=== design 1 ===
Figure 1. Clock distribution (design 1).
Drawn at 6 px/um.
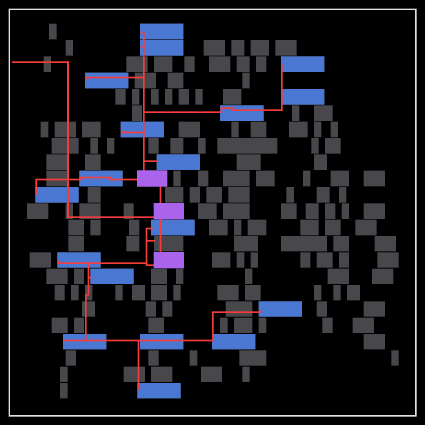
Figure 2. M3 wires (design 1).
Drawn at 6 px/um. Cells faint in the background.
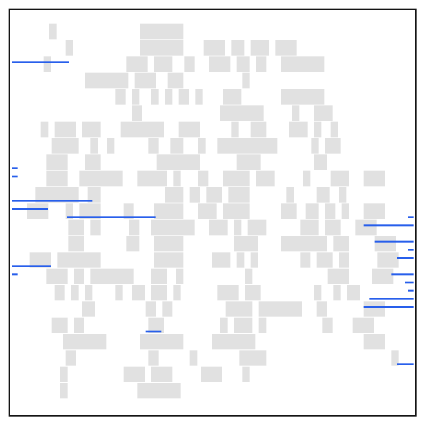
File: config.mk
export PLATFORM = sky130hd
export DESIGN_NAME = shift_monitor
export DESIGN_NICKNAME = d
export VERILOG_FILES = /design/src/rtl/shift_monitor.sv
export SDC_FILE = /design/constraint.sdc
export NUM_CORES = 1
export LEC_CHECK = 0
export CELL_PAD_IN_SITES_DETAIL_PLACEMENT = 1
export CELL_PAD_IN_SITES_GLOBAL_PLACEMENT = 2
export CORE_MARGIN = 2
export CORE_UTILIZATION = 29
export CTS_CLUSTER_SIZE = 28
export DETAILED_ROUTE_END_ITERATION = 10
export PLACE_DENSITY = 0.84
export SYNTH_ARGS = -nofsm -noshare
export SYNTH_HDL_FRONTEND = slang
export SYNTH_SLANG_ARGS = --single-unit
File: constraint.sdc
create_clock -name clk -period 5.9 [get_ports clk]
set_input_delay 1.18 -clock clk [delete_from_list [all_inputs] [get_ports clk]]
set_output_delay 1.18 -clock clk [all_outputs]
set_load 0.05 [all_outputs]
File: src/rtl/shift_monitor.sv
// Purpose : tracks a one-hot bouncing shift pattern, reports position, direction,
//           reversal count and dwell, and latches the first protocol error.
// Latency : one cycle; every output is registered from the pattern of the previous posedge.
// Backpres: none; a pattern is sampled on every posedge, nothing can stall the monitor.
//
// Ports   : clk, reset (sync, active-high), pattern[7:0] (one-hot sample)
//           pos[2:0], dir, locked, err, err_code[1:0], rev_cnt[7:0], dwell[7:0]
// Config  : define SHIFT_MONITOR_DWELL_EN to build the dwell counter and the
//           "step before MIN_DWELL" check (err_code 11); otherwise dwell reads 0.
module shift_monitor #(
  parameter int unsigned MIN_DWELL = 4
) (
  input  logic       clk,
  input  logic       reset,
  input  logic [7:0] pattern,
  output logic [2:0] pos,
  output logic       dir,
  output logic       locked,
  output logic       err,
  output logic [1:0] err_code,
  output logic [7:0] rev_cnt,
  output logic [7:0] dwell
);

  typedef enum logic [1:0] {IDLE, TRACK, ERROR} state_t;

  state_t     state_q, state_d;
  logic [2:0] pos_q, pos_d;
  logic       dir_q, dir_d;
  logic       locked_q, locked_d;
  logic       err_q, err_d;
  logic [1:0] code_q, code_d;
  logic [7:0] rev_q, rev_d;

  logic       is_onehot;
  logic [2:0] idx;
  logic       step_up, step_dn;
  logic       dwell_short;

  // Pattern decode: pattern & (pattern-1) clears the lowest set bit, so zero
  // means at most one bit was set.
  always_comb begin
    is_onehot = (pattern != 8'd0) && ((pattern & (pattern - 8'd1)) == 8'd0);
    idx = 3'd0;
    for (int i = 0; i < 8; i++) begin
      if (pattern[i]) idx = 3'(i);
    end
    // Endpoint guards stop 3-bit arithmetic from wrapping 7<->0 into a "legal" step.
    step_up = (pos_q != 3'd7) && (idx == pos_q + 3'd1);
    step_dn = (pos_q != 3'd0) && (idx == pos_q - 3'd1);
  end

`ifdef SHIFT_MONITOR_DWELL_EN
  localparam logic [7:0] MIN_DWELL_B = MIN_DWELL[7:0];
  logic [7:0] dwell_q, dwell_d;
  assign dwell_short = (dwell_q < MIN_DWELL_B);
  assign dwell       = dwell_q;
`else
  logic [7:0] unused_min_dwell;
  assign unused_min_dwell = MIN_DWELL[7:0];
  assign dwell_short      = 1'b0;
  assign dwell            = 8'd0;
`endif

  always_comb begin
    state_d  = state_q;
    pos_d    = pos_q;
    dir_d    = dir_q;
    locked_d = locked_q;
    err_d    = err_q;
    code_d   = code_q;
    rev_d    = rev_q;
`ifdef SHIFT_MONITOR_DWELL_EN
    dwell_d  = dwell_q;
`endif
    case (state_q)
      IDLE: begin
        if (is_onehot) begin
          state_d  = TRACK;
          pos_d    = idx;
          dir_d    = 1'b1;
          locked_d = 1'b1;
`ifdef SHIFT_MONITOR_DWELL_EN
          dwell_d  = 8'd1;
`endif
        end
      end
      TRACK: begin
        // Checks are ordered so the highest-priority cause wins: 01 > 10 > 11.
        if (!is_onehot) begin
          state_d  = ERROR;
          err_d    = 1'b1;
          locked_d = 1'b0;
          code_d   = 2'b01;
        end else if (idx == pos_q) begin
`ifdef SHIFT_MONITOR_DWELL_EN
          if (dwell_q != 8'hFF) dwell_d = dwell_q + 8'd1;
`endif
        end else if (!(step_up || step_dn)) begin
          state_d  = ERROR;
          err_d    = 1'b1;
          locked_d = 1'b0;
          code_d   = 2'b10;
        end else if (dwell_short) begin
          state_d  = ERROR;
          err_d    = 1'b1;
          locked_d = 1'b0;
          code_d   = 2'b11;
        end else begin
          pos_d = idx;
`ifdef SHIFT_MONITOR_DWELL_EN
          dwell_d = 8'd1;
`endif
          // A reversal is any legal step against the currently held direction.
          if (step_up != dir_q) begin
            dir_d = step_up;
            rev_d = rev_q + 8'd1;
          end
        end
      end
      ERROR: begin
        // Everything holds until reset.
      end
      default: state_d = IDLE;
    endcase
  end

  always_ff @(posedge clk) begin
    if (reset) begin
      state_q  <= IDLE;
      pos_q    <= 3'd0;
      dir_q    <= 1'b1;
      locked_q <= 1'b0;
      err_q    <= 1'b0;
      code_q   <= 2'b00;
      rev_q    <= 8'd0;
`ifdef SHIFT_MONITOR_DWELL_EN
      dwell_q  <= 8'd0;
`endif
    end else begin
      state_q  <= state_d;
      pos_q    <= pos_d;
      dir_q    <= dir_d;
      locked_q <= locked_d;
      err_q    <= err_d;
      code_q   <= code_d;
      rev_q    <= rev_d;
`ifdef SHIFT_MONITOR_DWELL_EN
      dwell_q  <= dwell_d;
`endif
    end
  end

  assign pos      = pos_q;
  assign dir      = dir_q;
  assign locked   = locked_q;
  assign err      = err_q;
  assign err_code = code_q;
  assign rev_cnt  = rev_q;

endmodule

==> reports/results.ini <==
[layout]
area_growth_pct=26.6
utilization_pct=37.6
regArea_um2=360
drive_above_1_share_pct=6.06
final.clkbuf_count=4
buffers=25
diodes=0
largestClassByArea=logic gates
fillers=470
largest_reg_flops=8
final_common_cell=clkdlybuf4s50_1

[timing]
setup_viol=0
worstMarginPinSlew_ns=1.03
fin_crit_sh_pct=71.0
hold_slack_ns=0.451

[grt]
track_usage_pct=14.3
antenna_found_initial=0
grt.busiest_layer=met2
grt_start_max_net_pins=20

[placed_design]
io_buffers=25

[critical_path]
r2r_start=pos[0]
crit_slowest_cell=a211o_1
crit_start=pattern[5]

[floorplan]
die_h_um=67.5
fp_util_pct=29.7
coreArea_um2=3940
io_pins=34

[yosys]
ys_types=41
yosys-top-cells-area=dfxtp_1 31%, ha_1 5.3%, a21oi_1 5.1%, buf_4 5.1%, nor2_1 4.8%
top_cells_by_count=18 x dfxtp_1, 15 x nor2_1, 12 x a21oi_1, 11 x nand2_1, 8 x buf_4
logic_family=AND-OR/OR-AND gates

[pwr]
seq_cell_power_mw=0.124
switching_share_pct=27.4
p_comb_mw=0.0468

[cts]
ctsResizeCount=0
clock_path_buffers=2

[status]
status=complete, no violations

[drt]
routed-wl-met3_um=93

Notes on Figure 1 above:
legend:
  purple:
    item: cells driving clock nets
    count: 3
  blue:
    item: flip-flops
    count: 18
  red:
    item: clock wires
    length: 258 um
routed clock nets: 4
Clock group: 0.100 mW
clock power share: 36.9%
Late-Pin Clk Latency: 0.25 ns
post-route clock skew: 0.00101 ns

Notes on Figure 2 above:
longest straight run: 14.5 um
nets with wire on the layer: 19
wire length on this layer: 93.8 um
Post-Route WL: 3110 um
Vias: 1,077
GR Layer Usage met3: 2.33%


=== design 2 ===
--- config.mk ---
export PLATFORM = sky130hd
export DESIGN_NAME = id_ex_stage
export DESIGN_NICKNAME = d
export VERILOG_FILES = /design/src/rtl/core_pkg.sv /design/src/rtl/alu_ctrl_dec.sv /design/src/rtl/id_ex_stage.sv
export SDC_FILE = /design/constraint.sdc
export NUM_CORES = 1
export LEC_CHECK = 0
export ABC_AREA = 1
export CAP_MARGIN = 20
export CORE_ASPECT_RATIO = 0.6
export CORE_MARGIN = 2
export CORE_UTILIZATION = 30
export DETAILED_ROUTE_END_ITERATION = 12
export SLEW_MARGIN = 20
export SYNTH_ARGS = -nofsm -noshare
export SYNTH_HDL_FRONTEND = slang
export SYNTH_HIERARCHICAL = 1
export SYNTH_SLANG_ARGS = --single-unit
export TNS_END_PERCENT = 50
--- constraint.sdc ---
create_clock -name clk_i -period 1.6 [get_ports clk_i]
set_clock_uncertainty 0.15 [all_clocks]
set_input_delay 0.24 -clock clk_i [delete_from_list [all_inputs] [get_ports clk_i]]
set_output_delay 0.24 -clock clk_i [all_outputs]
set_load 0.005 [all_outputs]
--- src/rtl/core_pkg.sv ---
// rtl/core_pkg.sv - shared ALU control, ALUOp and funct7 encodings for the RV32 core
package core_pkg;

  localparam logic [3:0] ALU_AND = 4'b0000;
  localparam logic [3:0] ALU_OR  = 4'b0001;
  localparam logic [3:0] ALU_ADD = 4'b0010;
  localparam logic [3:0] ALU_XOR = 4'b0011;
  localparam logic [3:0] ALU_SLL = 4'b0100;
  localparam logic [3:0] ALU_MUL = 4'b0101;
  localparam logic [3:0] ALU_SUB = 4'b0110;
  localparam logic [3:0] ALU_SRA = 4'b0111;

  localparam logic [1:0] ALUOP_LDST = 2'b00;
  localparam logic [1:0] ALUOP_BR   = 2'b01;
  localparam logic [1:0] ALUOP_R    = 2'b10;
  localparam logic [1:0] ALUOP_I    = 2'b11;

  localparam logic [6:0] F7_BASE = 7'b0000000;
  localparam logic [6:0] F7_ALT  = 7'b0100000;
  localparam logic [6:0] F7_MUL  = 7'b0000001;

endpackage

--- src/rtl/alu_ctrl_dec.sv ---
// rtl/alu_ctrl_dec.sv - funct3/funct7/ALUOp to 4-bit ALU control decoder
module alu_ctrl_dec
  import core_pkg::*;
(
  input  logic [1:0] alu_op,
  input  logic [2:0] funct3,
  input  logic [6:0] funct7,
  output logic [3:0] alu_ctrl
);

  always_comb begin
    alu_ctrl = ALU_ADD;
    unique case (alu_op)
      ALUOP_LDST: alu_ctrl = ALU_ADD;
      ALUOP_BR:   alu_ctrl = ALU_SUB;
      ALUOP_R: begin
        case (funct3)
          3'b000: begin
            if (funct7 == F7_ALT)      alu_ctrl = ALU_SUB;
            else if (funct7 == F7_MUL) alu_ctrl = ALU_MUL;
            else                       alu_ctrl = ALU_ADD;
          end
          3'b111: alu_ctrl = ALU_AND;
          3'b110: alu_ctrl = ALU_OR;
          3'b100: alu_ctrl = ALU_XOR;
          3'b001: alu_ctrl = ALU_SLL;
          3'b101: alu_ctrl = (funct7 == F7_ALT) ? ALU_SRA : ALU_ADD;
          default: alu_ctrl = ALU_ADD;
        endcase
      end
      ALUOP_I: begin
        case (funct3)
          3'b111: alu_ctrl = ALU_AND;
          3'b110: alu_ctrl = ALU_OR;
          3'b100: alu_ctrl = ALU_XOR;
          3'b001: alu_ctrl = ALU_SLL;
          3'b101: alu_ctrl = ALU_SRA;
          default: alu_ctrl = ALU_ADD;
        endcase
      end
      default: alu_ctrl = ALU_ADD;
    endcase
  end

endmodule

--- src/rtl/id_ex_stage.sv ---
// rtl/id_ex_stage.sv - ID/EX pipeline register with ALU decode, operand forwarding and load-use detect
module id_ex_stage
  import core_pkg::*;
#(
  parameter int XLEN = 32,
  parameter int RA_W = 5
) (
  input  logic            clk_i,
  input  logic            rst_i,
  input  logic            stall_i,
  input  logic            flush_i,
  input  logic            valid_i,
  input  logic [XLEN-1:0] pc_i,
  input  logic [XLEN-1:0] rs1_data_i,
  input  logic [XLEN-1:0] rs2_data_i,
  input  logic [XLEN-1:0] imm_i,
  input  logic [RA_W-1:0] rs1_addr_i,
  input  logic [RA_W-1:0] rs2_addr_i,
  input  logic [RA_W-1:0] rd_addr_i,
  input  logic [2:0]      funct3_i,
  input  logic [6:0]      funct7_i,
  input  logic [1:0]      alu_op_i,
  input  logic            alu_src_i,
  input  logic            reg_write_i,
  input  logic            mem_read_i,
  input  logic            mem_write_i,
  input  logic            mem_to_reg_i,
  input  logic            exmem_reg_write_i,
  input  logic [RA_W-1:0] exmem_rd_i,
  input  logic [XLEN-1:0] exmem_data_i,
  input  logic            memwb_reg_write_i,
  input  logic [RA_W-1:0] memwb_rd_i,
  input  logic [XLEN-1:0] memwb_data_i,
  output logic [XLEN-1:0] alu_data1_o,
  output logic [XLEN-1:0] alu_data2_o,
  output logic [3:0]      alu_ctrl_o,
  output logic [XLEN-1:0] store_data_o,
  output logic [XLEN-1:0] pc_o,
  output logic [RA_W-1:0] rd_addr_o,
  output logic            reg_write_o,
  output logic            mem_read_o,
  output logic            mem_write_o,
  output logic            mem_to_reg_o,
  output logic            valid_o,
  output logic            load_use_o
);

  logic [3:0]      alu_ctrl_d;
  logic [3:0]      alu_ctrl_q;
  logic [XLEN-1:0] pc_q, rs1_data_q, rs2_data_q, imm_q;
  logic [RA_W-1:0] rs1_addr_q, rs2_addr_q, rd_q;
  logic            valid_q, alu_src_q, reg_write_q, mem_read_q, mem_write_q, mem_to_reg_q;
  logic [XLEN-1:0] fwd_rs1, fwd_rs2;

  alu_ctrl_dec u_alu_ctrl_dec (
    .alu_op   (alu_op_i),
    .funct3   (funct3_i),
    .funct7   (funct7_i),
    .alu_ctrl (alu_ctrl_d)
  );

  // Flush only kills the control bits; data fields keep whatever they held.
  always_ff @(posedge clk_i) begin
    if (rst_i) begin
      valid_q      <= 1'b0;
      reg_write_q  <= 1'b0;
      mem_read_q   <= 1'b0;
      mem_write_q  <= 1'b0;
      mem_to_reg_q <= 1'b0;
      alu_ctrl_q   <= ALU_ADD;
      alu_src_q    <= 1'b0;
      pc_q         <= '0;
      rs1_data_q   <= '0;
      rs2_data_q   <= '0;
      imm_q        <= '0;
      rs1_addr_q   <= '0;
      rs2_addr_q   <= '0;
      rd_q         <= '0;
    end else if (flush_i) begin
      valid_q      <= 1'b0;
      reg_write_q  <= 1'b0;
      mem_read_q   <= 1'b0;
      mem_write_q  <= 1'b0;
      mem_to_reg_q <= 1'b0;
      alu_ctrl_q   <= ALU_ADD;
    end else if (!stall_i) begin
      valid_q      <= valid_i;
      reg_write_q  <= reg_write_i;
      mem_read_q   <= mem_read_i;
      mem_write_q  <= mem_write_i;
      mem_to_reg_q <= mem_to_reg_i;
      alu_ctrl_q   <= alu_ctrl_d;
      alu_src_q    <= alu_src_i;
      pc_q         <= pc_i;
      rs1_data_q   <= rs1_data_i;
      rs2_data_q   <= rs2_data_i;
      imm_q        <= imm_i;
      rs1_addr_q   <= rs1_addr_i;
      rs2_addr_q   <= rs2_addr_i;
      rd_q         <= rd_addr_i;
    end
  end

  function automatic logic [XLEN-1:0] forward(
    input logic [RA_W-1:0] addr,
    input logic [XLEN-1:0] reg_data,
    input logic            ex_we,
    input logic [RA_W-1:0] ex_rd,
    input logic [XLEN-1:0] ex_data,
    input logic            wb_we,
    input logic [RA_W-1:0] wb_rd,
    input logic [XLEN-1:0] wb_data
  );
    if (ex_we && ex_rd != '0 && ex_rd == addr)      return ex_data;
    else if (wb_we && wb_rd != '0 && wb_rd == addr) return wb_data;
    else                                            return reg_data;
  endfunction

  always_comb begin
    fwd_rs1 = forward(rs1_addr_q, rs1_data_q, exmem_reg_write_i, exmem_rd_i, exmem_data_i,
                      memwb_reg_write_i, memwb_rd_i, memwb_data_i);
    fwd_rs2 = forward(rs2_addr_q, rs2_data_q, exmem_reg_write_i, exmem_rd_i, exmem_data_i,
                      memwb_reg_write_i, memwb_rd_i, memwb_data_i);
  end

  assign alu_data1_o  = fwd_rs1;
  assign store_data_o = fwd_rs2;
  assign alu_data2_o  = alu_src_q ? imm_q : fwd_rs2;
  assign alu_ctrl_o   = alu_ctrl_q;
  assign pc_o         = pc_q;
  assign rd_addr_o    = rd_q;
  assign reg_write_o  = reg_write_q;
  assign mem_read_o   = mem_read_q;
  assign mem_write_o  = mem_write_q;
  assign mem_to_reg_o = mem_to_reg_q;
  assign valid_o      = valid_q;

  // A load in EX whose result the instruction in ID needs cannot be forwarded in time.
  assign load_use_o = valid_q & mem_read_q & (rd_q != '0) &
                      ((rd_q == rs1_addr_i) | (rd_q == rs2_addr_i));

endmodule

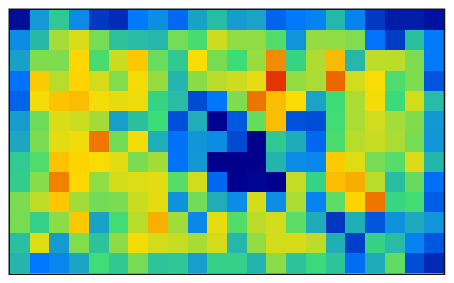
Figure 3: design 2, cell area per tile.
Drawn at 2 px/um. 22 x 13 tiles, from dark blue (low) to red (high), 0 to 100% covered.
mean over tiles: 49%
densest ninth of the die: west
fullest tile: 94%
emptiest ninth of the die: center

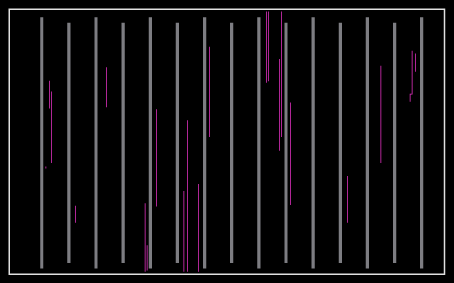
Figure 4: design 2, signal wires on met4.
Drawn at 2 px/um. Supply wires on this layer in gray.
wire length on this layer: 712 um
main direction: vertical
share of all routed wire: 1.8%
longest straight run: 75.5 um

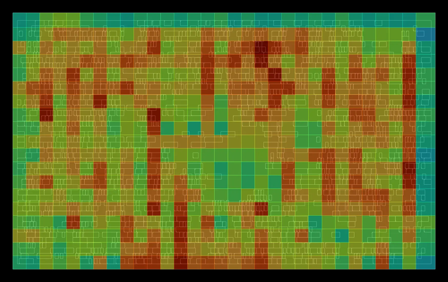
Figure 5: design 2, track usage over the die.
Final Core Density: 54.7%
grt peak-use layer: met2
Total GRT Usage: 25.7%
met2 Use GR: 38.6%

==> reports/results.ini <==
[pwr]
p_leak_nw=7.53
ir_worst_vdd_uv=698
clkPwrFrac_pct=36.2
p_total_mw=11.2

[critical_path]
crit_required_ns=1.21
crit_end=alu_data2_o[2]
r2r_slack_ns=0.60
reg2regPathDepth=3
r2r_start=rd_addr_o[1]

[yosys]
ys_types=28
yosys_warnings=6
async_flop_share_pct=0
synth.avg_cell_area_um2=6.59
ys_ff=153
fa_ha_area_share_pct=0
yosys_cells=1238

[layout]
area_growth_pct=78.4
seq_cells=153
final-comb-area_um2=4960

[status]
status=finished with violations
violations=setup timing

[floorplan]
rows=46
taps=360
coreArea_um2=26600

[drt]
drtAntennaViolNets=0
viasPerCell=4.96
route.met2.wl_um=17000

[timing]
period_needed_ns=2.67
setup_viol=97
drv_slew=0
fin_ws_ns=-1.07

[cts]
numCtsBuffers=17
cts.clk_slew.worst_paths_ns=0.06

[grt]
grtUsageMet3_pct=6.30
met1_usage_pct=36.3

[placed_design]
dp_hpwl_um=26600


=== design 3 ===
<file path="config.mk">
export PLATFORM = sky130hd
export DESIGN_NAME = rf_access_seq
export DESIGN_NICKNAME = d
export VERILOG_FILES = /design/src/rtl/rf_access_seq.sv
export SDC_FILE = /design/constraint.sdc
export NUM_CORES = 1
export LEC_CHECK = 0
export CAP_MARGIN = 40
export CORE_AREA = 2 2 118 120
export DETAILED_ROUTE_END_ITERATION = 8
export DIE_AREA = 0 0 120 122
export PLACE_DENSITY = 0.76
export SYNTH_ARGS = -nofsm -noshare
export SYNTH_HDL_FRONTEND = slang
export SYNTH_SLANG_ARGS = --single-unit
</file>
<file path="constraint.sdc">
create_clock -name clk -period 1.5 [get_ports clk]
set_input_delay 0.375 -clock clk [delete_from_list [all_inputs] [get_ports clk]]
set_output_delay 0.375 -clock clk [all_outputs]
set_load 0.01 [all_outputs]
</file>
<file path="src/rtl/rf_access_seq.sv">
// Register-file access sequencer: decode -> read operands -> hand to ALU -> single writeback.
// Define RF_SEQ_FASTWB_EN to drop the WB state and write combinationally on the result handshake.
module rf_access_seq #(
    parameter int XLEN    = 32,
    parameter int TIMEOUT = 64
) (
    input  logic            clk,
    input  logic            rst,
    input  logic            instr_valid,
    output logic            instr_ready,
    input  logic [31:0]     instr,
    output logic [4:0]      Rs1,
    output logic [4:0]      Rs2,
    output logic [4:0]      Rd,
    output logic            we,
    output logic [XLEN-1:0] data_in,
    input  logic [XLEN-1:0] read_data1,
    input  logic [XLEN-1:0] read_data2,
    output logic            op_valid,
    input  logic            op_ready,
    output logic [XLEN-1:0] opa,
    output logic [XLEN-1:0] opb,
    input  logic            res_valid,
    output logic            res_ready,
    input  logic [XLEN-1:0] res_data,
    output logic            err
);

    typedef enum logic [2:0] {
        S_IDLE,
        S_READ,
        S_ISSUE,
        S_WAIT,
        S_WB
    } state_t;

    localparam int CNT_W = (TIMEOUT > 1) ? $clog2(TIMEOUT) : 1;
    localparam logic [CNT_W-1:0] CNT_LAST = CNT_W'((TIMEOUT > 0) ? TIMEOUT - 1 : 0);

    state_t           state, state_nxt;
    logic             wr_en;
    logic             tmo_hit;
    logic [CNT_W-1:0] tmo_cnt;
    logic             unused_instr_bits;

    assign unused_instr_bits = ^{instr[31:25], instr[14:12]};

    // Only instructions that architecturally produce an rd value may write, and never x0.
    function automatic logic decode_wr_en(input logic [31:0] w);
        logic hit;
        case (w[6:0])
            7'b0110011, 7'b0010011, 7'b0000011, 7'b0110111,
            7'b0010111, 7'b1101111, 7'b1100111: hit = 1'b1;
            default:                            hit = 1'b0;
        endcase
        return hit && (w[11:7] != 5'd0);
    endfunction

    always_comb begin
        state_nxt = state;
        tmo_hit   = 1'b0;
        case (state)
            S_IDLE:  if (instr_valid) state_nxt = S_READ;
            S_READ:  state_nxt = S_ISSUE;
            S_ISSUE: if (op_ready) state_nxt = S_WAIT;
            S_WAIT: begin
                if (res_valid) begin
`ifdef RF_SEQ_FASTWB_EN
                    state_nxt = S_IDLE;
`else
                    state_nxt = wr_en ? S_WB : S_IDLE;
`endif
                end else if ((TIMEOUT != 0) && (tmo_cnt == CNT_LAST)) begin
                    tmo_hit   = 1'b1;
                    state_nxt = S_IDLE;
                end
            end
            S_WB:    state_nxt = S_IDLE;
            default: state_nxt = S_IDLE;
        endcase
    end

    always_ff @(posedge clk or negedge rst) begin
        if (!rst) begin
            state   <= S_IDLE;
            Rs1     <= '0;
            Rs2     <= '0;
            Rd      <= '0;
            wr_en   <= 1'b0;
            opa     <= '0;
            opb     <= '0;
            tmo_cnt <= '0;
            err     <= 1'b0;
        end else begin
            state <= state_nxt;
            err   <= tmo_hit;
            if (state == S_IDLE && instr_valid) begin
                Rs1   <= instr[19:15];
                Rs2   <= instr[24:20];
                Rd    <= instr[11:7];
                wr_en <= decode_wr_en(instr);
            end
            if (state == S_READ) begin
                opa <= read_data1;
                opb <= read_data2;
            end
            // Counter sits at zero outside WAIT_RES, so every entry starts a fresh window.
            tmo_cnt <= (state == S_WAIT) ? tmo_cnt + CNT_W'(1) : '0;
        end
    end

`ifdef RF_SEQ_FASTWB_EN
    assign we      = (state == S_WAIT) && res_valid && wr_en;
    assign data_in = (state == S_WAIT) ? res_data : '0;
`else
    always_ff @(posedge clk or negedge rst) begin
        if (!rst) begin
            data_in <= '0;
        end else if (state == S_WAIT && res_valid) begin
            data_in <= res_data;
        end
    end

    assign we = (state == S_WB);
`endif

    assign instr_ready = (state == S_IDLE);
    assign op_valid    = (state == S_ISSUE);
    assign res_ready   = (state == S_WAIT);

endmodule

</file>
==> reports/results.ini <==
[floorplan]
dieArea_um2=14600
taps=180
fp_util_pct=34.8
die_w_um=120

[layout]
final-comb-area_um2=1870
sh_comb_area_pct=21.6
reg_top3=data_in: 32 flops, opa: 32 flops, opb: 32 flops
largestClassByArea=registers
buf_share_pct=33.0
utilization_pct=64.1
final-clk-cell-share_pct=7.25

[grt]
antenna_found_initial=0
grt.busiest_layer=met2
grtUsageMet3_pct=7.87
grt_start_max_net_pins=58
grt_util_met2_pct=32.8
gr-total-overflow=0

[critical_path]
cp_num_buf_inv=4
crit_slowest_cell=dfrtp_2
critPathKind=flop to flop
crit_start=state[0]
critPathMaxStageDelay_ns=0.44

[yosys]
ys_area_um2=4700
logic_family=multiplexers
ys_ff=122
async_flop_share_pct=100
synth_dominant_cell_count=dfrtp_1
yosys_cells=291

[placed_design]
io_buffers=238
dp_hpwl_um=9330

[timing]
fin_ws_ns=-0.181
worstMarginPinSlew_ns=0.553
setup_viol=114

[drt]
drc=0
detail_route.iter0.violations=141

[pwr]
powerDensity_nw_per_um2=2090

[status]
violations=setup timing
status=finished with violations

[worst_hold_path]
min_to=tmo_cnt[0]

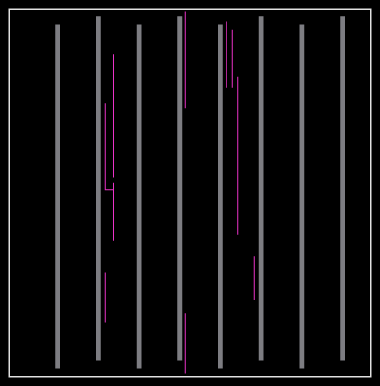
Figure 6: design 3, signal wires on met4.
Drawn at 3 px/um. Supply wires on this layer in gray.
wire length on this layer: 267 um
main direction: vertical
nets with wire on the layer: 6
longest straight run: 52.4 um
share of all routed wire: 1.9%
Post-Route WL: 14,000 um
Vias: 3,622

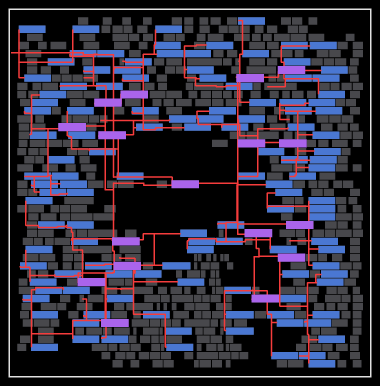
Figure 7: design 3, clock distribution.
Drawn at 3 px/um.
legend:
  purple:
    item: cells driving clock nets
    count: 17
  red:
    item: clock wires
    length: 1,620 um
  blue:
    item: flip-flops
    count: 122
flops lie: widely spread


=== design 4 ===
Figure 8. Signal wires on met4 (design 4).
Drawn at 3 px/um. Supply wires on this layer in gray.
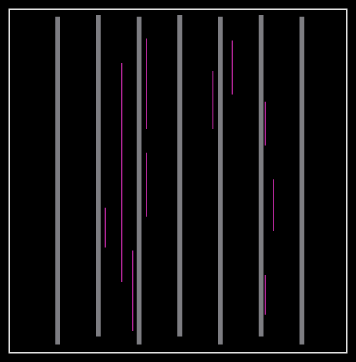
Figure 9. Wires at chosen ports, followed through buffers (design 4).
Drawn at 2 px/um.
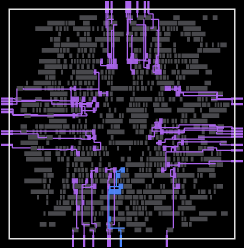
[src/rtl/aes_pkg.sv]
// ---------------------------------------------------------------------------
// aes_pkg
// Shared parameter helpers for the masked AES S-box datapath: width
// derivations for the DOM randomness feeder and the field-power legality
// check used by both the feeder and the DOM-indep GF(2^N) multipliers.
// No ports (package).
// ---------------------------------------------------------------------------
package aes_pkg;

   // Fresh-randomness bits consumed per multiplier enable cycle.
   function automatic int unsigned cons_width(input int unsigned npower,
                                              input int unsigned num_mul);
      return npower * num_mul;
   endfunction

   // The randomness buffer holds two PRNG words so a new word can be
   // requested while a full word's worth of bits is still pending.
   function automatic int unsigned buf_width(input int unsigned entropy_width);
      return 2 * entropy_width;
   endfunction

   // DOM multipliers are only built for GF(2^2) and GF(2^4).
   function automatic bit npower_legal(input int unsigned npower);
      return (npower == 2) || (npower == 4);
   endfunction

endpackage

[src/rtl/aes_dom_rand_buf.sv]
// ---------------------------------------------------------------------------
// aes_dom_rand_buf
// Bit-granular randomness shift buffer. Valid bits live in
// buf_q[fill_q-1:0], oldest at bit 0; everything above fill_q is zero.
// A consume drops the ConsW oldest bits, an append writes InW new bits just
// above the bits that remain after the consume.
//
// Ports:
//   clk_i, rst_ni  clock, asynchronous active-low reset
//   clear_i        synchronous flush (wins over consume/append)
//   consume_i      remove the ConsW oldest bits (caller guarantees fill>=ConsW)
//   append_i       append data_i (caller guarantees room after consume)
//   data_i         InW-bit word to append
//   head_o         the ConsW oldest bits
//   fill_o         number of valid bits
// ---------------------------------------------------------------------------
module aes_dom_rand_buf #(
   parameter int unsigned BufW  = 64,
   parameter int unsigned ConsW = 12,
   parameter int unsigned InW   = 32,
   parameter int unsigned CntW  = $clog2(BufW + 1)
) (
   input  logic            clk_i,
   input  logic            rst_ni,
   input  logic            clear_i,
   input  logic            consume_i,
   input  logic            append_i,
   input  logic [InW-1:0]  data_i,
   output logic [ConsW-1:0] head_o,
   output logic [CntW-1:0] fill_o
);

   localparam logic [CntW-1:0] ConsCnt = CntW'(ConsW);
   localparam logic [CntW-1:0] InCnt   = CntW'(InW);

   logic [BufW-1:0] buf_q, buf_d, buf_shift;
   logic [CntW-1:0] fill_q, fill_d, fill_shift;

   always_comb begin
      // Consume is applied before append so the new word lands directly
      // above whatever survives this cycle's consume.
      buf_shift  = consume_i ? (buf_q >> ConsW) : buf_q;
      fill_shift = consume_i ? (fill_q - ConsCnt) : fill_q;
      buf_d      = buf_shift;
      fill_d     = fill_shift;
      if (append_i) begin
         // OR is sufficient because all bits above the fill level are zero.
         buf_d  = buf_shift | (BufW'(data_i) << fill_shift);
         fill_d = fill_shift + InCnt;
      end
      if (clear_i) begin
         buf_d  = '0;
         fill_d = '0;
      end
   end

   always_ff @(posedge clk_i or negedge rst_ni) begin
      if (!rst_ni) begin
         buf_q  <= '0;
         fill_q <= '0;
      end else begin
         buf_q  <= buf_d;
         fill_q <= fill_d;
      end
   end

   assign head_o = buf_q[ConsW-1:0];
   assign fill_o = fill_q;

endmodule

[src/rtl/aes_dom_rand_feed.sv]
// ---------------------------------------------------------------------------
// aes_dom_rand_feed
// Fresh-randomness feeder and issue gate for the first-order DOM-indep
// multipliers of the masked AES S-box. PRNG words arrive over req/ack and
// are buffered bit-exactly; each enable cycle hands out a disjoint
// NumMul*NPower-bit slice as resharing masks, and the enable is only raised
// when that many unused bits are buffered, so no mask bit is reused.
//
// Ports:
//   clk_i, rst_ni   clock, asynchronous active-low reset
//   clear_i         synchronous flush of all buffered randomness
//   entropy_req_o   request a PRNG word (room for a full word)
//   entropy_ack_i   PRNG word valid on entropy_i (honoured only with req)
//   entropy_i       PRNG word
//   in_valid_i      upstream operands available
//   in_ready_o      enough randomness buffered to issue
//   we_o            multiplier enable (combinational)
//   z_o             masks, multiplier k uses [k*NPower +: NPower]; zero when idle
//   out_valid_o     we_o delayed one cycle (multiplier output valid)
// ---------------------------------------------------------------------------
module aes_dom_rand_feed
   import aes_pkg::*;
#(
   parameter int unsigned NPower       = 4,
   parameter int unsigned NumMul       = 3,
   parameter int unsigned EntropyWidth = 32,
   localparam int unsigned ConsW       = cons_width(NPower, NumMul),
   localparam int unsigned BufW        = buf_width(EntropyWidth),
   localparam int unsigned CntW        = $clog2(BufW + 1)
) (
   input  logic                    clk_i,
   input  logic                    rst_ni,
   input  logic                    clear_i,
   output logic                    entropy_req_o,
   input  logic                    entropy_ack_i,
   input  logic [EntropyWidth-1:0] entropy_i,
   input  logic                    in_valid_i,
   output logic                    in_ready_o,
   output logic                    we_o,
   output logic [ConsW-1:0]        z_o,
   output logic                    out_valid_o
);

   if (!npower_legal(NPower)) begin : gen_npower_illegal
      $error("aes_dom_rand_feed: NPower must be 2 or 4");
   end
   if (EntropyWidth < ConsW) begin : gen_entropy_too_narrow
      $error("aes_dom_rand_feed: EntropyWidth must be >= NumMul*NPower");
   end

   localparam logic [CntW-1:0] ConsCnt = CntW'(ConsW);
   localparam logic [CntW-1:0] RoomMax = CntW'(BufW - EntropyWidth);

   logic [CntW-1:0]  fill;
   logic [ConsW-1:0] head;
   logic             accept;
   logic             vld_p1;

   aes_dom_rand_buf #(
      .BufW  (BufW),
      .ConsW (ConsW),
      .InW   (EntropyWidth),
      .CntW  (CntW)
   ) u_buf (
      .clk_i     (clk_i),
      .rst_ni    (rst_ni),
      .clear_i   (clear_i),
      .consume_i (we_o),
      .append_i  (accept),
      .data_i    (entropy_i),
      .head_o    (head),
      .fill_o    (fill)
   );

   // The room check deliberately ignores a same-cycle consume: it keeps the
   // request independent of in_valid_i and so free of upstream timing.
   assign entropy_req_o = (fill <= RoomMax) && !clear_i;
   assign accept        = entropy_ack_i && entropy_req_o;

   assign in_ready_o = (fill >= ConsCnt) && !clear_i;
   assign we_o       = in_valid_i && in_ready_o;
   // Zero-gate so no fresh bit is exposed on idle cycles.
   assign z_o        = we_o ? head : '0;

   // Stage p0 -> p1: matches the multipliers' one-register latency.
   always_ff @(posedge clk_i or negedge rst_ni) begin
      if (!rst_ni) begin
         vld_p1 <= 1'b0;
      end else begin
         vld_p1 <= we_o;
      end
   end

   assign out_valid_o = vld_p1;

endmodule

[config.mk]
export PLATFORM = sky130hd
export DESIGN_NAME = aes_dom_rand_feed
export DESIGN_NICKNAME = d
export VERILOG_FILES = /design/src/rtl/aes_pkg.sv /design/src/rtl/aes_dom_rand_buf.sv /design/src/rtl/aes_dom_rand_feed.sv
export SDC_FILE = /design/constraint.sdc
export NUM_CORES = 1
export LEC_CHECK = 0
export ABC_AREA = 1
export CORE_AREA = 2 2 110 112
export CTS_BUF_LIST = sky130_fd_sc_hd__clkbuf_8 sky130_fd_sc_hd__clkbuf_16
export DETAILED_ROUTE_END_ITERATION = 16
export DIE_AREA = 0 0 112 114
export GPL_TIMING_DRIVEN = 0
export PLACE_DENSITY = 0.62
export REMOVE_ABC_BUFFERS = 1
export SLEW_MARGIN = 20
export SYNTH_ARGS = -nofsm -noshare
export SYNTH_HDL_FRONTEND = slang
export SYNTH_SLANG_ARGS = --single-unit
[constraint.sdc]
create_clock -name clk_i -period 5.32 [get_ports clk_i]
set_input_delay 1.33 -clock clk_i [delete_from_list [all_inputs] [get_ports clk_i]]
set_output_delay 1.33 -clock clk_i [all_outputs]
set_load 0.005 [all_outputs]
==> reports/results.ini <==
[layout]
inverters=49
diodes=0
final-comb-area_um2=2960
utilization_pct=51.6
final.clkbuf_count=10
final_area_um2=6050

[cts]
postCtsSetupBuffers=0
clk_latency_ns=0.34
ctsResizeCount=0

[critical_path]
startpoint_type=primary input
crit_end=z_o[6]
cp.depth=6
cp_num_buf_inv=4
path_cells=buf_4 -> inv_2 -> nand3_4 -> buf_12 -> nor2_1 -> clkdlybuf4s50_1

[drt]
wl_met1_um=6660
drtAntennaViolNets=0
vias=5241
detail_route.iter0.violations=463

[status]
status=complete, no violations

[placed_design]
routabilityCongestion=0.940
place_ws_ns=0.322

[yosys]
top_area_cell=dfrtp_1
synthMuxAreaShare_pct=7.00
synth_dominant_cell_count=nand2_1
ys_seq_share_pct=34.0
synth.avg_cell_area_um2=6.94
synthFlopType=dfrtp_1

[worst_hold_path]
holdPathStages=2

[pwr]
power.internal_mw=1.27
power.switching_mw=0.757

[flow_run]
cap_violations=0

[timing]
drv_slew=0
hold_viol_final=0

[grt]
track_usage_pct=24.8
grt_pass1_vias=4971

About Figure 8:
share of all routed wire: 1.6%
wire length on this layer: 244 um
main direction: vertical
longest straight run: 72.8 um

About Figure 9:
legend:
  blue:
    port: `in_valid_i`
    direction: input
    end_cells: 5
    buffers: 1
    wire: 49.9 um
  purple:
    port: `entropy_i`
    direction: input
    end_cells: 75
    buffers: 32
    wire: 1,340 um
io pins: 53
IO buf count: 52


=== design 5 ===
Figure 10. Clock distribution (design 5).
Drawn at 6 px/um.
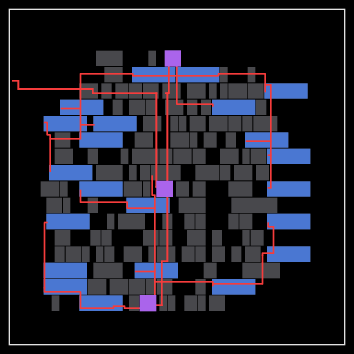
Figure 11. Cell area per tile (design 5).
Drawn at 6 px/um. 11 x 11 tiles, from dark blue (low) to red (high), 0 to 100% covered.
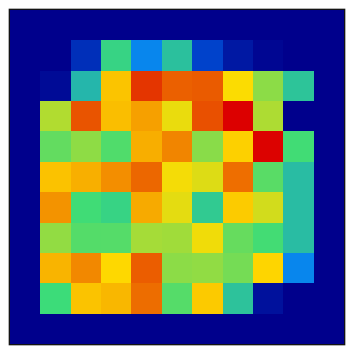
==> src/rtl/vga_pkg.sv <==
// Shared VGA timing types, default 640x480@60 timing constants and decode helpers.
// Imported by the timing generator and by the downstream pixel colour stage.
package vga_pkg;

    localparam int VGA_H_ACTIVE = 640;
    localparam int VGA_H_FP     = 16;
    localparam int VGA_H_SYNC   = 96;
    localparam int VGA_H_BP     = 48;
    localparam int VGA_V_ACTIVE = 480;
    localparam int VGA_V_FP     = 10;
    localparam int VGA_V_SYNC   = 2;
    localparam int VGA_V_BP     = 33;
    localparam int VGA_CLK_DIV  = 2;

    typedef logic [9:0] vga_coord_t;

    typedef struct packed {
        logic hsync;
        logic vsync;
        logic active;
        logic line_start;
        logic frame_start;
    } vga_timing_t;

    // Half-open window test lo <= c < hi; int math keeps hi = 1024 representable.
    function automatic logic in_range(input vga_coord_t c, input int lo, input int hi);
        return (int'(c) >= lo) && (int'(c) < hi);
    endfunction

endpackage

==> src/rtl/clk_en_div.sv <==
// Registered clock-enable divider: en is high for one clk out of every DIV.
// DIV = 1 holds en high on every clk once out of reset.
module clk_en_div #(
    parameter int DIV = 2
) (
    input  logic clk,
    input  logic rst,
    output logic en
);

    localparam int W = (DIV > 1) ? $clog2(DIV) : 1;
    localparam logic [W-1:0] LAST = W'(DIV - 1);

    if (DIV < 1) begin : g_bad_div
        $error("clk_en_div: DIV must be at least 1");
    end

    logic [W-1:0] div_cnt;

    always_ff @(posedge clk) begin
        if (!rst) begin
            div_cnt <= '0;
            en      <= 1'b0;
        end else begin
            en <= (div_cnt == LAST);
            if (div_cnt == LAST) begin
                div_cnt <= '0;
            end else begin
                div_cnt <= div_cnt + 1'b1;
            end
        end
    end

endmodule

==> src/rtl/vga_timing_gen.sv <==
// VGA timing generator: pixel strobe, horizontal/vertical counters and a Moore
// decode of sync, active video and line/frame start pulses.
module vga_timing_gen
    import vga_pkg::*;
#(
    parameter int CLK_DIV  = VGA_CLK_DIV,
    parameter int H_ACTIVE = VGA_H_ACTIVE,
    parameter int H_FP     = VGA_H_FP,
    parameter int H_SYNC   = VGA_H_SYNC,
    parameter int H_BP     = VGA_H_BP,
    parameter int V_ACTIVE = VGA_V_ACTIVE,
    parameter int V_FP     = VGA_V_FP,
    parameter int V_SYNC   = VGA_V_SYNC,
    parameter int V_BP     = VGA_V_BP,
    parameter bit SYNC_POL = 1'b0
) (
    input  logic       clk,
    input  logic       rst,
    output logic       pix_en,
    output logic [9:0] x,
    output logic [9:0] y,
    output logic       hsync,
    output logic       vsync,
    output logic       active,
    output logic       line_start,
    output logic       frame_start
);

    localparam int H_TOTAL = H_ACTIVE + H_FP + H_SYNC + H_BP;
    localparam int V_TOTAL = V_ACTIVE + V_FP + V_SYNC + V_BP;
    localparam int H_SYNC_START = H_ACTIVE + H_FP;
    localparam int H_SYNC_END   = H_SYNC_START + H_SYNC;
    localparam int V_SYNC_START = V_ACTIVE + V_FP;
    localparam int V_SYNC_END   = V_SYNC_START + V_SYNC;
    localparam vga_coord_t H_LAST = vga_coord_t'(H_TOTAL - 1);
    localparam vga_coord_t V_LAST = vga_coord_t'(V_TOTAL - 1);

    if (H_TOTAL > 1024) begin : g_bad_h
        $error("vga_timing_gen: H_TOTAL exceeds 1024");
    end
    if (V_TOTAL > 1024) begin : g_bad_v
        $error("vga_timing_gen: V_TOTAL exceeds 1024");
    end
    if (CLK_DIV < 1) begin : g_bad_div
        $error("vga_timing_gen: CLK_DIV must be at least 1");
    end

    vga_coord_t  h_cnt;
    vga_coord_t  v_cnt;
    vga_timing_t timing;

    clk_en_div #(
        .DIV(CLK_DIV)
    ) u_div (
        .clk(clk),
        .rst(rst),
        .en (pix_en)
    );

    // Reset parks the counters on the last pixel of the frame, so the first
    // strobe after release lands on (0,0) and the first frame is complete.
    always_ff @(posedge clk) begin
        if (!rst) begin
            h_cnt <= H_LAST;
            v_cnt <= V_LAST;
        end else if (pix_en) begin
            if (h_cnt == H_LAST) begin
                h_cnt <= '0;
                if (v_cnt == V_LAST) begin
                    v_cnt <= '0;
                end else begin
                    v_cnt <= v_cnt + 1'b1;
                end
            end else begin
                h_cnt <= h_cnt + 1'b1;
            end
        end
    end

    always_comb begin
        timing             = '0;
        timing.hsync       = in_range(h_cnt, H_SYNC_START, H_SYNC_END) ? SYNC_POL : ~SYNC_POL;
        timing.vsync       = in_range(v_cnt, V_SYNC_START, V_SYNC_END) ? SYNC_POL : ~SYNC_POL;
        timing.active      = (int'(h_cnt) < H_ACTIVE) && (int'(v_cnt) < V_ACTIVE);
        timing.line_start  = pix_en && (h_cnt == '0);
        timing.frame_start = pix_en && (h_cnt == '0) && (v_cnt == '0);
    end

    assign x           = h_cnt;
    assign y           = v_cnt;
    assign hsync       = timing.hsync;
    assign vsync       = timing.vsync;
    assign active      = timing.active;
    assign line_start  = timing.line_start;
    assign frame_start = timing.frame_start;

endmodule

==> config.mk <==
export PLATFORM = sky130hd
export DESIGN_NAME = vga_timing_gen
export DESIGN_NICKNAME = d
export VERILOG_FILES = /design/src/rtl/vga_pkg.sv /design/src/rtl/clk_en_div.sv /design/src/rtl/vga_timing_gen.sv
export SDC_FILE = /design/constraint.sdc
export NUM_CORES = 1
export LEC_CHECK = 0
export ABC_CLOCK_PERIOD_IN_PS = 2900
export CAP_MARGIN = 20
export CORE_MARGIN = 5
export CORE_UTILIZATION = 60
export DETAILED_ROUTE_END_ITERATION = 6
export DONT_BUFFER_PORTS = 1
export PLACE_DENSITY = 0.76
export SETUP_SLACK_MARGIN = 0.15
export SYNTH_ARGS = -nofsm -noshare
export SYNTH_HDL_FRONTEND = slang
export SYNTH_HIERARCHICAL = 1
export SYNTH_SLANG_ARGS = --single-unit
==> constraint.sdc <==
create_clock -name clk -period 2.9 [get_ports clk]
set_clock_uncertainty 0.05 [all_clocks]
set_input_delay 0.58 -clock clk [delete_from_list [all_inputs] [get_ports clk]]
set_output_delay 0.58 -clock clk [all_outputs]
set_load 0.01 [all_outputs]
==> reports/results.ini <==
[status]
status=complete, no violations

[layout]
utilization_pct=63.8
final_cell_mix=22 x dfxtp_1, 13 x nand3_1, 10 x nor2_1

[timing]
drv_slew=0

[cts]
numCtsBuffers=3
clk_latency_ns=0.32
htreeDepth=1

[floorplan]
dieArea_um2=3100

[placed_design]
place_ws_ns=0.764
dp.cells=160

[drt]
wl_met1_um=1200
wirelength_um=2780

[grt]
grt_pass1_vias=979
antenna_found_initial=0

[critical_path]
crit_end=frame_start
critPathMaxStageDelay_ns=0.44
r2r_slack_ns=0.70
critPathKind=flop to output port

[yosys]
yosys-top-cells-area=dfxtp_1 35%, nand3_1 5.2%, ha_1 5.0%, xnor2_1 4.2%, o211ai_1 3.6%
ys_seq_share_pct=35.2

[pwr]
power.switching_mw=0.197

About Figure 10:
legend:
  blue:
    item: flip-flops
    count: 22
  purple:
    item: cells driving clock nets
    count: 3
  red:
    item: clock wires
    length: 294 um
routed clock nets: 4

About Figure 11:
tiles over 75% full: 25%
densest ninth of the die: center
fullest tile: 100%


=== design 6 ===
Figure 12. Wires at chosen ports, followed through buffers (design 6).
Drawn at 1 px/um.
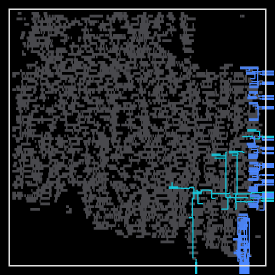
Figure 13. Cell area per tile (design 6).
Drawn at 1.5 px/um. 26 x 26 tiles, from dark blue (low) to red (high), 0 to 100% covered.
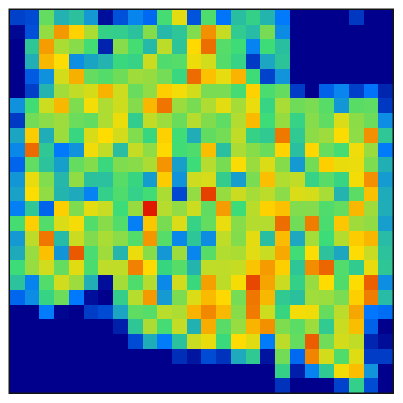
Figure 14. Clock distribution (design 6).
Drawn at 1.5 px/um.
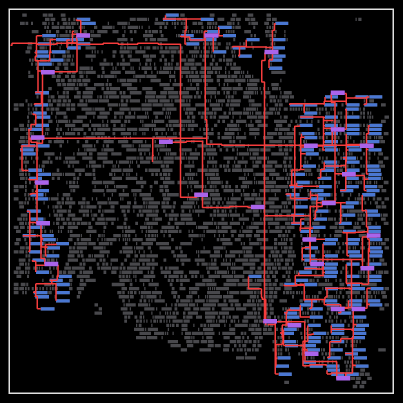
==> config.mk <==
export PLATFORM = sky130hd
export DESIGN_NAME = mul_pipe_ex
export DESIGN_NICKNAME = d
export VERILOG_FILES = /design/src/rtl/mul_pipe_pkg.sv /design/src/rtl/mul_stage_reg.sv /design/src/rtl/mul_pipe_ex.sv
export SDC_FILE = /design/constraint.sdc
export NUM_CORES = 1
export LEC_CHECK = 0
export ABC_AREA = 0
export CAP_MARGIN = 20
export CORE_MARGIN = 2
export CORE_UTILIZATION = 40
export DETAILED_ROUTE_END_ITERATION = 7
export GPL_TIMING_DRIVEN = 0
export SLEW_MARGIN = 10
export SYNTH_ARGS = -nofsm -noshare
export SYNTH_HDL_FRONTEND = slang
export SYNTH_HIERARCHICAL = 1
export SYNTH_SLANG_ARGS = --single-unit
==> constraint.sdc <==
create_clock -name clk -period 6.2 [get_ports clk]
set_input_delay 1.86 -clock clk [delete_from_list [all_inputs] [get_ports clk]]
set_output_delay 1.86 -clock clk [all_outputs]
set_load 0.1 [all_outputs]
==> src/rtl/mul_pipe_pkg.sv <==
// rtl/mul_pipe_pkg.sv - shared types and constants for the multiply execution pipe
// Carries the per-stage control record and the RAW hazard match helper.
package mul_pipe_pkg;

   localparam int MUL_STAGES_DEFAULT  = 5;
   localparam int REG_IDX_W           = 5;
   localparam int MUL_DATA_W_DEFAULT  = 32;

   // Control half of a stage; data travels alongside with a width set by the instance.
   typedef struct packed {
      logic                 valid;
      logic                 we;
      logic [REG_IDX_W-1:0] rgd_index;
   } mul_ctl_t;

   function automatic logic idx_hit(input mul_ctl_t       c,
                                    input logic [REG_IDX_W-1:0] s1,
                                    input logic [REG_IDX_W-1:0] s2);
      return c.valid & c.we & ((c.rgd_index == s1) | (c.rgd_index == s2));
   endfunction

endpackage

==> src/rtl/mul_stage_reg.sv <==
// rtl/mul_stage_reg.sv - one multiply pipe stage register with hold enable
// Captures a zeroed record whenever the incoming slot is a bubble.
module mul_stage_reg
   import mul_pipe_pkg::*;
#(
   parameter int W = MUL_DATA_W_DEFAULT
) (
   input  logic         clk,
   input  logic         rst_n,
   input  logic         en,
   input  mul_ctl_t     ctl_in,
   input  logic [W-1:0] data_in,
   output mul_ctl_t     ctl_q,
   output logic [W-1:0] data_q
);

   mul_ctl_t     ctl_d;
   logic [W-1:0] data_d;

   always_comb begin
      ctl_d  = ctl_q;
      data_d = data_q;
      if (en) begin
         if (ctl_in.valid) begin
            ctl_d  = ctl_in;
            data_d = data_in;
         end else begin
            ctl_d  = '0;
            data_d = '0;
         end
      end
   end

   always_ff @(posedge clk or negedge rst_n) begin
      if (!rst_n) begin
         ctl_q  <= '0;
         data_q <= '0;
      end else begin
         ctl_q  <= ctl_d;
         data_q <= data_d;
      end
   end

endmodule

==> src/rtl/mul_pipe_ex.sv <==
// rtl/mul_pipe_ex.sv - STAGES-deep multiply execution pipe with writeback and hazard outputs
// Optional decode RAW hazard detection is built when MUL_HAZARD_EN is defined.
module mul_pipe_ex
   import mul_pipe_pkg::*;
#(
   parameter int STAGES = MUL_STAGES_DEFAULT,
   parameter int DATA_W = MUL_DATA_W_DEFAULT
) (
   input  logic                 clk,
   input  logic                 reset,
   input  logic                 valid_in,
   input  logic                 write_reg_in,
   input  logic [REG_IDX_W-1:0] rgD_index_in,
   input  logic [DATA_W-1:0]    op_a_in,
   input  logic [DATA_W-1:0]    op_b_in,
   input  logic                 flush_in,
   input  logic                 stall_in,
   output logic                 ready_out,
   output logic                 wb_valid_out,
   output logic                 wb_we_out,
   output logic [REG_IDX_W-1:0] wb_rgD_index_out,
   output logic [DATA_W-1:0]    wb_data_out,
   output logic [STAGES-1:0]    stage_valid_out,
   input  logic [REG_IDX_W-1:0] id_rgS1_index_in,
   input  logic [REG_IDX_W-1:0] id_rgS2_index_in,
   output logic                 hazard_out
);

   mul_ctl_t            ctl_q [STAGES];
   logic [DATA_W-1:0]   stage_data [STAGES];
   logic [2*DATA_W-1:0] s0_data_q;
   logic                freeze;
   logic                advance;

   // Only a live instruction blocked at writeback stops the pipe; bubbles never stall it.
   assign freeze    = stall_in & ctl_q[STAGES-1].valid;
   assign advance   = ~freeze;
   assign ready_out = ~freeze;

   // stage_data[0] is the product formed from the stage 0 operands, captured by stage 1.
   assign stage_data[0] = s0_data_q[DATA_W-1:0] * s0_data_q[2*DATA_W-1:DATA_W];

   for (genvar k = 0; k < STAGES; k++) begin : g_stage
      if (k == 0) begin : g_first
         mul_ctl_t ctl_in;
         assign ctl_in.valid     = valid_in & ~flush_in;
         assign ctl_in.we        = write_reg_in;
         assign ctl_in.rgd_index = rgD_index_in;

         mul_stage_reg #(.W(2*DATA_W)) u_reg (
            .clk     (clk),
            .rst_n   (reset),
            .en      (advance),
            .ctl_in  (ctl_in),
            .data_in ({op_b_in, op_a_in}),
            .ctl_q   (ctl_q[0]),
            .data_q  (s0_data_q)
         );
      end else begin : g_rest
         mul_stage_reg #(.W(DATA_W)) u_reg (
            .clk     (clk),
            .rst_n   (reset),
            .en      (advance),
            .ctl_in  (ctl_q[k-1]),
            .data_in (stage_data[k-1]),
            .ctl_q   (ctl_q[k]),
            .data_q  (stage_data[k])
         );
      end
      assign stage_valid_out[k] = ctl_q[k].valid;
   end

   assign wb_valid_out     = ctl_q[STAGES-1].valid;
   assign wb_we_out        = ctl_q[STAGES-1].valid & ctl_q[STAGES-1].we;
   assign wb_rgD_index_out = ctl_q[STAGES-1].rgd_index;
   assign wb_data_out      = stage_data[STAGES-1];

`ifdef MUL_HAZARD_EN
   always_comb begin
      hazard_out = 1'b0;
      for (int k = 0; k < STAGES; k++) begin
         if (idx_hit(ctl_q[k], id_rgS1_index_in, id_rgS2_index_in)) begin
            hazard_out = 1'b1;
         end
      end
   end
`else
   logic unused_hazard;

   always_comb begin
      unused_hazard = ^{id_rgS1_index_in, id_rgS2_index_in};
      for (int k = 0; k < STAGES; k++) begin
         unused_hazard = unused_hazard ^ (^ctl_q[k]);
      end
   end

   assign hazard_out = 1'b0;
`endif

endmodule

==> reports/results.ini <==
[timing]
fin_ws_ns=-0.650
worstMarginPinSlew_ns=1.00
setup_viol=14
skew_ns=0.00750

[placed_design]
dp_hpwl_um=58300
io_buffers=119

[floorplan]
die_h_um=255
io_pins=131

[drt]
dr.pass1.iters=5
top_layer=met4

[grt]
grt.busiest_layer=met2
track_usage_pct=23.2

[critical_path]
crit_start=g_stage[0].g_first.u_reg/data_q[38]
r2r_start=g_stage[0].g_first.u_reg/data_q[38]
cp.depth=23
critPathKind=flop to flop
startpoint_type=flop

[layout]
fillers=5818
regArea_um2=5720
buf_share_pct=11.9
buffers=362
final_nets=3536
final.clkbuf_count=40

[worst_hold_path]
min_to=g_stage[4].g_rest.u_reg/data_q[27]
min_path_type=flop to flop

[yosys]
synth_dominant_cell_count=inv_1

[cts]
cts_tree=yes

[status]
status=finished with violations
violations=setup timing

[pwr]
power.switching_mw=2.39

## Picture notes: Figure 12
legend:
  blue:
    port: `wb_data_out`
    direction: output
    end_cells: 32
    buffers: 32
    wire: 798 um
  cyan:
    port: `stage_valid_out`
    direction: output
    end_cells: 5
    buffers: 5
    wire: 461 um

## Picture notes: Figure 13
nearly empty tiles: 17%
fullest tile: 97%
emptiest ninth of the die: south-west
mean over tiles: 46%
FP Core Util: 40.2%
Final Core Density: 49.1%
core area: 62,700 um^2

## Picture notes: Figure 14
legend:
  purple:
    item: cells driving clock nets
    count: 27
  red:
    item: clock wires
    length: 3,340 um
  blue:
    item: flip-flops
    count: 227
routed clock nets: 28


=== design 7 ===
File: config.mk
export PLATFORM = sky130hd
export DESIGN_NAME = fixed_point_descaler_flat
export DESIGN_NICKNAME = d
export VERILOG_FILES = /design/src/rtl/fixed_point_descaler_if.sv /design/src/rtl/fixed_point_descaler.sv /design/src/flat_wrapper.sv
export SDC_FILE = /design/constraint.sdc
export NUM_CORES = 1
export LEC_CHECK = 0
export CAP_MARGIN = 20
export CELL_PAD_IN_SITES_DETAIL_PLACEMENT = 0
export CELL_PAD_IN_SITES_GLOBAL_PLACEMENT = 1
export CORE_MARGIN = 2
export CORE_UTILIZATION = 48
export CTS_BUF_LIST = sky130_fd_sc_hd__clkbuf_8
export DETAILED_ROUTE_END_ITERATION = 10
export HOLD_SLACK_MARGIN = 0.1
export PLACE_DENSITY_LB_ADDON = 0.1
export SLEW_MARGIN = 20
export SYNTH_ARGS = -nofsm -noshare
export SYNTH_HDL_FRONTEND = slang
export SYNTH_SLANG_ARGS = --single-unit
File: constraint.sdc
create_clock -name clk -period 6.2 [get_ports clk]
set_clock_uncertainty 0.15 [all_clocks]
set_input_delay 1.24 -clock clk [delete_from_list [all_inputs] [get_ports clk]]
set_output_delay 1.24 -clock clk [all_outputs]
set_load 0.03 [all_outputs]
File: src/rtl/fixed_point_descaler_if.sv
// rtl/fixed_point_descaler_if.sv - operand/result handshake bundle for fixed_point_descaler
// The master drives operands and out_ready; the slave (the descaler) returns results.
interface fixed_point_descaler_if #(
  parameter int BB = 16,
  parameter int BC = 27,
  parameter int BP = 45,
  parameter int BQ = 27
);
  logic                 in_valid;
  logic                 in_ready;
  logic signed [BP-1:0] p;
  logic        [BB-1:0] b;
  logic signed [BC-1:0] c;
  logic                 out_valid;
  logic                 out_ready;
  logic signed [BQ-1:0] q;
  logic signed [BB:0]   r;
  logic                 sat;
  logic                 dz;

  modport master (
    output in_valid, p, b, c, out_ready,
    input  in_ready, out_valid, q, r, sat, dz
  );

  modport slave (
    input  in_valid, p, b, c, out_ready,
    output in_ready, out_valid, q, r, sat, dz
  );
endinterface

File: src/rtl/fixed_point_descaler.sv
// rtl/fixed_point_descaler.sv - sequential descaler q = (p - c) / b via sign-magnitude restoring division
// Optional macro FIXED_POINT_DESCALER_ROUND_EN: round half away from zero instead of truncating.
module fixed_point_descaler #(
  parameter int BB = 16,
  parameter int BC = 27,
  parameter int BP = 45,
  parameter int BQ = 27
) (
  input logic                   clk,
  input logic                   clr,
  fixed_point_descaler_if.slave bus
);
  localparam int BD = BP + 1;
  localparam int CW = $clog2(BD);
  localparam logic [CW-1:0] CNT_LAST = CW'(BD - 1);
  localparam logic signed [BQ-1:0] QMAX = {1'b0, {(BQ-1){1'b1}}};
  localparam logic signed [BQ-1:0] QMIN = {1'b1, {(BQ-1){1'b0}}};
  localparam logic [BD:0] LIM_POS = {{(BD+2-BQ){1'b0}}, {(BQ-1){1'b1}}};
  localparam logic [BD:0] LIM_NEG = {{(BD+1-BQ){1'b0}}, 1'b1, {(BQ-1){1'b0}}};

  typedef enum logic [2:0] {S_IDLE, S_PREP, S_DIV, S_FIX, S_DONE} state_t;

  state_t               r_state;
  logic signed [BP-1:0] r_p;
  logic        [BB-1:0] r_b;
  logic signed [BC-1:0] r_c;
  logic                 r_neg;
  logic        [BD-1:0] r_quo;
  logic        [BB:0]   r_rem;
  logic        [CW-1:0] r_cnt;
  logic                 r_in_ready;
  logic                 r_out_valid;
  logic signed [BQ-1:0] r_q;
  logic signed [BB:0]   r_r;
  logic                 r_sat;
  logic                 r_dz;

  logic signed [BD-1:0] w_diff;
  logic        [BD-1:0] w_mag;
  logic        [BB:0]   w_trial;
  logic                 w_ge;
  logic        [BB:0]   w_rem_next;
  logic        [BD:0]   w_qmag;
  logic        [BD:0]   w_lim;
  logic                 w_sat;
  logic signed [BQ-1:0] w_q;
  logic signed [BB:0]   w_r;

  // Both operands sign-extended to BP+1 bits so the difference cannot overflow.
  assign w_diff = {r_p[BP-1], r_p} - {{(BD-BC){r_c[BC-1]}}, r_c};
  assign w_mag  = w_diff[BD-1] ? -w_diff : w_diff;

  // r_quo doubles as dividend shifter (MSB out) and quotient collector (LSB in).
  assign w_trial    = {r_rem[BB-1:0], r_quo[BD-1]};
  assign w_ge       = w_trial >= {1'b0, r_b};
  assign w_rem_next = w_ge ? w_trial - {1'b0, r_b} : w_trial;

`ifdef FIXED_POINT_DESCALER_ROUND_EN
  logic w_round;
  assign w_round = {r_rem, 1'b0} >= {2'b00, r_b};
  assign w_qmag  = {1'b0, r_quo} + {{BD{1'b0}}, w_round};
`else
  assign w_qmag  = {1'b0, r_quo};
`endif

  assign w_lim = r_neg ? LIM_NEG : LIM_POS;
  assign w_sat = w_qmag > w_lim;
  assign w_q   = w_sat ? (r_neg ? QMIN : QMAX)
                       : (r_neg ? -$signed(w_qmag[BQ-1:0]) : $signed(w_qmag[BQ-1:0]));
  assign w_r   = r_neg ? -$signed(r_rem) : $signed(r_rem);

  always_ff @(posedge clk) begin
    if (clr) begin
      r_state     <= S_IDLE;
      r_p         <= '0;
      r_b         <= '0;
      r_c         <= '0;
      r_neg       <= 1'b0;
      r_quo       <= '0;
      r_rem       <= '0;
      r_cnt       <= '0;
      r_in_ready  <= 1'b1;
      r_out_valid <= 1'b0;
      r_q         <= '0;
      r_r         <= '0;
      r_sat       <= 1'b0;
      r_dz        <= 1'b0;
    end else begin
      case (r_state)
        S_IDLE: begin
          if (bus.in_valid) begin
            r_p        <= bus.p;
            r_b        <= bus.b;
            r_c        <= bus.c;
            r_in_ready <= 1'b0;
            r_state    <= S_PREP;
          end
        end
        S_PREP: begin
          r_neg   <= w_diff[BD-1];
          r_quo   <= w_mag;
          r_rem   <= '0;
          r_cnt   <= '0;
          r_state <= (r_b == '0) ? S_FIX : S_DIV;
        end
        S_DIV: begin
          r_rem <= w_rem_next;
          r_quo <= {r_quo[BD-2:0], w_ge};
          r_cnt <= r_cnt + 1'b1;
          if (r_cnt == CNT_LAST) r_state <= S_FIX;
        end
        S_FIX: begin
          if (r_b == '0) begin
            r_q   <= r_neg ? QMIN : QMAX;
            r_r   <= '0;
            r_sat <= 1'b1;
            r_dz  <= 1'b1;
          end else begin
            r_q   <= w_q;
            r_r   <= w_r;
            r_sat <= w_sat;
            r_dz  <= 1'b0;
          end
          r_out_valid <= 1'b1;
          r_state     <= S_DONE;
        end
        S_DONE: begin
          if (bus.out_ready) begin
            r_out_valid <= 1'b0;
            r_in_ready  <= 1'b1;
            r_state     <= S_IDLE;
          end
        end
        default: r_state <= S_IDLE;
      endcase
    end
  end

  assign bus.in_ready  = r_in_ready;
  assign bus.out_valid = r_out_valid;
  assign bus.q         = r_q;
  assign bus.r         = r_r;
  assign bus.sat       = r_sat;
  assign bus.dz        = r_dz;
endmodule

File: src/flat_wrapper.sv
// flat-port wrapper written by rule: the top's interface ports become plain ports
module fixed_point_descaler_flat 
#(
  parameter int BB = 16,
  parameter int BC = 27,
  parameter int BP = 45,
  parameter int BQ = 27
)
  (clk, clr, bus_in_valid, bus_p, bus_b, bus_c, bus_out_ready, bus_in_ready, bus_out_valid, bus_q, bus_r, bus_sat, bus_dz);
  fixed_point_descaler_if #(.BB(BB), .BC(BC), .BP(BP), .BQ(BQ)) bus_i ();
  input logic clk;
  input logic clr;
  input wire logic [$bits(bus_i.in_valid)-1:0] bus_in_valid;
  input wire logic [$bits(bus_i.p)-1:0] bus_p;
  input wire logic [$bits(bus_i.b)-1:0] bus_b;
  input wire logic [$bits(bus_i.c)-1:0] bus_c;
  input wire logic [$bits(bus_i.out_ready)-1:0] bus_out_ready;
  output wire logic [$bits(bus_i.in_ready)-1:0] bus_in_ready;
  output wire logic [$bits(bus_i.out_valid)-1:0] bus_out_valid;
  output wire logic [$bits(bus_i.q)-1:0] bus_q;
  output wire logic [$bits(bus_i.r)-1:0] bus_r;
  output wire logic [$bits(bus_i.sat)-1:0] bus_sat;
  output wire logic [$bits(bus_i.dz)-1:0] bus_dz;
  assign bus_i.in_valid = bus_in_valid;
  assign bus_i.p = bus_p;
  assign bus_i.b = bus_b;
  assign bus_i.c = bus_c;
  assign bus_i.out_ready = bus_out_ready;
  assign bus_in_ready = bus_i.in_ready;
  assign bus_out_valid = bus_i.out_valid;
  assign bus_q = bus_i.q;
  assign bus_r = bus_i.r;
  assign bus_sat = bus_i.sat;
  assign bus_dz = bus_i.dz;
  fixed_point_descaler #(.BB(BB), .BC(BC), .BP(BP), .BQ(BQ)) u_core (.clk(clk), .clr(clr), .bus(bus_i));
endmodule
==> reports/results.ini <==
[grt]
grt_start_max_net_pins=92
grt_util_met2_pct=37.6
gr-total-overflow=0

[critical_path]
critPathMaxStageDelay_ns=0.67
startpoint_type=flop
r2r_start=u_core.r_p[0]
reg2regPathDepth=14
crit_family=AND-OR/OR-AND gates
r2r_slack_ns=1.82
cp_common_cell=a211oi_1
crit_start=u_core.r_p[0]

[cts]
numCtsBuffers=39
clock_path_buffers=3
cts.sinks=209

[layout]
buf_share_pct=8.93
instances_no_fill=2433
seq_share_pct=24.6
comb_cells=1531
final-clk-cell-share_pct=4.47
inverters=75

[yosys]
synth-simple-area-share_pct=21.9
ys_ff=209
ys_area_um2=14700
ys_seq_share_pct=28.5
syn_inst=1939
synth_dominant_cell_count=nand2_1
ys_types=97
fa_ha_area_share_pct=8.19
yosysTopAreaCellShare_pct=28.5
top_area_cell=dfxtp_1
top_cells_by_count=303 x nand2_1, 209 x dfxtp_1, 195 x a21oi_1, 130 x o21ai_0, 117 x nor2_1

[floorplan]
dieArea_um2=32000

[timing]
fin_crit_sh_pct=70.7
hold_viol_final=0

[drt]
top_layer=met4
route.met2.wl_um=16800
wl_met1_um=19200
vias=14000

[pwr]
p_seq_share_pct=24.6
ir_worst_vdd_uv=323
powerDensity_nw_per_um2=431

[placed_design]
placed_cell_area_um2=16200

[flow_run]
cap_violations=0

[status]
status=complete, no violations

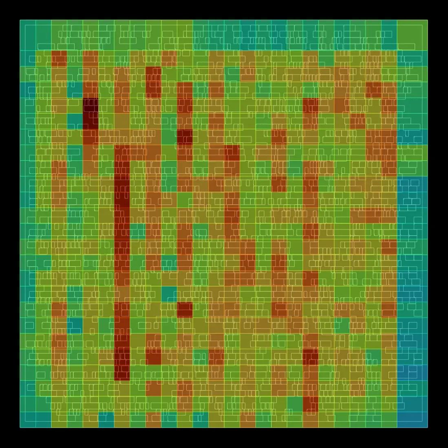
Figure 15: design 7, track usage over the die.
GR Layer Usage met3: 3.54%
Final Core Density: 55.9%
M1 GR Usage: 33.9%
Total GRT Usage: 23.9%
wire per inst: 15.8 um


=== design 8 ===
`src/rtl/fifo_scsi_unpacker.sv`:
```
// Memory-to-SCSI drain: pops 32-bit longwords from the DMA FIFO and presents
// them big-endian, one byte at a time, over a DREQ/DACK handshake.
module fifo_scsi_unpacker #(
  parameter int unsigned DACK_CYCLES = 2
) (
  input  logic        SCLK,
  input  logic        RST,
  input  logic        ENABLE,
  input  logic        FLUSH,
  input  logic        FIFOEMPTY,
  input  logic [31:0] FIFO_OD,
  output logic        INCNO,
  output logic        DECFIFO,
  input  logic        DREQ,
  output logic [7:0]  PD,
  output logic        DACK,
  output logic [1:0]  BO,
  output logic        BOEQ3,
  output logic        BUSY
);

  localparam int unsigned WORD_W = 32;
  localparam int unsigned BYTE_W = 8;
  localparam int unsigned CNT_W  = 4;

  typedef enum logic [2:0] {
    IDLE,
    LOAD,
    WAIT_REQ,
    STROBE,
    RECOVER
  } state_t;

  state_t              state_q, state_d;
  logic [WORD_W-1:0]   hold_q, hold_d;
  logic [CNT_W-1:0]    cnt_q, cnt_d;
  logic                flush_q, flush_d;
  logic [1:0]          bo_d;
  logic [BYTE_W-1:0]   pd_d;
  logic                dack_d;
  logic                incno_d;

  // Next state, next holding word / byte offset, and next registered outputs
  always_comb begin
    state_d = state_q;
    hold_d  = hold_q;
    cnt_d   = cnt_q;
    flush_d = flush_q;
    bo_d    = BO;

    unique case (state_q)
      IDLE: begin
        if (ENABLE && !FIFOEMPTY) state_d = LOAD;
      end
      LOAD: begin
        hold_d  = FIFO_OD;
        bo_d    = 2'd0;
        state_d = WAIT_REQ;
      end
      WAIT_REQ: begin
        if (DREQ && ENABLE) begin
          state_d = STROBE;
          cnt_d   = CNT_W'(DACK_CYCLES - 1);
        end
      end
      STROBE: begin
        // A flush here is deferred so the strobe always runs its full width
        if (FLUSH) flush_d = 1'b1;
        if (cnt_q == '0) begin
          if (flush_q || FLUSH) begin
            state_d = IDLE;
            bo_d    = 2'd0;
            hold_d  = '0;
            flush_d = 1'b0;
          end else begin
            state_d = RECOVER;
          end
        end else begin
          cnt_d = cnt_q - CNT_W'(1);
        end
      end
      RECOVER: begin
        if (!DREQ) begin
          if (BO != 2'd3) begin
            bo_d    = BO + 2'd1;
            state_d = WAIT_REQ;
          end else begin
            bo_d    = 2'd0;
            hold_d  = '0;
            state_d = (ENABLE && !FIFOEMPTY) ? LOAD : IDLE;
          end
        end
      end
      default: state_d = IDLE;
    endcase

    if (FLUSH && (state_q != STROBE)) begin
      state_d = IDLE;
      bo_d    = 2'd0;
      hold_d  = '0;
      flush_d = 1'b0;
    end

    dack_d  = (state_d == STROBE);
    incno_d = (state_d == LOAD);

    unique case (bo_d)
      2'd0:    pd_d = hold_d[31:24];
      2'd1:    pd_d = hold_d[23:16];
      2'd2:    pd_d = hold_d[15:8];
      default: pd_d = hold_d[7:0];
    endcase
  end

  // State and output registers
  always_ff @(posedge SCLK) begin
    if (RST) begin
      state_q <= IDLE;
      hold_q  <= '0;
      cnt_q   <= '0;
      flush_q <= 1'b0;
      PD      <= '0;
      DACK    <= 1'b0;
      INCNO   <= 1'b0;
      DECFIFO <= 1'b0;
      BO      <= 2'd0;
      BOEQ3   <= 1'b0;
      BUSY    <= 1'b0;
    end else begin
      state_q <= state_d;
      hold_q  <= hold_d;
      cnt_q   <= cnt_d;
      flush_q <= flush_d;
      PD      <= pd_d;
      DACK    <= dack_d;
      INCNO   <= incno_d;
      DECFIFO <= incno_d;
      BO      <= bo_d;
      BOEQ3   <= (bo_d == 2'd3);
      BUSY    <= (state_d != IDLE);
    end
  end

endmodule

```
`config.mk`:
```
export PLATFORM = sky130hd
export DESIGN_NAME = fifo_scsi_unpacker
export DESIGN_NICKNAME = d
export VERILOG_FILES = /design/src/rtl/fifo_scsi_unpacker.sv
export SDC_FILE = /design/constraint.sdc
export NUM_CORES = 1
export LEC_CHECK = 0
export ABC_CLOCK_PERIOD_IN_PS = 5100
export CAP_MARGIN = 20
export CORE_MARGIN = 5
export CORE_UTILIZATION = 42
export CTS_CLUSTER_SIZE = 30
export DETAILED_ROUTE_END_ITERATION = 16
export GPL_TIMING_DRIVEN = 0
export PLACE_DENSITY = 0.75
export SETUP_SLACK_MARGIN = 0.2
export SYNTH_ARGS = -nofsm -noshare
export SYNTH_HDL_FRONTEND = slang
export SYNTH_SLANG_ARGS = --single-unit
```
`constraint.sdc`:
```
create_clock -name SCLK -period 5.1 [get_ports SCLK]
set_clock_uncertainty 0.05 [all_clocks]
set_input_delay 0.51 -clock SCLK [delete_from_list [all_inputs] [get_ports SCLK]]
set_output_delay 0.51 -clock SCLK [all_outputs]
set_load 0.02 [all_outputs]
```
==> reports/results.ini <==
[layout]
final_nets=360
final_area_um2=3110
seq_share_pct=34.7
final-comb-area_um2=1210

[yosys]
top_area_cell=dfxtp_1
aoi_share_pct=22.0
async_flop_share_pct=0
ys_seq_share_pct=44.5

[drt]
wirelength_um=5650
dr.pass1.iters=4
viasPerCell=5.34
wl_per_cell_um=14.5

[timing]
drv_slew=0
fin_ws_ns=2.33

[floorplan]
io_pins=53
coreArea_um2=5570

[status]
status=complete, no violations

[flow_run]
openroad.warnings=27

[placed_design]
routabilityCongestion=0.851

[cts]
htreeDepth=2
hold_buffers=0

[pwr]
p_seq_share_pct=58.5

[grt]
grt_pass1_vias=1997
grt.busiest_layer=met2

[critical_path]
crit_family=buffers and inverters

[worst_hold_path]
min_to=hold_q[25]

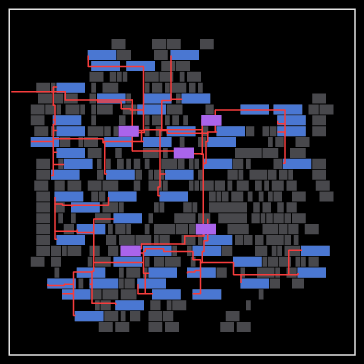
Figure 16: design 8, clock distribution.
Drawn at 4 px/um.
legend:
  purple:
    item: cells driving clock nets
    count: 5
  red:
    item: clock wires
    length: 578 um
  blue:
    item: flip-flops
    count: 54
routed clock nets: 6
clock power share: 31.5%
Late-Pin Clk Latency: 0.30 ns
Clock group: 0.230 mW

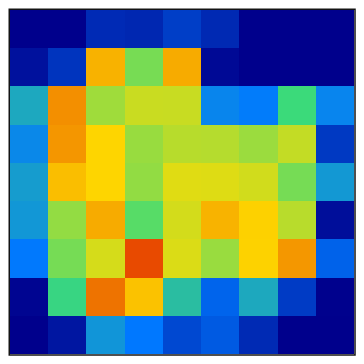
Figure 17: design 8, cell area per tile.
Drawn at 4 px/um. 9 x 9 tiles, from dark blue (low) to red (high), 0 to 100% covered.
fullest tile: 92%
densest ninth of the die: center
tiles over 75% full: 19%
emptiest ninth of the die: north-east


=== design 9 ===
Figure 18. Wires at chosen ports, followed through buffers (design 9).
Drawn at 4 px/um.
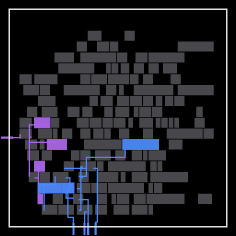
Figure 19. Clock distribution (design 9).
Drawn at 6 px/um.
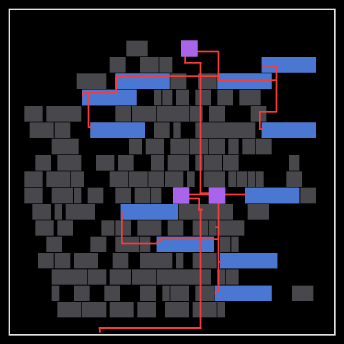
### src/rtl/pipeline_sequencer_if.sv
// Hazard/flush request inputs and pipeline-register control outputs of the sequencer.
// The master modport drives the requests; the slave (the sequencer) drives the controls.
interface pipeline_sequencer_if;
   logic       load_use_in;
   logic       mcu_start_in;
   logic       mcu_done_in;
   logic       bru_flush_in;
   logic       jump_flush_in;
   logic       pc_enable_out;
   logic [3:0] stage_enable_out;
   logic [3:0] stage_flush_out;
   logic [1:0] state_out;
   logic       mcu_timeout_out;

   modport master (
      output load_use_in,
      output mcu_start_in,
      output mcu_done_in,
      output bru_flush_in,
      output jump_flush_in,
      input  pc_enable_out,
      input  stage_enable_out,
      input  stage_flush_out,
      input  state_out,
      input  mcu_timeout_out
   );

   modport slave (
      input  load_use_in,
      input  mcu_start_in,
      input  mcu_done_in,
      input  bru_flush_in,
      input  jump_flush_in,
      output pc_enable_out,
      output stage_enable_out,
      output stage_flush_out,
      output state_out,
      output mcu_timeout_out
   );
endinterface

### src/rtl/pipeline_sequencer.sv
// Pipeline controller for Core101: boot hold-off, load-use bubbles, multi-cycle unit freezes
// with timeout, and branch/jump flushes. Mealy outputs from registered state and live inputs.
module pipeline_sequencer #(
   parameter int unsigned BOOT_CYCLES = 4,
   parameter int unsigned MCU_TIMEOUT = 64
) (
   input logic               clock_in,
   input logic               reset_in,
   pipeline_sequencer_if.slave seq
);

   localparam int unsigned BootW = (BOOT_CYCLES > 1) ? $clog2(BOOT_CYCLES) : 1;
   localparam int unsigned TmoW  = $clog2(MCU_TIMEOUT);

   localparam logic [BootW-1:0] BootInit = BootW'(BOOT_CYCLES - 1);
   localparam logic [TmoW-1:0]  TmoLast  = TmoW'(MCU_TIMEOUT - 1);

   // Enable/flush patterns, bit order IF/ID, ID/EX, EX/MEM, MEM/WB.
   localparam logic [3:0] EnAll    = 4'b1111;
   localparam logic [3:0] EnMcu    = 4'b0011;
   localparam logic [3:0] EnLdUse  = 4'b0111;
   localparam logic [3:0] FlNone   = 4'b0000;
   localparam logic [3:0] FlAll    = 4'b1111;
   localparam logic [3:0] FlBru    = 4'b1100;
   localparam logic [3:0] FlJump   = 4'b1000;
   localparam logic [3:0] FlMcu    = 4'b0010;
   localparam logic [3:0] FlLdUse  = 4'b0100;

   typedef enum logic [1:0] {
      StBoot    = 2'b00,
      StRun     = 2'b01,
      StWaitMcu = 2'b10
   } state_e;

   state_e           state_q, state_d;
   logic [BootW-1:0] boot_cnt_q, boot_cnt_d;
   logic [TmoW-1:0]  tmo_cnt_q, tmo_cnt_d;
   logic             tmo_flag_q, tmo_flag_d;

   logic       pc_en;
   logic [3:0] stage_en;
   logic [3:0] stage_fl;

   always_comb begin
      state_d    = state_q;
      boot_cnt_d = boot_cnt_q;
      tmo_cnt_d  = tmo_cnt_q;
      tmo_flag_d = tmo_flag_q;
      pc_en      = 1'b0;
      stage_en   = 4'b0000;
      stage_fl   = FlAll;

      case (state_q)
         StBoot: begin
            if (boot_cnt_q == '0) begin
               state_d = StRun;
            end else begin
               boot_cnt_d = boot_cnt_q - 1'b1;
            end
         end

         StRun: begin
            pc_en    = 1'b1;
            stage_en = EnAll;
            stage_fl = FlNone;
            if (seq.bru_flush_in) begin
               stage_fl = FlBru;
            end else if (seq.jump_flush_in) begin
               stage_fl = FlJump;
            end else if (seq.mcu_start_in && !seq.mcu_done_in) begin
               pc_en     = 1'b0;
               stage_en  = EnMcu;
               stage_fl  = FlMcu;
               tmo_cnt_d = '0;
               state_d   = StWaitMcu;
            end else if (seq.mcu_start_in) begin
               // Single-cycle op: done arrives with start, run normally.
               stage_fl = FlNone;
            end else if (seq.load_use_in) begin
               pc_en    = 1'b0;
               stage_en = EnLdUse;
               stage_fl = FlLdUse;
            end
         end

         StWaitMcu: begin
            if (tmo_cnt_q != TmoLast) begin
               tmo_cnt_d = tmo_cnt_q + 1'b1;
            end
            if (seq.mcu_done_in || (tmo_cnt_q == TmoLast)) begin
               pc_en    = 1'b1;
               stage_en = EnAll;
               stage_fl = FlNone;
               state_d  = StRun;
               if (!seq.mcu_done_in) begin
                  tmo_flag_d = 1'b1;
               end
            end else begin
               pc_en    = 1'b0;
               stage_en = EnMcu;
               stage_fl = FlMcu;
            end
         end

         // Encoding 11 is unreachable; hold the boot pattern and recover into RUN.
         default: begin
            state_d = StRun;
         end
      endcase
   end

   always_ff @(posedge clock_in or negedge reset_in) begin
      if (!reset_in) begin
         state_q    <= StBoot;
         boot_cnt_q <= BootInit;
         tmo_cnt_q  <= '0;
         tmo_flag_q <= 1'b0;
      end else begin
         state_q    <= state_d;
         boot_cnt_q <= boot_cnt_d;
         tmo_cnt_q  <= tmo_cnt_d;
         tmo_flag_q <= tmo_flag_d;
      end
   end

   assign seq.pc_enable_out    = pc_en;
   assign seq.stage_enable_out = stage_en;
   assign seq.stage_flush_out  = stage_fl;
   assign seq.state_out        = state_q;
   assign seq.mcu_timeout_out  = tmo_flag_q;

endmodule

### src/flat_wrapper.sv
// flat-port wrapper written by rule: the top's interface ports become plain ports
module pipeline_sequencer_flat 
#(
   parameter int unsigned BOOT_CYCLES = 4,
   parameter int unsigned MCU_TIMEOUT = 64
)
  (clock_in, reset_in, seq_load_use_in, seq_mcu_start_in, seq_mcu_done_in, seq_bru_flush_in, seq_jump_flush_in, seq_pc_enable_out, seq_stage_enable_out, seq_stage_flush_out, seq_state_out, seq_mcu_timeout_out);
  pipeline_sequencer_if seq_i ();
  input logic clock_in;
  input logic reset_in;
  input wire logic [$bits(seq_i.load_use_in)-1:0] seq_load_use_in;
  input wire logic [$bits(seq_i.mcu_start_in)-1:0] seq_mcu_start_in;
  input wire logic [$bits(seq_i.mcu_done_in)-1:0] seq_mcu_done_in;
  input wire logic [$bits(seq_i.bru_flush_in)-1:0] seq_bru_flush_in;
  input wire logic [$bits(seq_i.jump_flush_in)-1:0] seq_jump_flush_in;
  output wire logic [$bits(seq_i.pc_enable_out)-1:0] seq_pc_enable_out;
  output wire logic [$bits(seq_i.stage_enable_out)-1:0] seq_stage_enable_out;
  output wire logic [$bits(seq_i.stage_flush_out)-1:0] seq_stage_flush_out;
  output wire logic [$bits(seq_i.state_out)-1:0] seq_state_out;
  output wire logic [$bits(seq_i.mcu_timeout_out)-1:0] seq_mcu_timeout_out;
  assign seq_i.load_use_in = seq_load_use_in;
  assign seq_i.mcu_start_in = seq_mcu_start_in;
  assign seq_i.mcu_done_in = seq_mcu_done_in;
  assign seq_i.bru_flush_in = seq_bru_flush_in;
  assign seq_i.jump_flush_in = seq_jump_flush_in;
  assign seq_pc_enable_out = seq_i.pc_enable_out;
  assign seq_stage_enable_out = seq_i.stage_enable_out;
  assign seq_stage_flush_out = seq_i.stage_flush_out;
  assign seq_state_out = seq_i.state_out;
  assign seq_mcu_timeout_out = seq_i.mcu_timeout_out;
  pipeline_sequencer #(.BOOT_CYCLES(BOOT_CYCLES), .MCU_TIMEOUT(MCU_TIMEOUT)) u_core (.clock_in(clock_in), .reset_in(reset_in), .seq(seq_i));
endmodule
### config.mk
export PLATFORM = sky130hd
export DESIGN_NAME = pipeline_sequencer_flat
export DESIGN_NICKNAME = d
export VERILOG_FILES = /design/src/rtl/pipeline_sequencer_if.sv /design/src/rtl/pipeline_sequencer.sv /design/src/flat_wrapper.sv
export SDC_FILE = /design/constraint.sdc
export NUM_CORES = 1
export LEC_CHECK = 0
export CORE_MARGIN = 2
export CORE_UTILIZATION = 30
export DETAILED_ROUTE_END_ITERATION = 8
export PLACE_DENSITY = 0.63
export SYNTH_ARGS = -nofsm -noshare
export SYNTH_HDL_FRONTEND = slang
export SYNTH_SLANG_ARGS = --single-unit
### constraint.sdc
create_clock -name clock_in -period 1.65 [get_ports clock_in]
set_input_delay 0.33 -clock clock_in [delete_from_list [all_inputs] [get_ports clock_in]]
set_output_delay 0.33 -clock clock_in [all_outputs]
set_load 0.02 [all_outputs]
==> reports/results.ini <==
[status]
status=finished with violations
violations=setup timing

[cts]
ctsResizeCount=68
cts_tree=yes
hold_buffers=0
htreeDepth=1

[yosys]
ys_types=33
ys_ff=11
syn_inst=82

[critical_path]
reg2regPathDepth=5
crit_required_ns=1.32
crit_end=seq_stage_enable_out[3]
cp_common_cell=buf_6
path_cells=inv_2 -> buf_6 -> ha_4 -> clkinvlp_4 -> a21oi_4 -> buf_6
crit_path_end_kind=output port

[drt]
wirelength_um=2090
routed-wl-met3_um=52
vias=784
drc=0

[layout]
final_area_um2=1330
drive_above_1_share_pct=56.2
largestClassByArea=logic gates
fillers=227
final_common_cell=buf_4
final-clk-cell-share_pct=1.98
regArea_um2=280

[grt]
track_usage_pct=15.8
grt_util_met2_pct=30.1
grt_start_max_net_pins=12
grt_pass1_wl_um=3320

[floorplan]
io_pins=19

[timing]
max_freq_mhz=538
worstMarginPinSlew_ns=0.521
period_needed_ns=1.86
setup_viol=9
fin_ws_ns=-0.207
hold_slack_ns=0.396
fin_crit_sh_pct=113

[pwr]
seq_cell_power_mw=0.379
power.internal_mw=1.37
powerDensity_nw_per_um2=1790

[placed_design]
io_buffers=18
dp_hpwl_um=1600

Notes on Figure 18 above:
legend:
  blue:
    port: `seq_stage_enable_out`
    direction: output
    end_cells: 3
    buffers: 5
    wire: 95.7 um
  purple:
    port: `seq_jump_flush_in`
    direction: input
    end_cells: 4
    buffers: 2
    wire: 36.2 um

Notes on Figure 19 above:
legend:
  red:
    item: clock wires
    length: 186 um
  blue:
    item: flip-flops
    count: 11
  purple:
    item: cells driving clock nets
    count: 3
routed clock nets: 4
clock power share: 7.9%
Clock group: 0.189 mW
post-route clock skew: 0.00660 ns
Late-Pin Clk Latency: 0.27 ns


=== design 10 ===
`src/rtl/branch_target_buffer.sv`:
```
// Direct-mapped branch target buffer: fetch-PC lookup, WB-stage fill on taken BR/JSR, hit/miss stats.
// Latency: lookup is combinational (0 cycles); a write becomes visible the cycle after it is presented.
// Backpressure: none; lookup_en and enable only qualify statistics and writes.
module branch_target_buffer #(
   parameter int index_bits = 4
) (
   input  logic        clk,
   input  logic        reset,
   input  logic [15:0] PC_if,
   input  logic        lookup_en,
   output logic        hit,
   output logic [15:0] target_out,
   input  logic [15:0] PC_wb,
   input  logic [15:0] target_wb,
   input  logic [3:0]  opcode_wb,
   input  logic        taken_wb,
   input  logic        enable,
   output logic [15:0] hit_count,
   output logic [15:0] miss_count
);

   localparam int entries  = 1 << index_bits;
   localparam int tag_bits = 15 - index_bits;

   localparam logic [3:0] op_br  = 4'b0000;
   localparam logic [3:0] op_jsr = 4'b0100;

   typedef struct packed {
      logic [tag_bits-1:0] tag;
      logic [15:0]         target;
   } entry_t;

   // Valid bits carry the reset; tag/target storage is left unreset since an
   // invalid entry's payload is never observed.
   logic [entries-1:0] valid_q;
   entry_t             entry_q [entries];

   logic [index_bits-1:0] idx_if;
   logic [index_bits-1:0] idx_wb;
   logic [tag_bits-1:0]   tag_if;
   logic [tag_bits-1:0]   tag_wb;
   entry_t                rd_entry;
   entry_t                wr_entry;
   logic                  is_ctrl_op;
   logic                  wr;

   // PC bit 0 is always zero for LC-3b instructions, so it never selects an entry.
   logic unused_pc_lsb;
   assign unused_pc_lsb = PC_if[0] ^ PC_wb[0];

   assign idx_if = PC_if[index_bits:1];
   assign tag_if = PC_if[15:index_bits+1];
   assign idx_wb = PC_wb[index_bits:1];
   assign tag_wb = PC_wb[15:index_bits+1];

   assign rd_entry   = entry_q[idx_if];
   assign hit        = valid_q[idx_if] && (rd_entry.tag == tag_if);
   assign target_out = hit ? rd_entry.target : 16'h0000;

   assign is_ctrl_op = (opcode_wb == op_br) || (opcode_wb == op_jsr);
   assign wr         = enable && taken_wb && is_ctrl_op;

   assign wr_entry.tag    = tag_wb;
   assign wr_entry.target = target_wb;

   always_ff @(posedge clk) begin
      if (reset) begin
         valid_q <= '0;
      end else if (wr) begin
         valid_q[idx_wb] <= 1'b1;
      end
   end

   // No read bypass: a same-cycle lookup of the written index sees the old entry.
   always_ff @(posedge clk) begin
      if (wr && !reset) begin
         entry_q[idx_wb] <= wr_entry;
      end
   end

   always_ff @(posedge clk) begin
      if (reset) begin
         hit_count  <= 16'h0000;
         miss_count <= 16'h0000;
      end else if (lookup_en) begin
         if (hit) begin
            if (hit_count != 16'hFFFF) begin
               hit_count <= hit_count + 16'h0001;
            end
         end else if (miss_count != 16'hFFFF) begin
            miss_count <= miss_count + 16'h0001;
         end
      end
   end

endmodule
```
`config.mk`:
```
export PLATFORM = sky130hd
export DESIGN_NAME = branch_target_buffer
export DESIGN_NICKNAME = d
export VERILOG_FILES = /design/src/rtl/branch_target_buffer.sv
export SDC_FILE = /design/constraint.sdc
export NUM_CORES = 1
export LEC_CHECK = 0
export CAP_MARGIN = 20
export CORE_UTILIZATION = 50
export CTS_CLUSTER_SIZE = 40
export DETAILED_ROUTE_END_ITERATION = 6
export PLACE_DENSITY = 0.69
export SLEW_MARGIN = 20
export SYNTH_ARGS = -nofsm -noshare
export SYNTH_HDL_FRONTEND = slang
export SYNTH_SLANG_ARGS = --single-unit
```
`constraint.sdc`:
```
create_clock -name clk -period 7.2 [get_ports clk]
set_clock_uncertainty 0.15 [all_clocks]
set_input_delay 1.8 -clock clk [delete_from_list [all_inputs] [get_ports clk]]
set_output_delay 1.8 -clock clk [all_outputs]
set_load 0.03 [all_outputs]
```
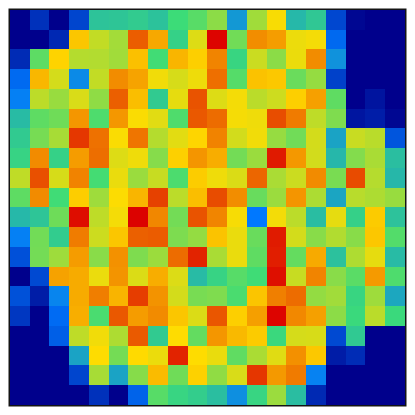
Figure 20: design 10, cell area per tile.
Drawn at 2 px/um. 20 x 20 tiles, from dark blue (low) to red (high), 0 to 100% covered.
mean over tiles: 56%
tiles over 75% full: 28%
nearly empty tiles: 12%
fullest tile: 100%

==> reports/results.ini <==
[status]
status=complete, no violations

[cts]
cts_tree=yes
ctsResizeCount=0
cts.clk_slew.worst_paths_ns=0.06

[drt]
wl_met1_um=17100
vias=9943
drc=0

[pwr]
power-top-group=sequential cells
seq_cell_power_mw=3.04
p_seq_share_pct=51.6

[layout]
buffers=140
utilization_pct=60.0
final_area_um2=22600
largest_reg_flops=432
final_nets=1204

[critical_path]
crit_family=simple AND/OR/NAND/NOR gates
crit_fanout=37
reg2regPathDepth=8
critPathKind=primary input to output port
crit_start=PC_if[2]

[timing]
drv_slew=0
hold_viol_final=0
fin_crit_sh_pct=95.4

[grt]
grt_start_max_net_pins=48
antenna_found_initial=2
grtUsageMet3_pct=3.86
met1_usage_pct=29.4

[floorplan]
rows=71
coreArea_um2=37700
dieArea_um2=39000

[yosys]
synth.avg_cell_area_um2=19.1
top_cells_by_count=432 x edfxtp_1, 108 x mux4_2, 48 x dfxtp_1, 44 x nor2_1, 39 x mux2i_1
ys_area_um2=19100
yosys_cells=1003
synth_area_um2=19100

[placed_design]
routabilityCongestion=0.772

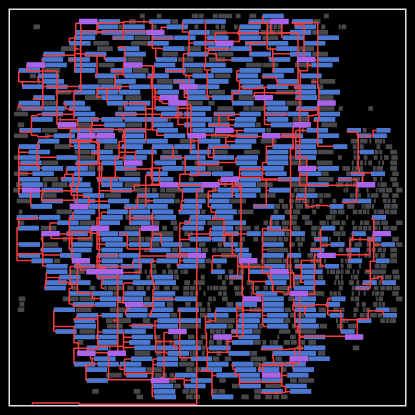
Figure 21: design 10, clock distribution.
Drawn at 2 px/um.
legend:
  purple:
    item: cells driving clock nets
    count: 49
  red:
    item: clock wires
    length: 5,470 um
  blue:
    item: flip-flops
    count: 480
routed clock nets: 50
flops lie: widely spread
Late-Pin Clk Latency: 0.58 ns
Clock group: 2.58 mW
clock power share: 43.9%


=== design 11 ===
[config.mk]
export PLATFORM = sky130hd
export DESIGN_NAME = ex_mem_stage
export DESIGN_NICKNAME = d
export VERILOG_FILES = /design/src/rtl/ex_mem_pkg.sv /design/src/rtl/ex_mem_stage_pipe_skid.sv /design/src/rtl/ex_mem_stage.sv
export SDC_FILE = /design/constraint.sdc
export NUM_CORES = 1
export LEC_CHECK = 0
export CAP_MARGIN = 30
export CORE_ASPECT_RATIO = 1.4
export CORE_MARGIN = 4
export CORE_UTILIZATION = 45
export DETAILED_ROUTE_END_ITERATION = 10
export PLACE_DENSITY_LB_ADDON = 0.2
export RECOVER_POWER = 100
export SLEW_MARGIN = 20
export SYNTH_ARGS = -nofsm -noshare
export SYNTH_HDL_FRONTEND = slang
export SYNTH_SLANG_ARGS = --single-unit
[constraint.sdc]
create_clock -name clk -period 2.2 [get_ports clk]
set_clock_uncertainty 0.1 [all_clocks]
set_input_delay 0.44 -clock clk [delete_from_list [all_inputs] [get_ports clk]]
set_output_delay 0.44 -clock clk [all_outputs]
set_load 0.01 [all_outputs]
[src/rtl/ex_mem_pkg.sv]
// Shared types for the EX/MEM pipeline register: payload layout, control bits,
// skid-buffer states and the ALU control encodings used by execute.
package ex_mem_pkg;

    localparam int EX_MEM_DATA_W = 64;
    localparam int EX_MEM_REG_AW = 5;
    localparam int CTRL_W        = 5;

    localparam int CTRL_BRANCH     = 4;
    localparam int CTRL_MEM_READ   = 3;
    localparam int CTRL_MEM_WRITE  = 2;
    localparam int CTRL_REG_WRITE  = 1;
    localparam int CTRL_MEM_TO_REG = 0;

    typedef struct packed {
        logic branch;
        logic mem_read;
        logic mem_write;
        logic reg_write;
        logic mem_to_reg;
    } ctrl_t;

    typedef struct packed {
        logic [EX_MEM_DATA_W-1:0] alu_result;
        logic                     zero;
        logic [EX_MEM_DATA_W-1:0] write_data;
        logic [EX_MEM_DATA_W-1:0] pc_branch;
        logic [EX_MEM_REG_AW-1:0] rd;
        ctrl_t                    ctrl;
    } ex_mem_t;

    typedef enum logic [1:0] {
        SKID_EMPTY = 2'd0,
        SKID_ONE   = 2'd1,
        SKID_FULL  = 2'd2
    } skid_state_t;

    typedef enum logic [3:0] {
        ALU_AND    = 4'b0000,
        ALU_ORR    = 4'b0001,
        ALU_ADD    = 4'b0010,
        ALU_SUB    = 4'b0110,
        ALU_PASS_B = 4'b0111
    } alu_ctrl_t;

    // A bubble must never carry a stray RegWrite/MemWrite downstream.
    function automatic ctrl_t ctrl_mask(input ctrl_t c, input logic valid);
        ctrl_t r;
        if (valid) begin
            r = c;
        end else begin
            r = '0;
        end
        return r;
    endfunction

endpackage

[src/rtl/ex_mem_stage_pipe_skid.sv]
// Generic valid/ready pipeline register. Single entry by default; defining
// EX_MEM_SKID_EN builds a two-entry skid buffer with a registered in_ready.
module pipe_skid
    import ex_mem_pkg::*;
#(
    parameter type T = logic [7:0]
) (
    input  logic clk,
    input  logic reset,
    input  logic flush,
    input  logic in_valid,
    output logic in_ready,
    input  T     in_data,
    output logic out_valid,
    input  logic out_ready,
    output T     out_data
);

`ifdef EX_MEM_SKID_EN
    skid_state_t state_r;
    skid_state_t state_next;
    T            main_r;
    T            skid_r;
    logic        in_ready_s;
    logic        out_valid_s;
    logic        in_fire;
    logic        out_fire;

    assign in_fire   = in_valid && in_ready_s;
    assign out_fire  = out_valid_s && out_ready;
    assign in_ready  = in_ready_s;
    assign out_valid = out_valid_s;
    assign out_data  = main_r;

    always_ff @(posedge clk) begin
        if (reset || flush) begin
            state_r <= SKID_EMPTY;
        end else begin
            state_r <= state_next;
        end
    end

    always_comb begin
        state_next = state_r;
        case (state_r)
            SKID_EMPTY: state_next = in_fire ? SKID_ONE : SKID_EMPTY;
            SKID_ONE: begin
                if (in_fire && !out_fire) begin
                    state_next = SKID_FULL;
                end else if (out_fire && !in_fire) begin
                    state_next = SKID_EMPTY;
                end else begin
                    state_next = SKID_ONE;
                end
            end
            SKID_FULL:  state_next = out_fire ? SKID_ONE : SKID_FULL;
            default:    state_next = SKID_EMPTY;
        endcase
    end

    // Handshake outputs decode the state register only, so in_ready never sees out_ready.
    always_comb begin
        in_ready_s  = 1'b1;
        out_valid_s = 1'b0;
        case (state_r)
            SKID_EMPTY: begin in_ready_s = 1'b1; out_valid_s = 1'b0; end
            SKID_ONE:   begin in_ready_s = 1'b1; out_valid_s = 1'b1; end
            SKID_FULL:  begin in_ready_s = 1'b0; out_valid_s = 1'b1; end
            default:    begin in_ready_s = 1'b1; out_valid_s = 1'b0; end
        endcase
    end

    always_ff @(posedge clk) begin
        if (reset) begin
            main_r <= '0;
            skid_r <= '0;
        end else if (!flush) begin
            case (state_r)
                SKID_EMPTY: if (in_fire) main_r <= in_data;
                SKID_ONE: begin
                    if (in_fire && out_fire) begin
                        main_r <= in_data;
                    end else if (in_fire) begin
                        skid_r <= in_data;
                    end
                end
                SKID_FULL:  if (out_fire) main_r <= skid_r;
                default:    main_r <= main_r;
            endcase
        end
    end
`else
    logic valid_r;
    T     data_r;

    assign in_ready  = !valid_r || out_ready;
    assign out_valid = valid_r;
    assign out_data  = data_r;

    // Load wins over drain so a simultaneous transfer replaces the old bundle.
    always_ff @(posedge clk) begin
        if (reset) begin
            valid_r <= 1'b0;
            data_r  <= '0;
        end else if (flush) begin
            valid_r <= 1'b0;
        end else if (in_valid && in_ready) begin
            valid_r <= 1'b1;
            data_r  <= in_data;
        end else if (out_ready) begin
            valid_r <= 1'b0;
        end
    end
`endif

endmodule

[src/rtl/ex_mem_stage.sv]
// EX/MEM pipeline register for the LEGv8 datapath: wraps pipe_skid and masks
// control on bubbles. Define EX_MEM_SKID_EN for the two-entry skid variant.
module ex_mem_stage
    import ex_mem_pkg::*;
#(
    parameter int DATA_W = 64,
    parameter int REG_AW = 5
) (
    input  logic              clk,
    input  logic              reset,
    input  logic              flush,
    input  logic              in_valid,
    output logic              in_ready,
    input  logic [DATA_W-1:0] in_alu_result,
    input  logic              in_zero,
    input  logic [DATA_W-1:0] in_write_data,
    input  logic [DATA_W-1:0] in_pc_branch,
    input  logic [REG_AW-1:0] in_rd,
    input  logic [4:0]        in_ctrl,
    output logic              out_valid,
    input  logic              out_ready,
    output logic [DATA_W-1:0] out_alu_result,
    output logic              out_zero,
    output logic [DATA_W-1:0] out_write_data,
    output logic [DATA_W-1:0] out_pc_branch,
    output logic [REG_AW-1:0] out_rd,
    output logic [4:0]        out_ctrl
);

    typedef struct packed {
        logic [DATA_W-1:0] alu_result;
        logic              zero;
        logic [DATA_W-1:0] write_data;
        logic [DATA_W-1:0] pc_branch;
        logic [REG_AW-1:0] rd;
        ctrl_t             ctrl;
    } payload_t;

    payload_t in_data;
    payload_t out_data;

    assign in_data.alu_result = in_alu_result;
    assign in_data.zero       = in_zero;
    assign in_data.write_data = in_write_data;
    assign in_data.pc_branch  = in_pc_branch;
    assign in_data.rd         = in_rd;
    assign in_data.ctrl       = in_ctrl;

    pipe_skid #(.T(payload_t)) u_pipe (
        .clk       (clk),
        .reset     (reset),
        .flush     (flush),
        .in_valid  (in_valid),
        .in_ready  (in_ready),
        .in_data   (in_data),
        .out_valid (out_valid),
        .out_ready (out_ready),
        .out_data  (out_data)
    );

    assign out_alu_result = out_data.alu_result;
    assign out_zero       = out_data.zero;
    assign out_write_data = out_data.write_data;
    assign out_pc_branch  = out_data.pc_branch;
    assign out_rd         = out_data.rd;
    assign out_ctrl       = ctrl_mask(out_data.ctrl, out_valid);

endmodule

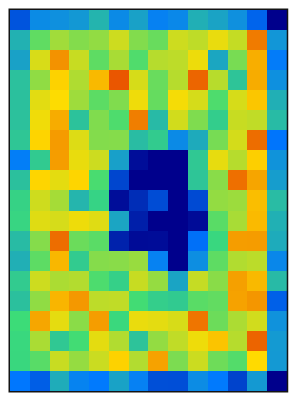
Figure 22: design 11, cell area per tile.
Drawn at 2 px/um. 14 x 19 tiles, from dark blue (low) to red (high), 0 to 100% covered.
emptiest ninth of the die: center
tiles over 75% full: 15%
nearly empty tiles: 4.5%

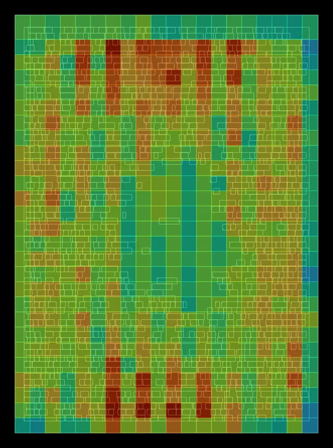
Figure 23: design 11, track usage over the die.
Total GRT Usage: 18.5%
wire per inst: 15.9 um

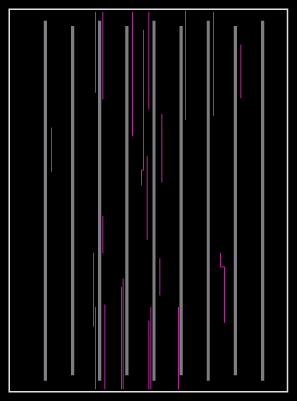
Figure 24: design 11, signal wires on met4.
Drawn at 2 px/um. Supply wires on this layer in gray.
longest straight run: 70.1 um
main direction: vertical
nets with wire on the layer: 17
share of all routed wire: 3.6%

==> reports/results.ini <==
[cts]
postCtsSetupBuffers=0
cts.sinks=204
ctsResizeCount=1
cts-root-buf=clkbuf_16

[critical_path]
crit_required_ns=1.66
crit_slowest_cell=clkdlybuf4s50_1
cp.depth=2
critPathMaxStageDelay_ns=0.56
crit_start=u_pipe.out_valid
r2r_start=u_pipe.out_valid

[worst_hold_path]
min_to=u_pipe.out_valid
min_path_type=primary input to flop

[drt]
drtAntennaViolNets=0
vias=7204
wirelength_um=25500
drc=0

[grt]
met1_usage_pct=20.7
grt_pass1_vias=7358
gr-total-overflow=0
grtUsageMet3_pct=7.23

[layout]
comb_cells=618
inverters=1
largestClassByArea=logic gates
seq_cells=204
final_nets=1487

[yosys]
yosys-top-cells-area=dfxtp_1 38%, nand2b_1 24%, mux2i_1 19%, buf_4 14%, buf_8 2.4%
ys_ff=204
logic_family=simple AND/OR/NAND/NOR gates
top_cells_by_count=406 x nand2b_1, 204 x dfxtp_1, 203 x mux2i_1, 200 x buf_4, 41 x clkbuf_1
aoi_share_pct=0

[flow_run]
cap_violations=0

[pwr]
p_leak_nw=5.77
clkPwrFrac_pct=39.1
powerDensity_nw_per_um2=631

[floorplan]
rows=66
die_w_um=138

[timing]
worstMarginPinSlew_ns=0.531
fin_crit_sh_pct=96.2
relSlewSlack_pct=64.6
hold_slack_ns=0.0905

[status]
status=complete, no violations

[placed_design]
placed_cell_area_um2=13500


=== design 12 ===
[config.mk]
export PLATFORM = sky130hd
export DESIGN_NAME = cdb_arbiter_flat
export DESIGN_NICKNAME = d
export VERILOG_FILES = /design/src/rtl/cdb_arbiter_pkg.sv /design/src/rtl/cdb_arbiter_if.sv /design/src/rtl/cdb_src_fifo.sv /design/src/rtl/cdb_arbiter.sv /design/src/flat_wrapper.sv
export SDC_FILE = /design/constraint.sdc
export NUM_CORES = 1
export LEC_CHECK = 0
export ABC_AREA = 0
export CAP_MARGIN = 10
export CELL_PAD_IN_SITES_DETAIL_PLACEMENT = 1
export CELL_PAD_IN_SITES_GLOBAL_PLACEMENT = 1
export CORE_MARGIN = 8
export CORE_UTILIZATION = 27
export DETAILED_ROUTE_END_ITERATION = 10
export GPL_TIMING_DRIVEN = 0
export PLACE_DENSITY_LB_ADDON = 0.1
export SLEW_MARGIN = 20
export SYNTH_ARGS = -nofsm -noshare
export SYNTH_HDL_FRONTEND = slang
export SYNTH_SLANG_ARGS = --single-unit
[constraint.sdc]
create_clock -name clk -period 6.03 [get_ports clk]
set_clock_uncertainty 0.15 [all_clocks]
set_input_delay 1.206 -clock clk [delete_from_list [all_inputs] [get_ports clk]]
set_output_delay 1.206 -clock clk [all_outputs]
set_load 0.005 [all_outputs]
[src/rtl/cdb_arbiter_pkg.sv]
// Shared definitions for the common data bus arbiter: bus widths, source codes
// and the round-robin pick helper.
package cdb_arbiter_pkg;

  localparam int ROB_ADDR_W = 4;   // ROBAddrBus
  localparam int DATA_BUS_W = 32;  // DataBus

  typedef enum logic {
    SRC_ALU = 1'b0,
    SRC_LS  = 1'b1
  } src_e;

  // On a tie the source that did not win last time gets the bus.
  function automatic src_e rr_pick(input src_e last);
    return (last == SRC_LS) ? SRC_ALU : SRC_LS;
  endfunction

endpackage

[src/rtl/cdb_arbiter_if.sv]
// Producer-side pushes, flow control and the registered CDB broadcast.
interface cdb_arbiter_if #(
  parameter int ID_W   = 4,
  parameter int DATA_W = 32
);
  logic              rdy;
  logic              clr_i;
  logic              alu_en_i;
  logic [ID_W-1:0]   alu_id_i;
  logic [DATA_W-1:0] alu_data_i;
  logic [DATA_W-1:0] alu_pc_i;
  logic              alu_cond_i;
  logic              alu_full_o;
  logic              ls_en_i;
  logic [ID_W-1:0]   ls_id_i;
  logic [DATA_W-1:0] ls_data_i;
  logic              ls_full_o;
  logic              cdb_en_o;
  logic [ID_W-1:0]   cdb_id_o;
  logic [DATA_W-1:0] cdb_data_o;
  logic [DATA_W-1:0] cdb_pc_o;
  logic              cdb_cond_o;
  logic              cdb_src_o;

  modport slave (
    input  rdy, clr_i,
    input  alu_en_i, alu_id_i, alu_data_i, alu_pc_i, alu_cond_i,
    input  ls_en_i, ls_id_i, ls_data_i,
    output alu_full_o, ls_full_o,
    output cdb_en_o, cdb_id_o, cdb_data_o, cdb_pc_o, cdb_cond_o, cdb_src_o
  );

  modport master (
    output rdy, clr_i,
    output alu_en_i, alu_id_i, alu_data_i, alu_pc_i, alu_cond_i,
    output ls_en_i, ls_id_i, ls_data_i,
    input  alu_full_o, ls_full_o,
    input  cdb_en_o, cdb_id_o, cdb_data_o, cdb_pc_o, cdb_cond_o, cdb_src_o
  );
endinterface

[src/rtl/cdb_src_fifo.sv]
// Per-source circular result queue. Push while full is dropped; clr empties the
// queue and wins over any push/pop in the same cycle. Head is read combinationally.
module cdb_src_fifo #(
  parameter int W     = 8,
  parameter int DEPTH = 2
) (
  input  logic         clk,
  input  logic         rst,
  input  logic         push,
  input  logic [W-1:0] data_in,
  input  logic         pop,
  output logic [W-1:0] head,
  output logic         valid,
  output logic         full,
  input  logic         clr
);

  localparam int PW = (DEPTH > 1) ? $clog2(DEPTH) : 1;
  localparam int CW = $clog2(DEPTH + 1);
  localparam logic [CW-1:0] DEPTH_C = CW'(DEPTH);

  logic [W-1:0]  mem [DEPTH];
  logic [PW-1:0] rd_ptr;
  logic [PW-1:0] wr_ptr;
  logic [CW-1:0] count;
  logic          do_push;
  logic          do_pop;

  assign valid   = (count != '0);
  assign full    = (count == DEPTH_C);
  assign do_push = push & ~full & ~clr;
  assign do_pop  = pop & valid & ~clr;
  assign head    = mem[rd_ptr];

  // Pointer and occupancy bookkeeping; power-of-two DEPTH makes the wrap free.
  always_ff @(posedge clk or posedge rst) begin
    if (rst) begin
      rd_ptr <= '0;
      wr_ptr <= '0;
      count  <= '0;
    end else if (clr) begin
      rd_ptr <= '0;
      wr_ptr <= '0;
      count  <= '0;
    end else begin
      if (do_push) wr_ptr <= wr_ptr + PW'(1);
      if (do_pop)  rd_ptr <= rd_ptr + PW'(1);
      case ({do_push, do_pop})
        2'b10:   count <= count + CW'(1);
        2'b01:   count <= count - CW'(1);
        default: count <= count;
      endcase
    end
  end

  // Payload storage needs no reset; count gates every read.
  always_ff @(posedge clk) begin
    if (do_push) mem[wr_ptr] <= data_in;
  end

endmodule

[src/rtl/cdb_arbiter.sv]
// Single common data bus: ALU and LS results are queued per source, a
// round-robin arbiter picks one head per cycle and the winner is broadcast
// from registered outputs. rdy=0 freezes everything; clr_i flushes both queues.
module cdb_arbiter
  import cdb_arbiter_pkg::*;
#(
  parameter int ID_W   = ROB_ADDR_W,
  parameter int DATA_W = DATA_BUS_W,
  parameter int DEPTH  = 2
) (
  input logic          clk,
  input logic          rst,
  cdb_arbiter_if.slave bus
);

  localparam int ALU_W = ID_W + 2*DATA_W + 1;
  localparam int LS_W  = ID_W + DATA_W;

  logic [ALU_W-1:0]  alu_head;
  logic [LS_W-1:0]   ls_head;
  logic              alu_valid, ls_valid;
  logic              alu_full, ls_full;
  logic              alu_push, ls_push;
  logic              alu_pop, ls_pop;
  logic              q_clr, advance;
  logic              gnt_valid;
  src_e              gnt_src;
  src_e              rr_last;

  logic              nxt_en;
  logic [ID_W-1:0]   nxt_id;
  logic [DATA_W-1:0] nxt_data;
  logic [DATA_W-1:0] nxt_pc;
  logic              nxt_cond;
  src_e              nxt_src;

  logic              cdb_en;
  logic [ID_W-1:0]   cdb_id;
  logic [DATA_W-1:0] cdb_data;
  logic [DATA_W-1:0] cdb_pc;
  logic              cdb_cond;
  src_e              cdb_src;

  assign q_clr    = bus.rdy & bus.clr_i;
  assign advance  = bus.rdy & ~bus.clr_i;
  assign alu_push = bus.rdy & bus.alu_en_i;
  assign ls_push  = bus.rdy & bus.ls_en_i;
  assign alu_pop  = advance & gnt_valid & (gnt_src == SRC_ALU);
  assign ls_pop   = advance & gnt_valid & (gnt_src == SRC_LS);

  cdb_src_fifo #(.W(ALU_W), .DEPTH(DEPTH)) u_alu_q (
    .clk     (clk),
    .rst     (rst),
    .push    (alu_push),
    .data_in ({bus.alu_id_i, bus.alu_data_i, bus.alu_pc_i, bus.alu_cond_i}),
    .pop     (alu_pop),
    .head    (alu_head),
    .valid   (alu_valid),
    .full    (alu_full),
    .clr     (q_clr)
  );

  cdb_src_fifo #(.W(LS_W), .DEPTH(DEPTH)) u_ls_q (
    .clk     (clk),
    .rst     (rst),
    .push    (ls_push),
    .data_in ({bus.ls_id_i, bus.ls_data_i}),
    .pop     (ls_pop),
    .head    (ls_head),
    .valid   (ls_valid),
    .full    (ls_full),
    .clr     (q_clr)
  );

  // Grant: a lone valid head wins outright; a tie goes to the source that is not rr_last.
  always_comb begin
    gnt_valid = 1'b0;
    gnt_src   = SRC_ALU;
    if (alu_valid && ls_valid) begin
      gnt_valid = 1'b1;
      gnt_src   = rr_pick(rr_last);
    end else if (alu_valid) begin
      gnt_valid = 1'b1;
      gnt_src   = SRC_ALU;
    end else if (ls_valid) begin
      gnt_valid = 1'b1;
      gnt_src   = SRC_LS;
    end
  end

  // Next broadcast from the granted head; LS carries no pc/cond so those stay 0.
  always_comb begin
    nxt_en   = 1'b0;
    nxt_id   = '0;
    nxt_data = '0;
    nxt_pc   = '0;
    nxt_cond = 1'b0;
    nxt_src  = SRC_ALU;
    if (gnt_valid) begin
      nxt_en  = 1'b1;
      nxt_src = gnt_src;
      if (gnt_src == SRC_ALU) begin
        {nxt_id, nxt_data, nxt_pc, nxt_cond} = alu_head;
      end else begin
        {nxt_id, nxt_data} = ls_head;
      end
    end
  end

  // Broadcast registers and round-robin state; only a tie moves rr_last.
  always_ff @(posedge clk or posedge rst) begin
    if (rst) begin
      cdb_en   <= 1'b0;
      cdb_id   <= '0;
      cdb_data <= '0;
      cdb_pc   <= '0;
      cdb_cond <= 1'b0;
      cdb_src  <= SRC_ALU;
      rr_last  <= SRC_LS;
    end else if (bus.rdy) begin
      if (bus.clr_i) begin
        cdb_en   <= 1'b0;
        cdb_id   <= '0;
        cdb_data <= '0;
        cdb_pc   <= '0;
        cdb_cond <= 1'b0;
        cdb_src  <= SRC_ALU;
        rr_last  <= SRC_LS;
      end else begin
        cdb_en   <= nxt_en;
        cdb_id   <= nxt_id;
        cdb_data <= nxt_data;
        cdb_pc   <= nxt_pc;
        cdb_cond <= nxt_cond;
        cdb_src  <= nxt_src;
        if (alu_valid && ls_valid) rr_last <= gnt_src;
      end
    end
  end

  assign bus.alu_full_o = alu_full;
  assign bus.ls_full_o  = ls_full;
  assign bus.cdb_en_o   = cdb_en;
  assign bus.cdb_id_o   = cdb_id;
  assign bus.cdb_data_o = cdb_data;
  assign bus.cdb_pc_o   = cdb_pc;
  assign bus.cdb_cond_o = cdb_cond;
  assign bus.cdb_src_o  = cdb_src;

endmodule
[src/flat_wrapper.sv]
// flat-port wrapper written by rule: the top's interface ports become plain ports
module cdb_arbiter_flat import cdb_arbiter_pkg::*;
#(
  parameter int ID_W   = ROB_ADDR_W,
  parameter int DATA_W = DATA_BUS_W,
  parameter int DEPTH  = 2
)
  (clk, rst, bus_rdy, bus_clr_i, bus_alu_en_i, bus_alu_id_i, bus_alu_data_i, bus_alu_pc_i, bus_alu_cond_i, bus_ls_en_i, bus_ls_id_i, bus_ls_data_i, bus_alu_full_o, bus_ls_full_o, bus_cdb_en_o, bus_cdb_id_o, bus_cdb_data_o, bus_cdb_pc_o, bus_cdb_cond_o, bus_cdb_src_o);
  cdb_arbiter_if #(.ID_W(ID_W), .DATA_W(DATA_W)) bus_i ();
  input logic clk;
  input logic rst;
  input wire logic [$bits(bus_i.rdy)-1:0] bus_rdy;
  input wire logic [$bits(bus_i.clr_i)-1:0] bus_clr_i;
  input wire logic [$bits(bus_i.alu_en_i)-1:0] bus_alu_en_i;
  input wire logic [$bits(bus_i.alu_id_i)-1:0] bus_alu_id_i;
  input wire logic [$bits(bus_i.alu_data_i)-1:0] bus_alu_data_i;
  input wire logic [$bits(bus_i.alu_pc_i)-1:0] bus_alu_pc_i;
  input wire logic [$bits(bus_i.alu_cond_i)-1:0] bus_alu_cond_i;
  input wire logic [$bits(bus_i.ls_en_i)-1:0] bus_ls_en_i;
  input wire logic [$bits(bus_i.ls_id_i)-1:0] bus_ls_id_i;
  input wire logic [$bits(bus_i.ls_data_i)-1:0] bus_ls_data_i;
  output wire logic [$bits(bus_i.alu_full_o)-1:0] bus_alu_full_o;
  output wire logic [$bits(bus_i.ls_full_o)-1:0] bus_ls_full_o;
  output wire logic [$bits(bus_i.cdb_en_o)-1:0] bus_cdb_en_o;
  output wire logic [$bits(bus_i.cdb_id_o)-1:0] bus_cdb_id_o;
  output wire logic [$bits(bus_i.cdb_data_o)-1:0] bus_cdb_data_o;
  output wire logic [$bits(bus_i.cdb_pc_o)-1:0] bus_cdb_pc_o;
  output wire logic [$bits(bus_i.cdb_cond_o)-1:0] bus_cdb_cond_o;
  output wire logic [$bits(bus_i.cdb_src_o)-1:0] bus_cdb_src_o;
  assign bus_i.rdy = bus_rdy;
  assign bus_i.clr_i = bus_clr_i;
  assign bus_i.alu_en_i = bus_alu_en_i;
  assign bus_i.alu_id_i = bus_alu_id_i;
  assign bus_i.alu_data_i = bus_alu_data_i;
  assign bus_i.alu_pc_i = bus_alu_pc_i;
  assign bus_i.alu_cond_i = bus_alu_cond_i;
  assign bus_i.ls_en_i = bus_ls_en_i;
  assign bus_i.ls_id_i = bus_ls_id_i;
  assign bus_i.ls_data_i = bus_ls_data_i;
  assign bus_alu_full_o = bus_i.alu_full_o;
  assign bus_ls_full_o = bus_i.ls_full_o;
  assign bus_cdb_en_o = bus_i.cdb_en_o;
  assign bus_cdb_id_o = bus_i.cdb_id_o;
  assign bus_cdb_data_o = bus_i.cdb_data_o;
  assign bus_cdb_pc_o = bus_i.cdb_pc_o;
  assign bus_cdb_cond_o = bus_i.cdb_cond_o;
  assign bus_cdb_src_o = bus_i.cdb_src_o;
  cdb_arbiter #(.ID_W(ID_W), .DATA_W(DATA_W), .DEPTH(DEPTH)) u_core (.clk(clk), .rst(rst), .bus(bus_i));
endmodule
==> reports/results.ini <==
[grt]
grtUsageMet3_pct=4.74
track_usage_pct=12.9
grt_util_met2_pct=22.3
met1_usage_pct=14.9

[floorplan]
coreArea_um2=40600
die_w_um=219
io_pins=184
die_h_um=219
rows=74

[pwr]
pwr-share-comb_pct=27.8
clkPwrFrac_pct=31.4
power-top-group=sequential cells
power.internal_mw=4.51
clk-power_mw=1.96

[yosys]
ys_types=33
edf_count=210
synth_dominant_cell_count=edfxtp_1
synthFlopType=edfxtp_1
synth.avg_cell_area_um2=18.8

[placed_design]
place_ws_ns=2.16

[critical_path]
crit_fanout=10
worstReg2RegEnd=u_core.u_alu_q.count[1]
crit_required_ns=6.27
r2r_slack_ns=3.24
crit_slowest_cell=clkbuf_1
cp_num_buf_inv=3
critPathMaxStageDelay_ns=0.47

[timing]
hold_viol_final=0
period_needed_ns=3.20
max_freq_mhz=313

[layout]
final.clkbuf_count=51
final_nets=934
final_common_cell=edfxtp_1
sh_comb_area_pct=17.2
top_register=u_core.u_alu_q.mem

[status]
status=complete, no violations

[worst_hold_path]
min_to=u_core.bus.cdb_src_o

[flow_run]
openroad.warnings=26

[drt]
routed-wl-met3_um=2040

[cts]
postCtsSetupBuffers=0

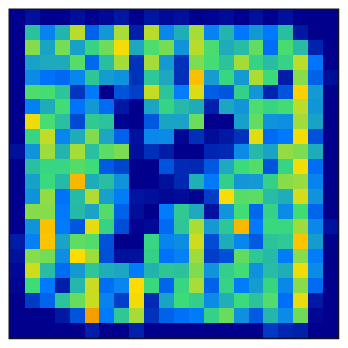
Figure 25: design 12, cell area per tile.
Drawn at 1.5 px/um. 22 x 22 tiles, from dark blue (low) to red (high), 0 to 100% covered.
fullest tile: 82%
mean over tiles: 30%
tiles over 75% full: 1.7%
nearly empty tiles: 18%
emptiest ninth of the die: center


=== design 13 ===
Figure 26. Signal wires on met4 (design 13).
Drawn at 2 px/um. Supply wires on this layer in gray.
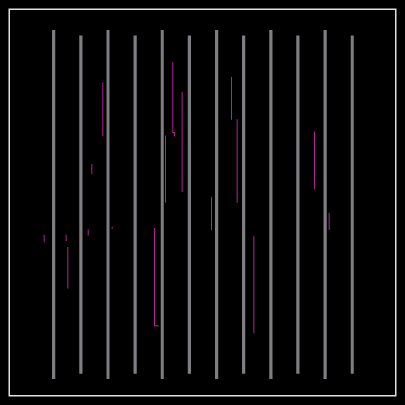
Figure 27. Clock distribution (design 13).
Drawn at 2 px/um.
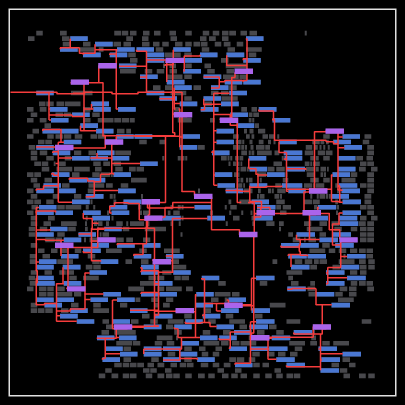
**src/rtl/display_scan.sv**
```systemverilog
// display_scan: time-multiplexed 8x8 red/green matrix and 8-digit 7-segment scan driver.
module display_scan #(
  parameter int CLK_DIV   = 12500,
  parameter int BLANK_CYC = 8
) (
  input  logic         clk,
  input  logic         sw,
  input  logic [127:0] matrixData,
  input  logic [31:0]  numbersData,
  output logic [7:0]   row,
  output logic [7:0]   colR,
  output logic [7:0]   colG,
  output logic [7:0]   digSel,
  output logic [7:0]   seg,
  output logic         frameStart
);
  localparam int DW = $clog2(CLK_DIV);
  logic [DW-1:0] div_q, div_d;
  logic [2:0]    idx_q, idx_d;
  logic [127:0]  snap_m_q, snap_m_d;
  logic [31:0]   snap_n_q, snap_n_d;
  logic [7:0]    row_q, row_d, col_r_q, col_r_d, col_g_q, col_g_d;
  logic [7:0]    dig_q, dig_d, seg_q, seg_d;
  logic          fs_q, fs_d;
  logic          tick, blank;
  logic [15:0]   pix;
  logic [3:0]    nib;
  logic [7:0]    sel, glyph, r_bits, g_bits;
  always_comb begin
    tick     = div_q == DW'(CLK_DIV - 1);
    blank    = div_q < DW'(BLANK_CYC);
    div_d    = tick ? '0 : div_q + 1'b1;
    idx_d    = tick ? idx_q + 3'd1 : idx_q;
    snap_m_d = (tick && idx_q == 3'd7) ? matrixData : snap_m_q;
    snap_n_d = (tick && idx_q == 3'd7) ? numbersData : snap_n_q;
    fs_d     = tick && idx_q == 3'd7;
    pix      = snap_m_q[{idx_q, 4'h0} +: 16];
    nib      = snap_n_q[{idx_q, 2'b00} +: 4];
    sel      = ~(8'd1 << idx_q);
    r_bits   = '0;
    g_bits   = '0;
    for (int c = 0; c < 8; c++) begin
      r_bits[c] = pix[2*c+1];
      g_bits[c] = pix[2*c];
    end
    case (nib)
      4'h0: glyph = 8'h3F;
      4'h1: glyph = 8'h06;
      4'h2: glyph = 8'h5B;
      4'h3: glyph = 8'h4F;
      4'h4: glyph = 8'h66;
      4'h5: glyph = 8'h6D;
      4'h6: glyph = 8'h7D;
      4'h7: glyph = 8'h07;
      4'h8: glyph = 8'h7F;
      4'h9: glyph = 8'h6F;
      4'hA: glyph = 8'h77;
      4'hB: glyph = 8'h7C;
      4'hC: glyph = 8'h39;
      4'hD: glyph = 8'h5E;
      4'hE: glyph = 8'h79;
      default: glyph = 8'h00;
    endcase
    row_d   = blank ? 8'hFF : sel;
    dig_d   = blank ? 8'hFF : sel;
    col_r_d = blank ? 8'h00 : r_bits;
    col_g_d = blank ? 8'h00 : g_bits;
    seg_d   = blank ? 8'h00 : glyph;
  end
  always_ff @(posedge clk or negedge sw) begin
    if (!sw) begin
      div_q    <= '0;
      idx_q    <= '0;
      snap_m_q <= '0;
      snap_n_q <= 32'hFFFF_FFFF;
      row_q    <= 8'hFF;
      col_r_q  <= 8'h00;
      col_g_q  <= 8'h00;
      dig_q    <= 8'hFF;
      seg_q    <= 8'h00;
      fs_q     <= 1'b0;
    end else begin
      div_q    <= div_d;
      idx_q    <= idx_d;
      snap_m_q <= snap_m_d;
      snap_n_q <= snap_n_d;
      row_q    <= row_d;
      col_r_q  <= col_r_d;
      col_g_q  <= col_g_d;
      dig_q    <= dig_d;
      seg_q    <= seg_d;
      fs_q     <= fs_d;
    end
  end
  assign row        = row_q;
  assign colR       = col_r_q;
  assign colG       = col_g_q;
  assign digSel     = dig_q;
  assign seg        = seg_q;
  assign frameStart = fs_q;
endmodule

```
**config.mk**
```make
export PLATFORM = sky130hd
export DESIGN_NAME = display_scan
export DESIGN_NICKNAME = d
export VERILOG_FILES = /design/src/rtl/display_scan.sv
export SDC_FILE = /design/constraint.sdc
export NUM_CORES = 1
export LEC_CHECK = 0
export CAP_MARGIN = 10
export CORE_MARGIN = 8
export CORE_UTILIZATION = 30
export DETAILED_ROUTE_END_ITERATION = 12
export PLACE_DENSITY = 0.61
export SLEW_MARGIN = 20
export SYNTH_ARGS = -nofsm -noshare
export SYNTH_HDL_FRONTEND = slang
export SYNTH_SLANG_ARGS = --single-unit
```
**constraint.sdc**
```tcl
create_clock -name clk -period 3.52 [get_ports clk]
set_input_delay 1.056 -clock clk [delete_from_list [all_inputs] [get_ports clk]]
set_output_delay 1.056 -clock clk [all_outputs]
set_load 0.005 [all_outputs]
```
==> reports/results.ini <==
[layout]
final_area_um2=12700
top_register=snap_m_q
final_common_cell=clkdlybuf4s50_1
largest_reg_flops=128
buf_share_pct=17.8

[timing]
fin_tns_setup_ns=0
rsz0062_at_grt=no
fin_crit_sh_pct=77.8
hold_slack_ns=0.480
fin_ws_ns=0.780
worstMarginPinSlew_ns=0.686

[placed_design]
routabilityCongestion=0.809
place_ws_ns=0.749

[worst_hold_path]
min_to=snap_m_q[34]

[floorplan]
rows=64
io_pins=203
dieArea_um2=37000

[status]
status=complete, no violations

[cts]
numCtsBuffers=26
clk_latency_ns=0.53
cts.clk_slew.worst_paths_ns=0.06
clock_path_buffers=3
hold_buffers=0

[pwr]
pwr-share-comb_pct=4.4
clk-power_mw=2.79
powerDensity_nw_per_um2=429
clkPwrFrac_pct=51.3

[yosys]
yosys_cells=616
edf_count=0
syn_nets=791
synthMuxAreaShare_pct=30.1
ys_seq_share_pct=56.5
ys_area_um2=9340

[critical_path]
crit_required_ns=3.93
crit_family=simple AND/OR/NAND/NOR gates
crit_slowest_cell=or4_4
worstPathArrival_ns=3.15
cp_num_buf_inv=2

[grt]
gr-total-overflow=0

[drt]
detail_route.iter0.violations=167

About Figure 26:
nets with wire on the layer: 8
wire length on this layer: 397 um
Vias: 5,697
Post-Route WL: 23,700 um

About Figure 27:
legend:
  blue:
    item: flip-flops
    count: 209
  purple:
    item: cells driving clock nets
    count: 26
  red:
    item: clock wires
    length: 2,940 um
routed clock nets: 27



==> screenshots <==
Cell area per tile.
Plate I
Drawn at 2 px/um. 19 x 19 tiles, from dark blue (low) to red (high), 0 to 100% covered.
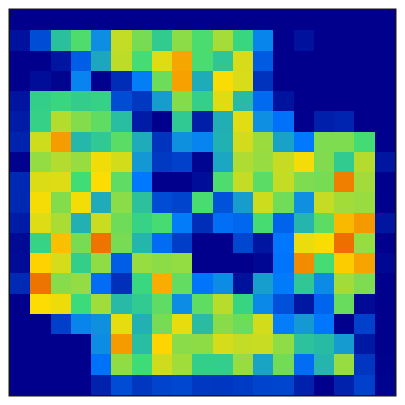
Plate II
Drawn at 6 px/um. 11 x 11 tiles, from dark blue (low) to red (high), 0 to 100% covered.
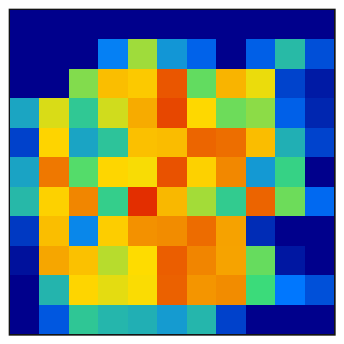
Plate III
Drawn at 3 px/um. 12 x 12 tiles, from dark blue (low) to red (high), 0 to 100% covered.
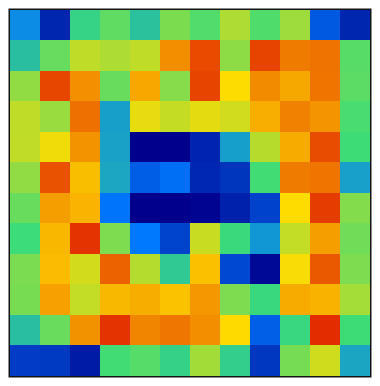
Plate IV
Drawn at 3 px/um. 11 x 11 tiles, from dark blue (low) to red (high), 0 to 100% covered.
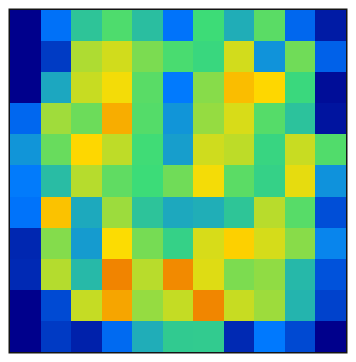
Plate V
Drawn at 2 px/um. 18 x 18 tiles, from dark blue (low) to red (high), 0 to 100% covered.
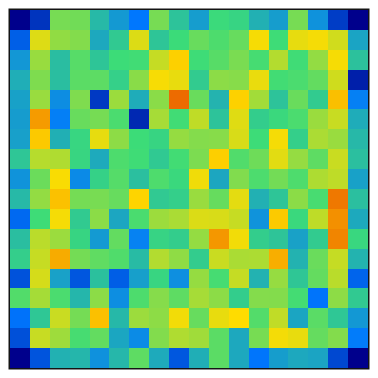
Plate VI
Drawn at 6 px/um. 7 x 7 tiles, from dark blue (low) to red (high), 0 to 100% covered.
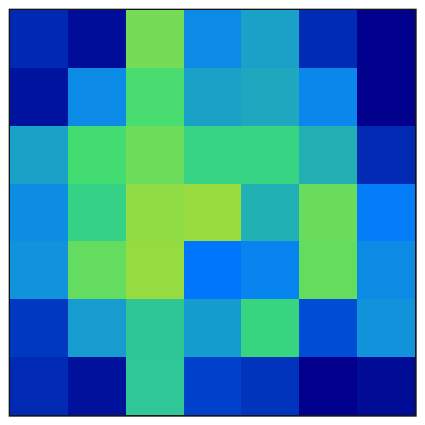
Plate V comes from design 7.
Plate III comes from design 3.
Plate IV comes from design 4.
Plate II comes from design 9.
Plate VI comes from design 1.
Plate I comes from design 13.
Of these, largest die: Plate I
Of these, smallest die: Plate II


==> layout pictures side by side <==
Signal wires on met4.
picture 1
Drawn at 2 px/um. Supply wires on this layer in gray.
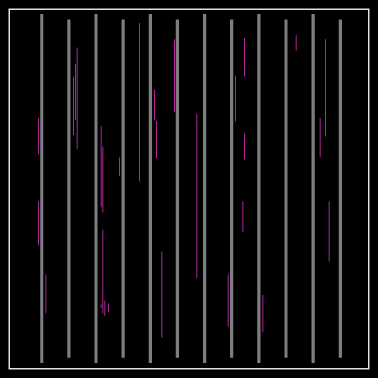
picture 2
Drawn at 1.5 px/um. Supply wires on this layer in gray.
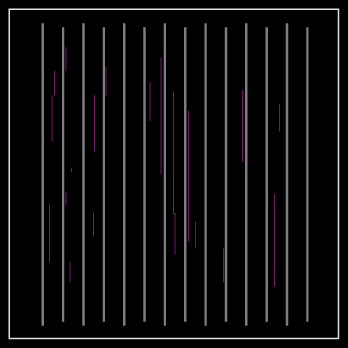
picture 3
Drawn at 1.5 px/um. Supply wires on this layer in gray.
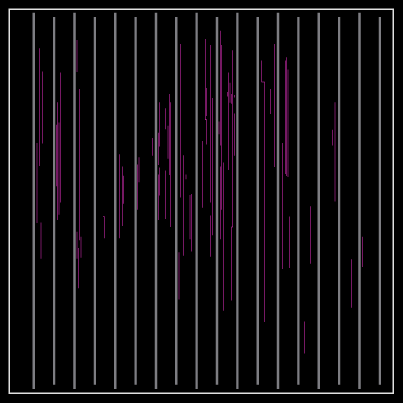
picture 4
Drawn at 2 px/um. Supply wires on this layer in gray.
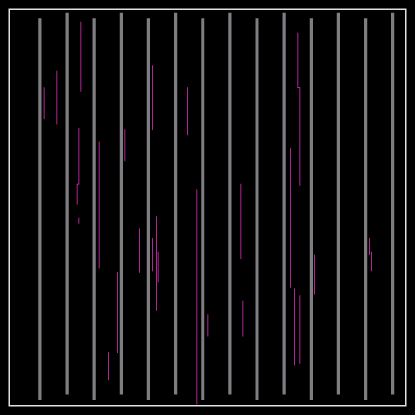
picture 5
Drawn at 6 px/um. Supply wires on this layer in gray.
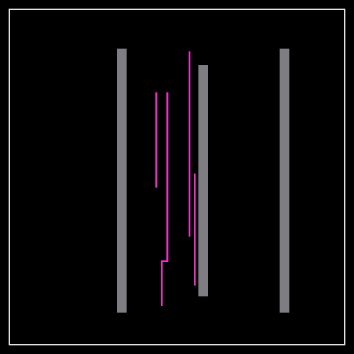
| picture | from |
|---|---|
| picture 5 | design 5 |
| picture 3 | design 6 |
| picture 2 | design 12 |
| picture 4 | design 10 |
| picture 1 | design 7 |
The one with the smallest die is picture 5.
The one with the largest die is picture 3.

Power is estimated from default activity; no workload was simulated.
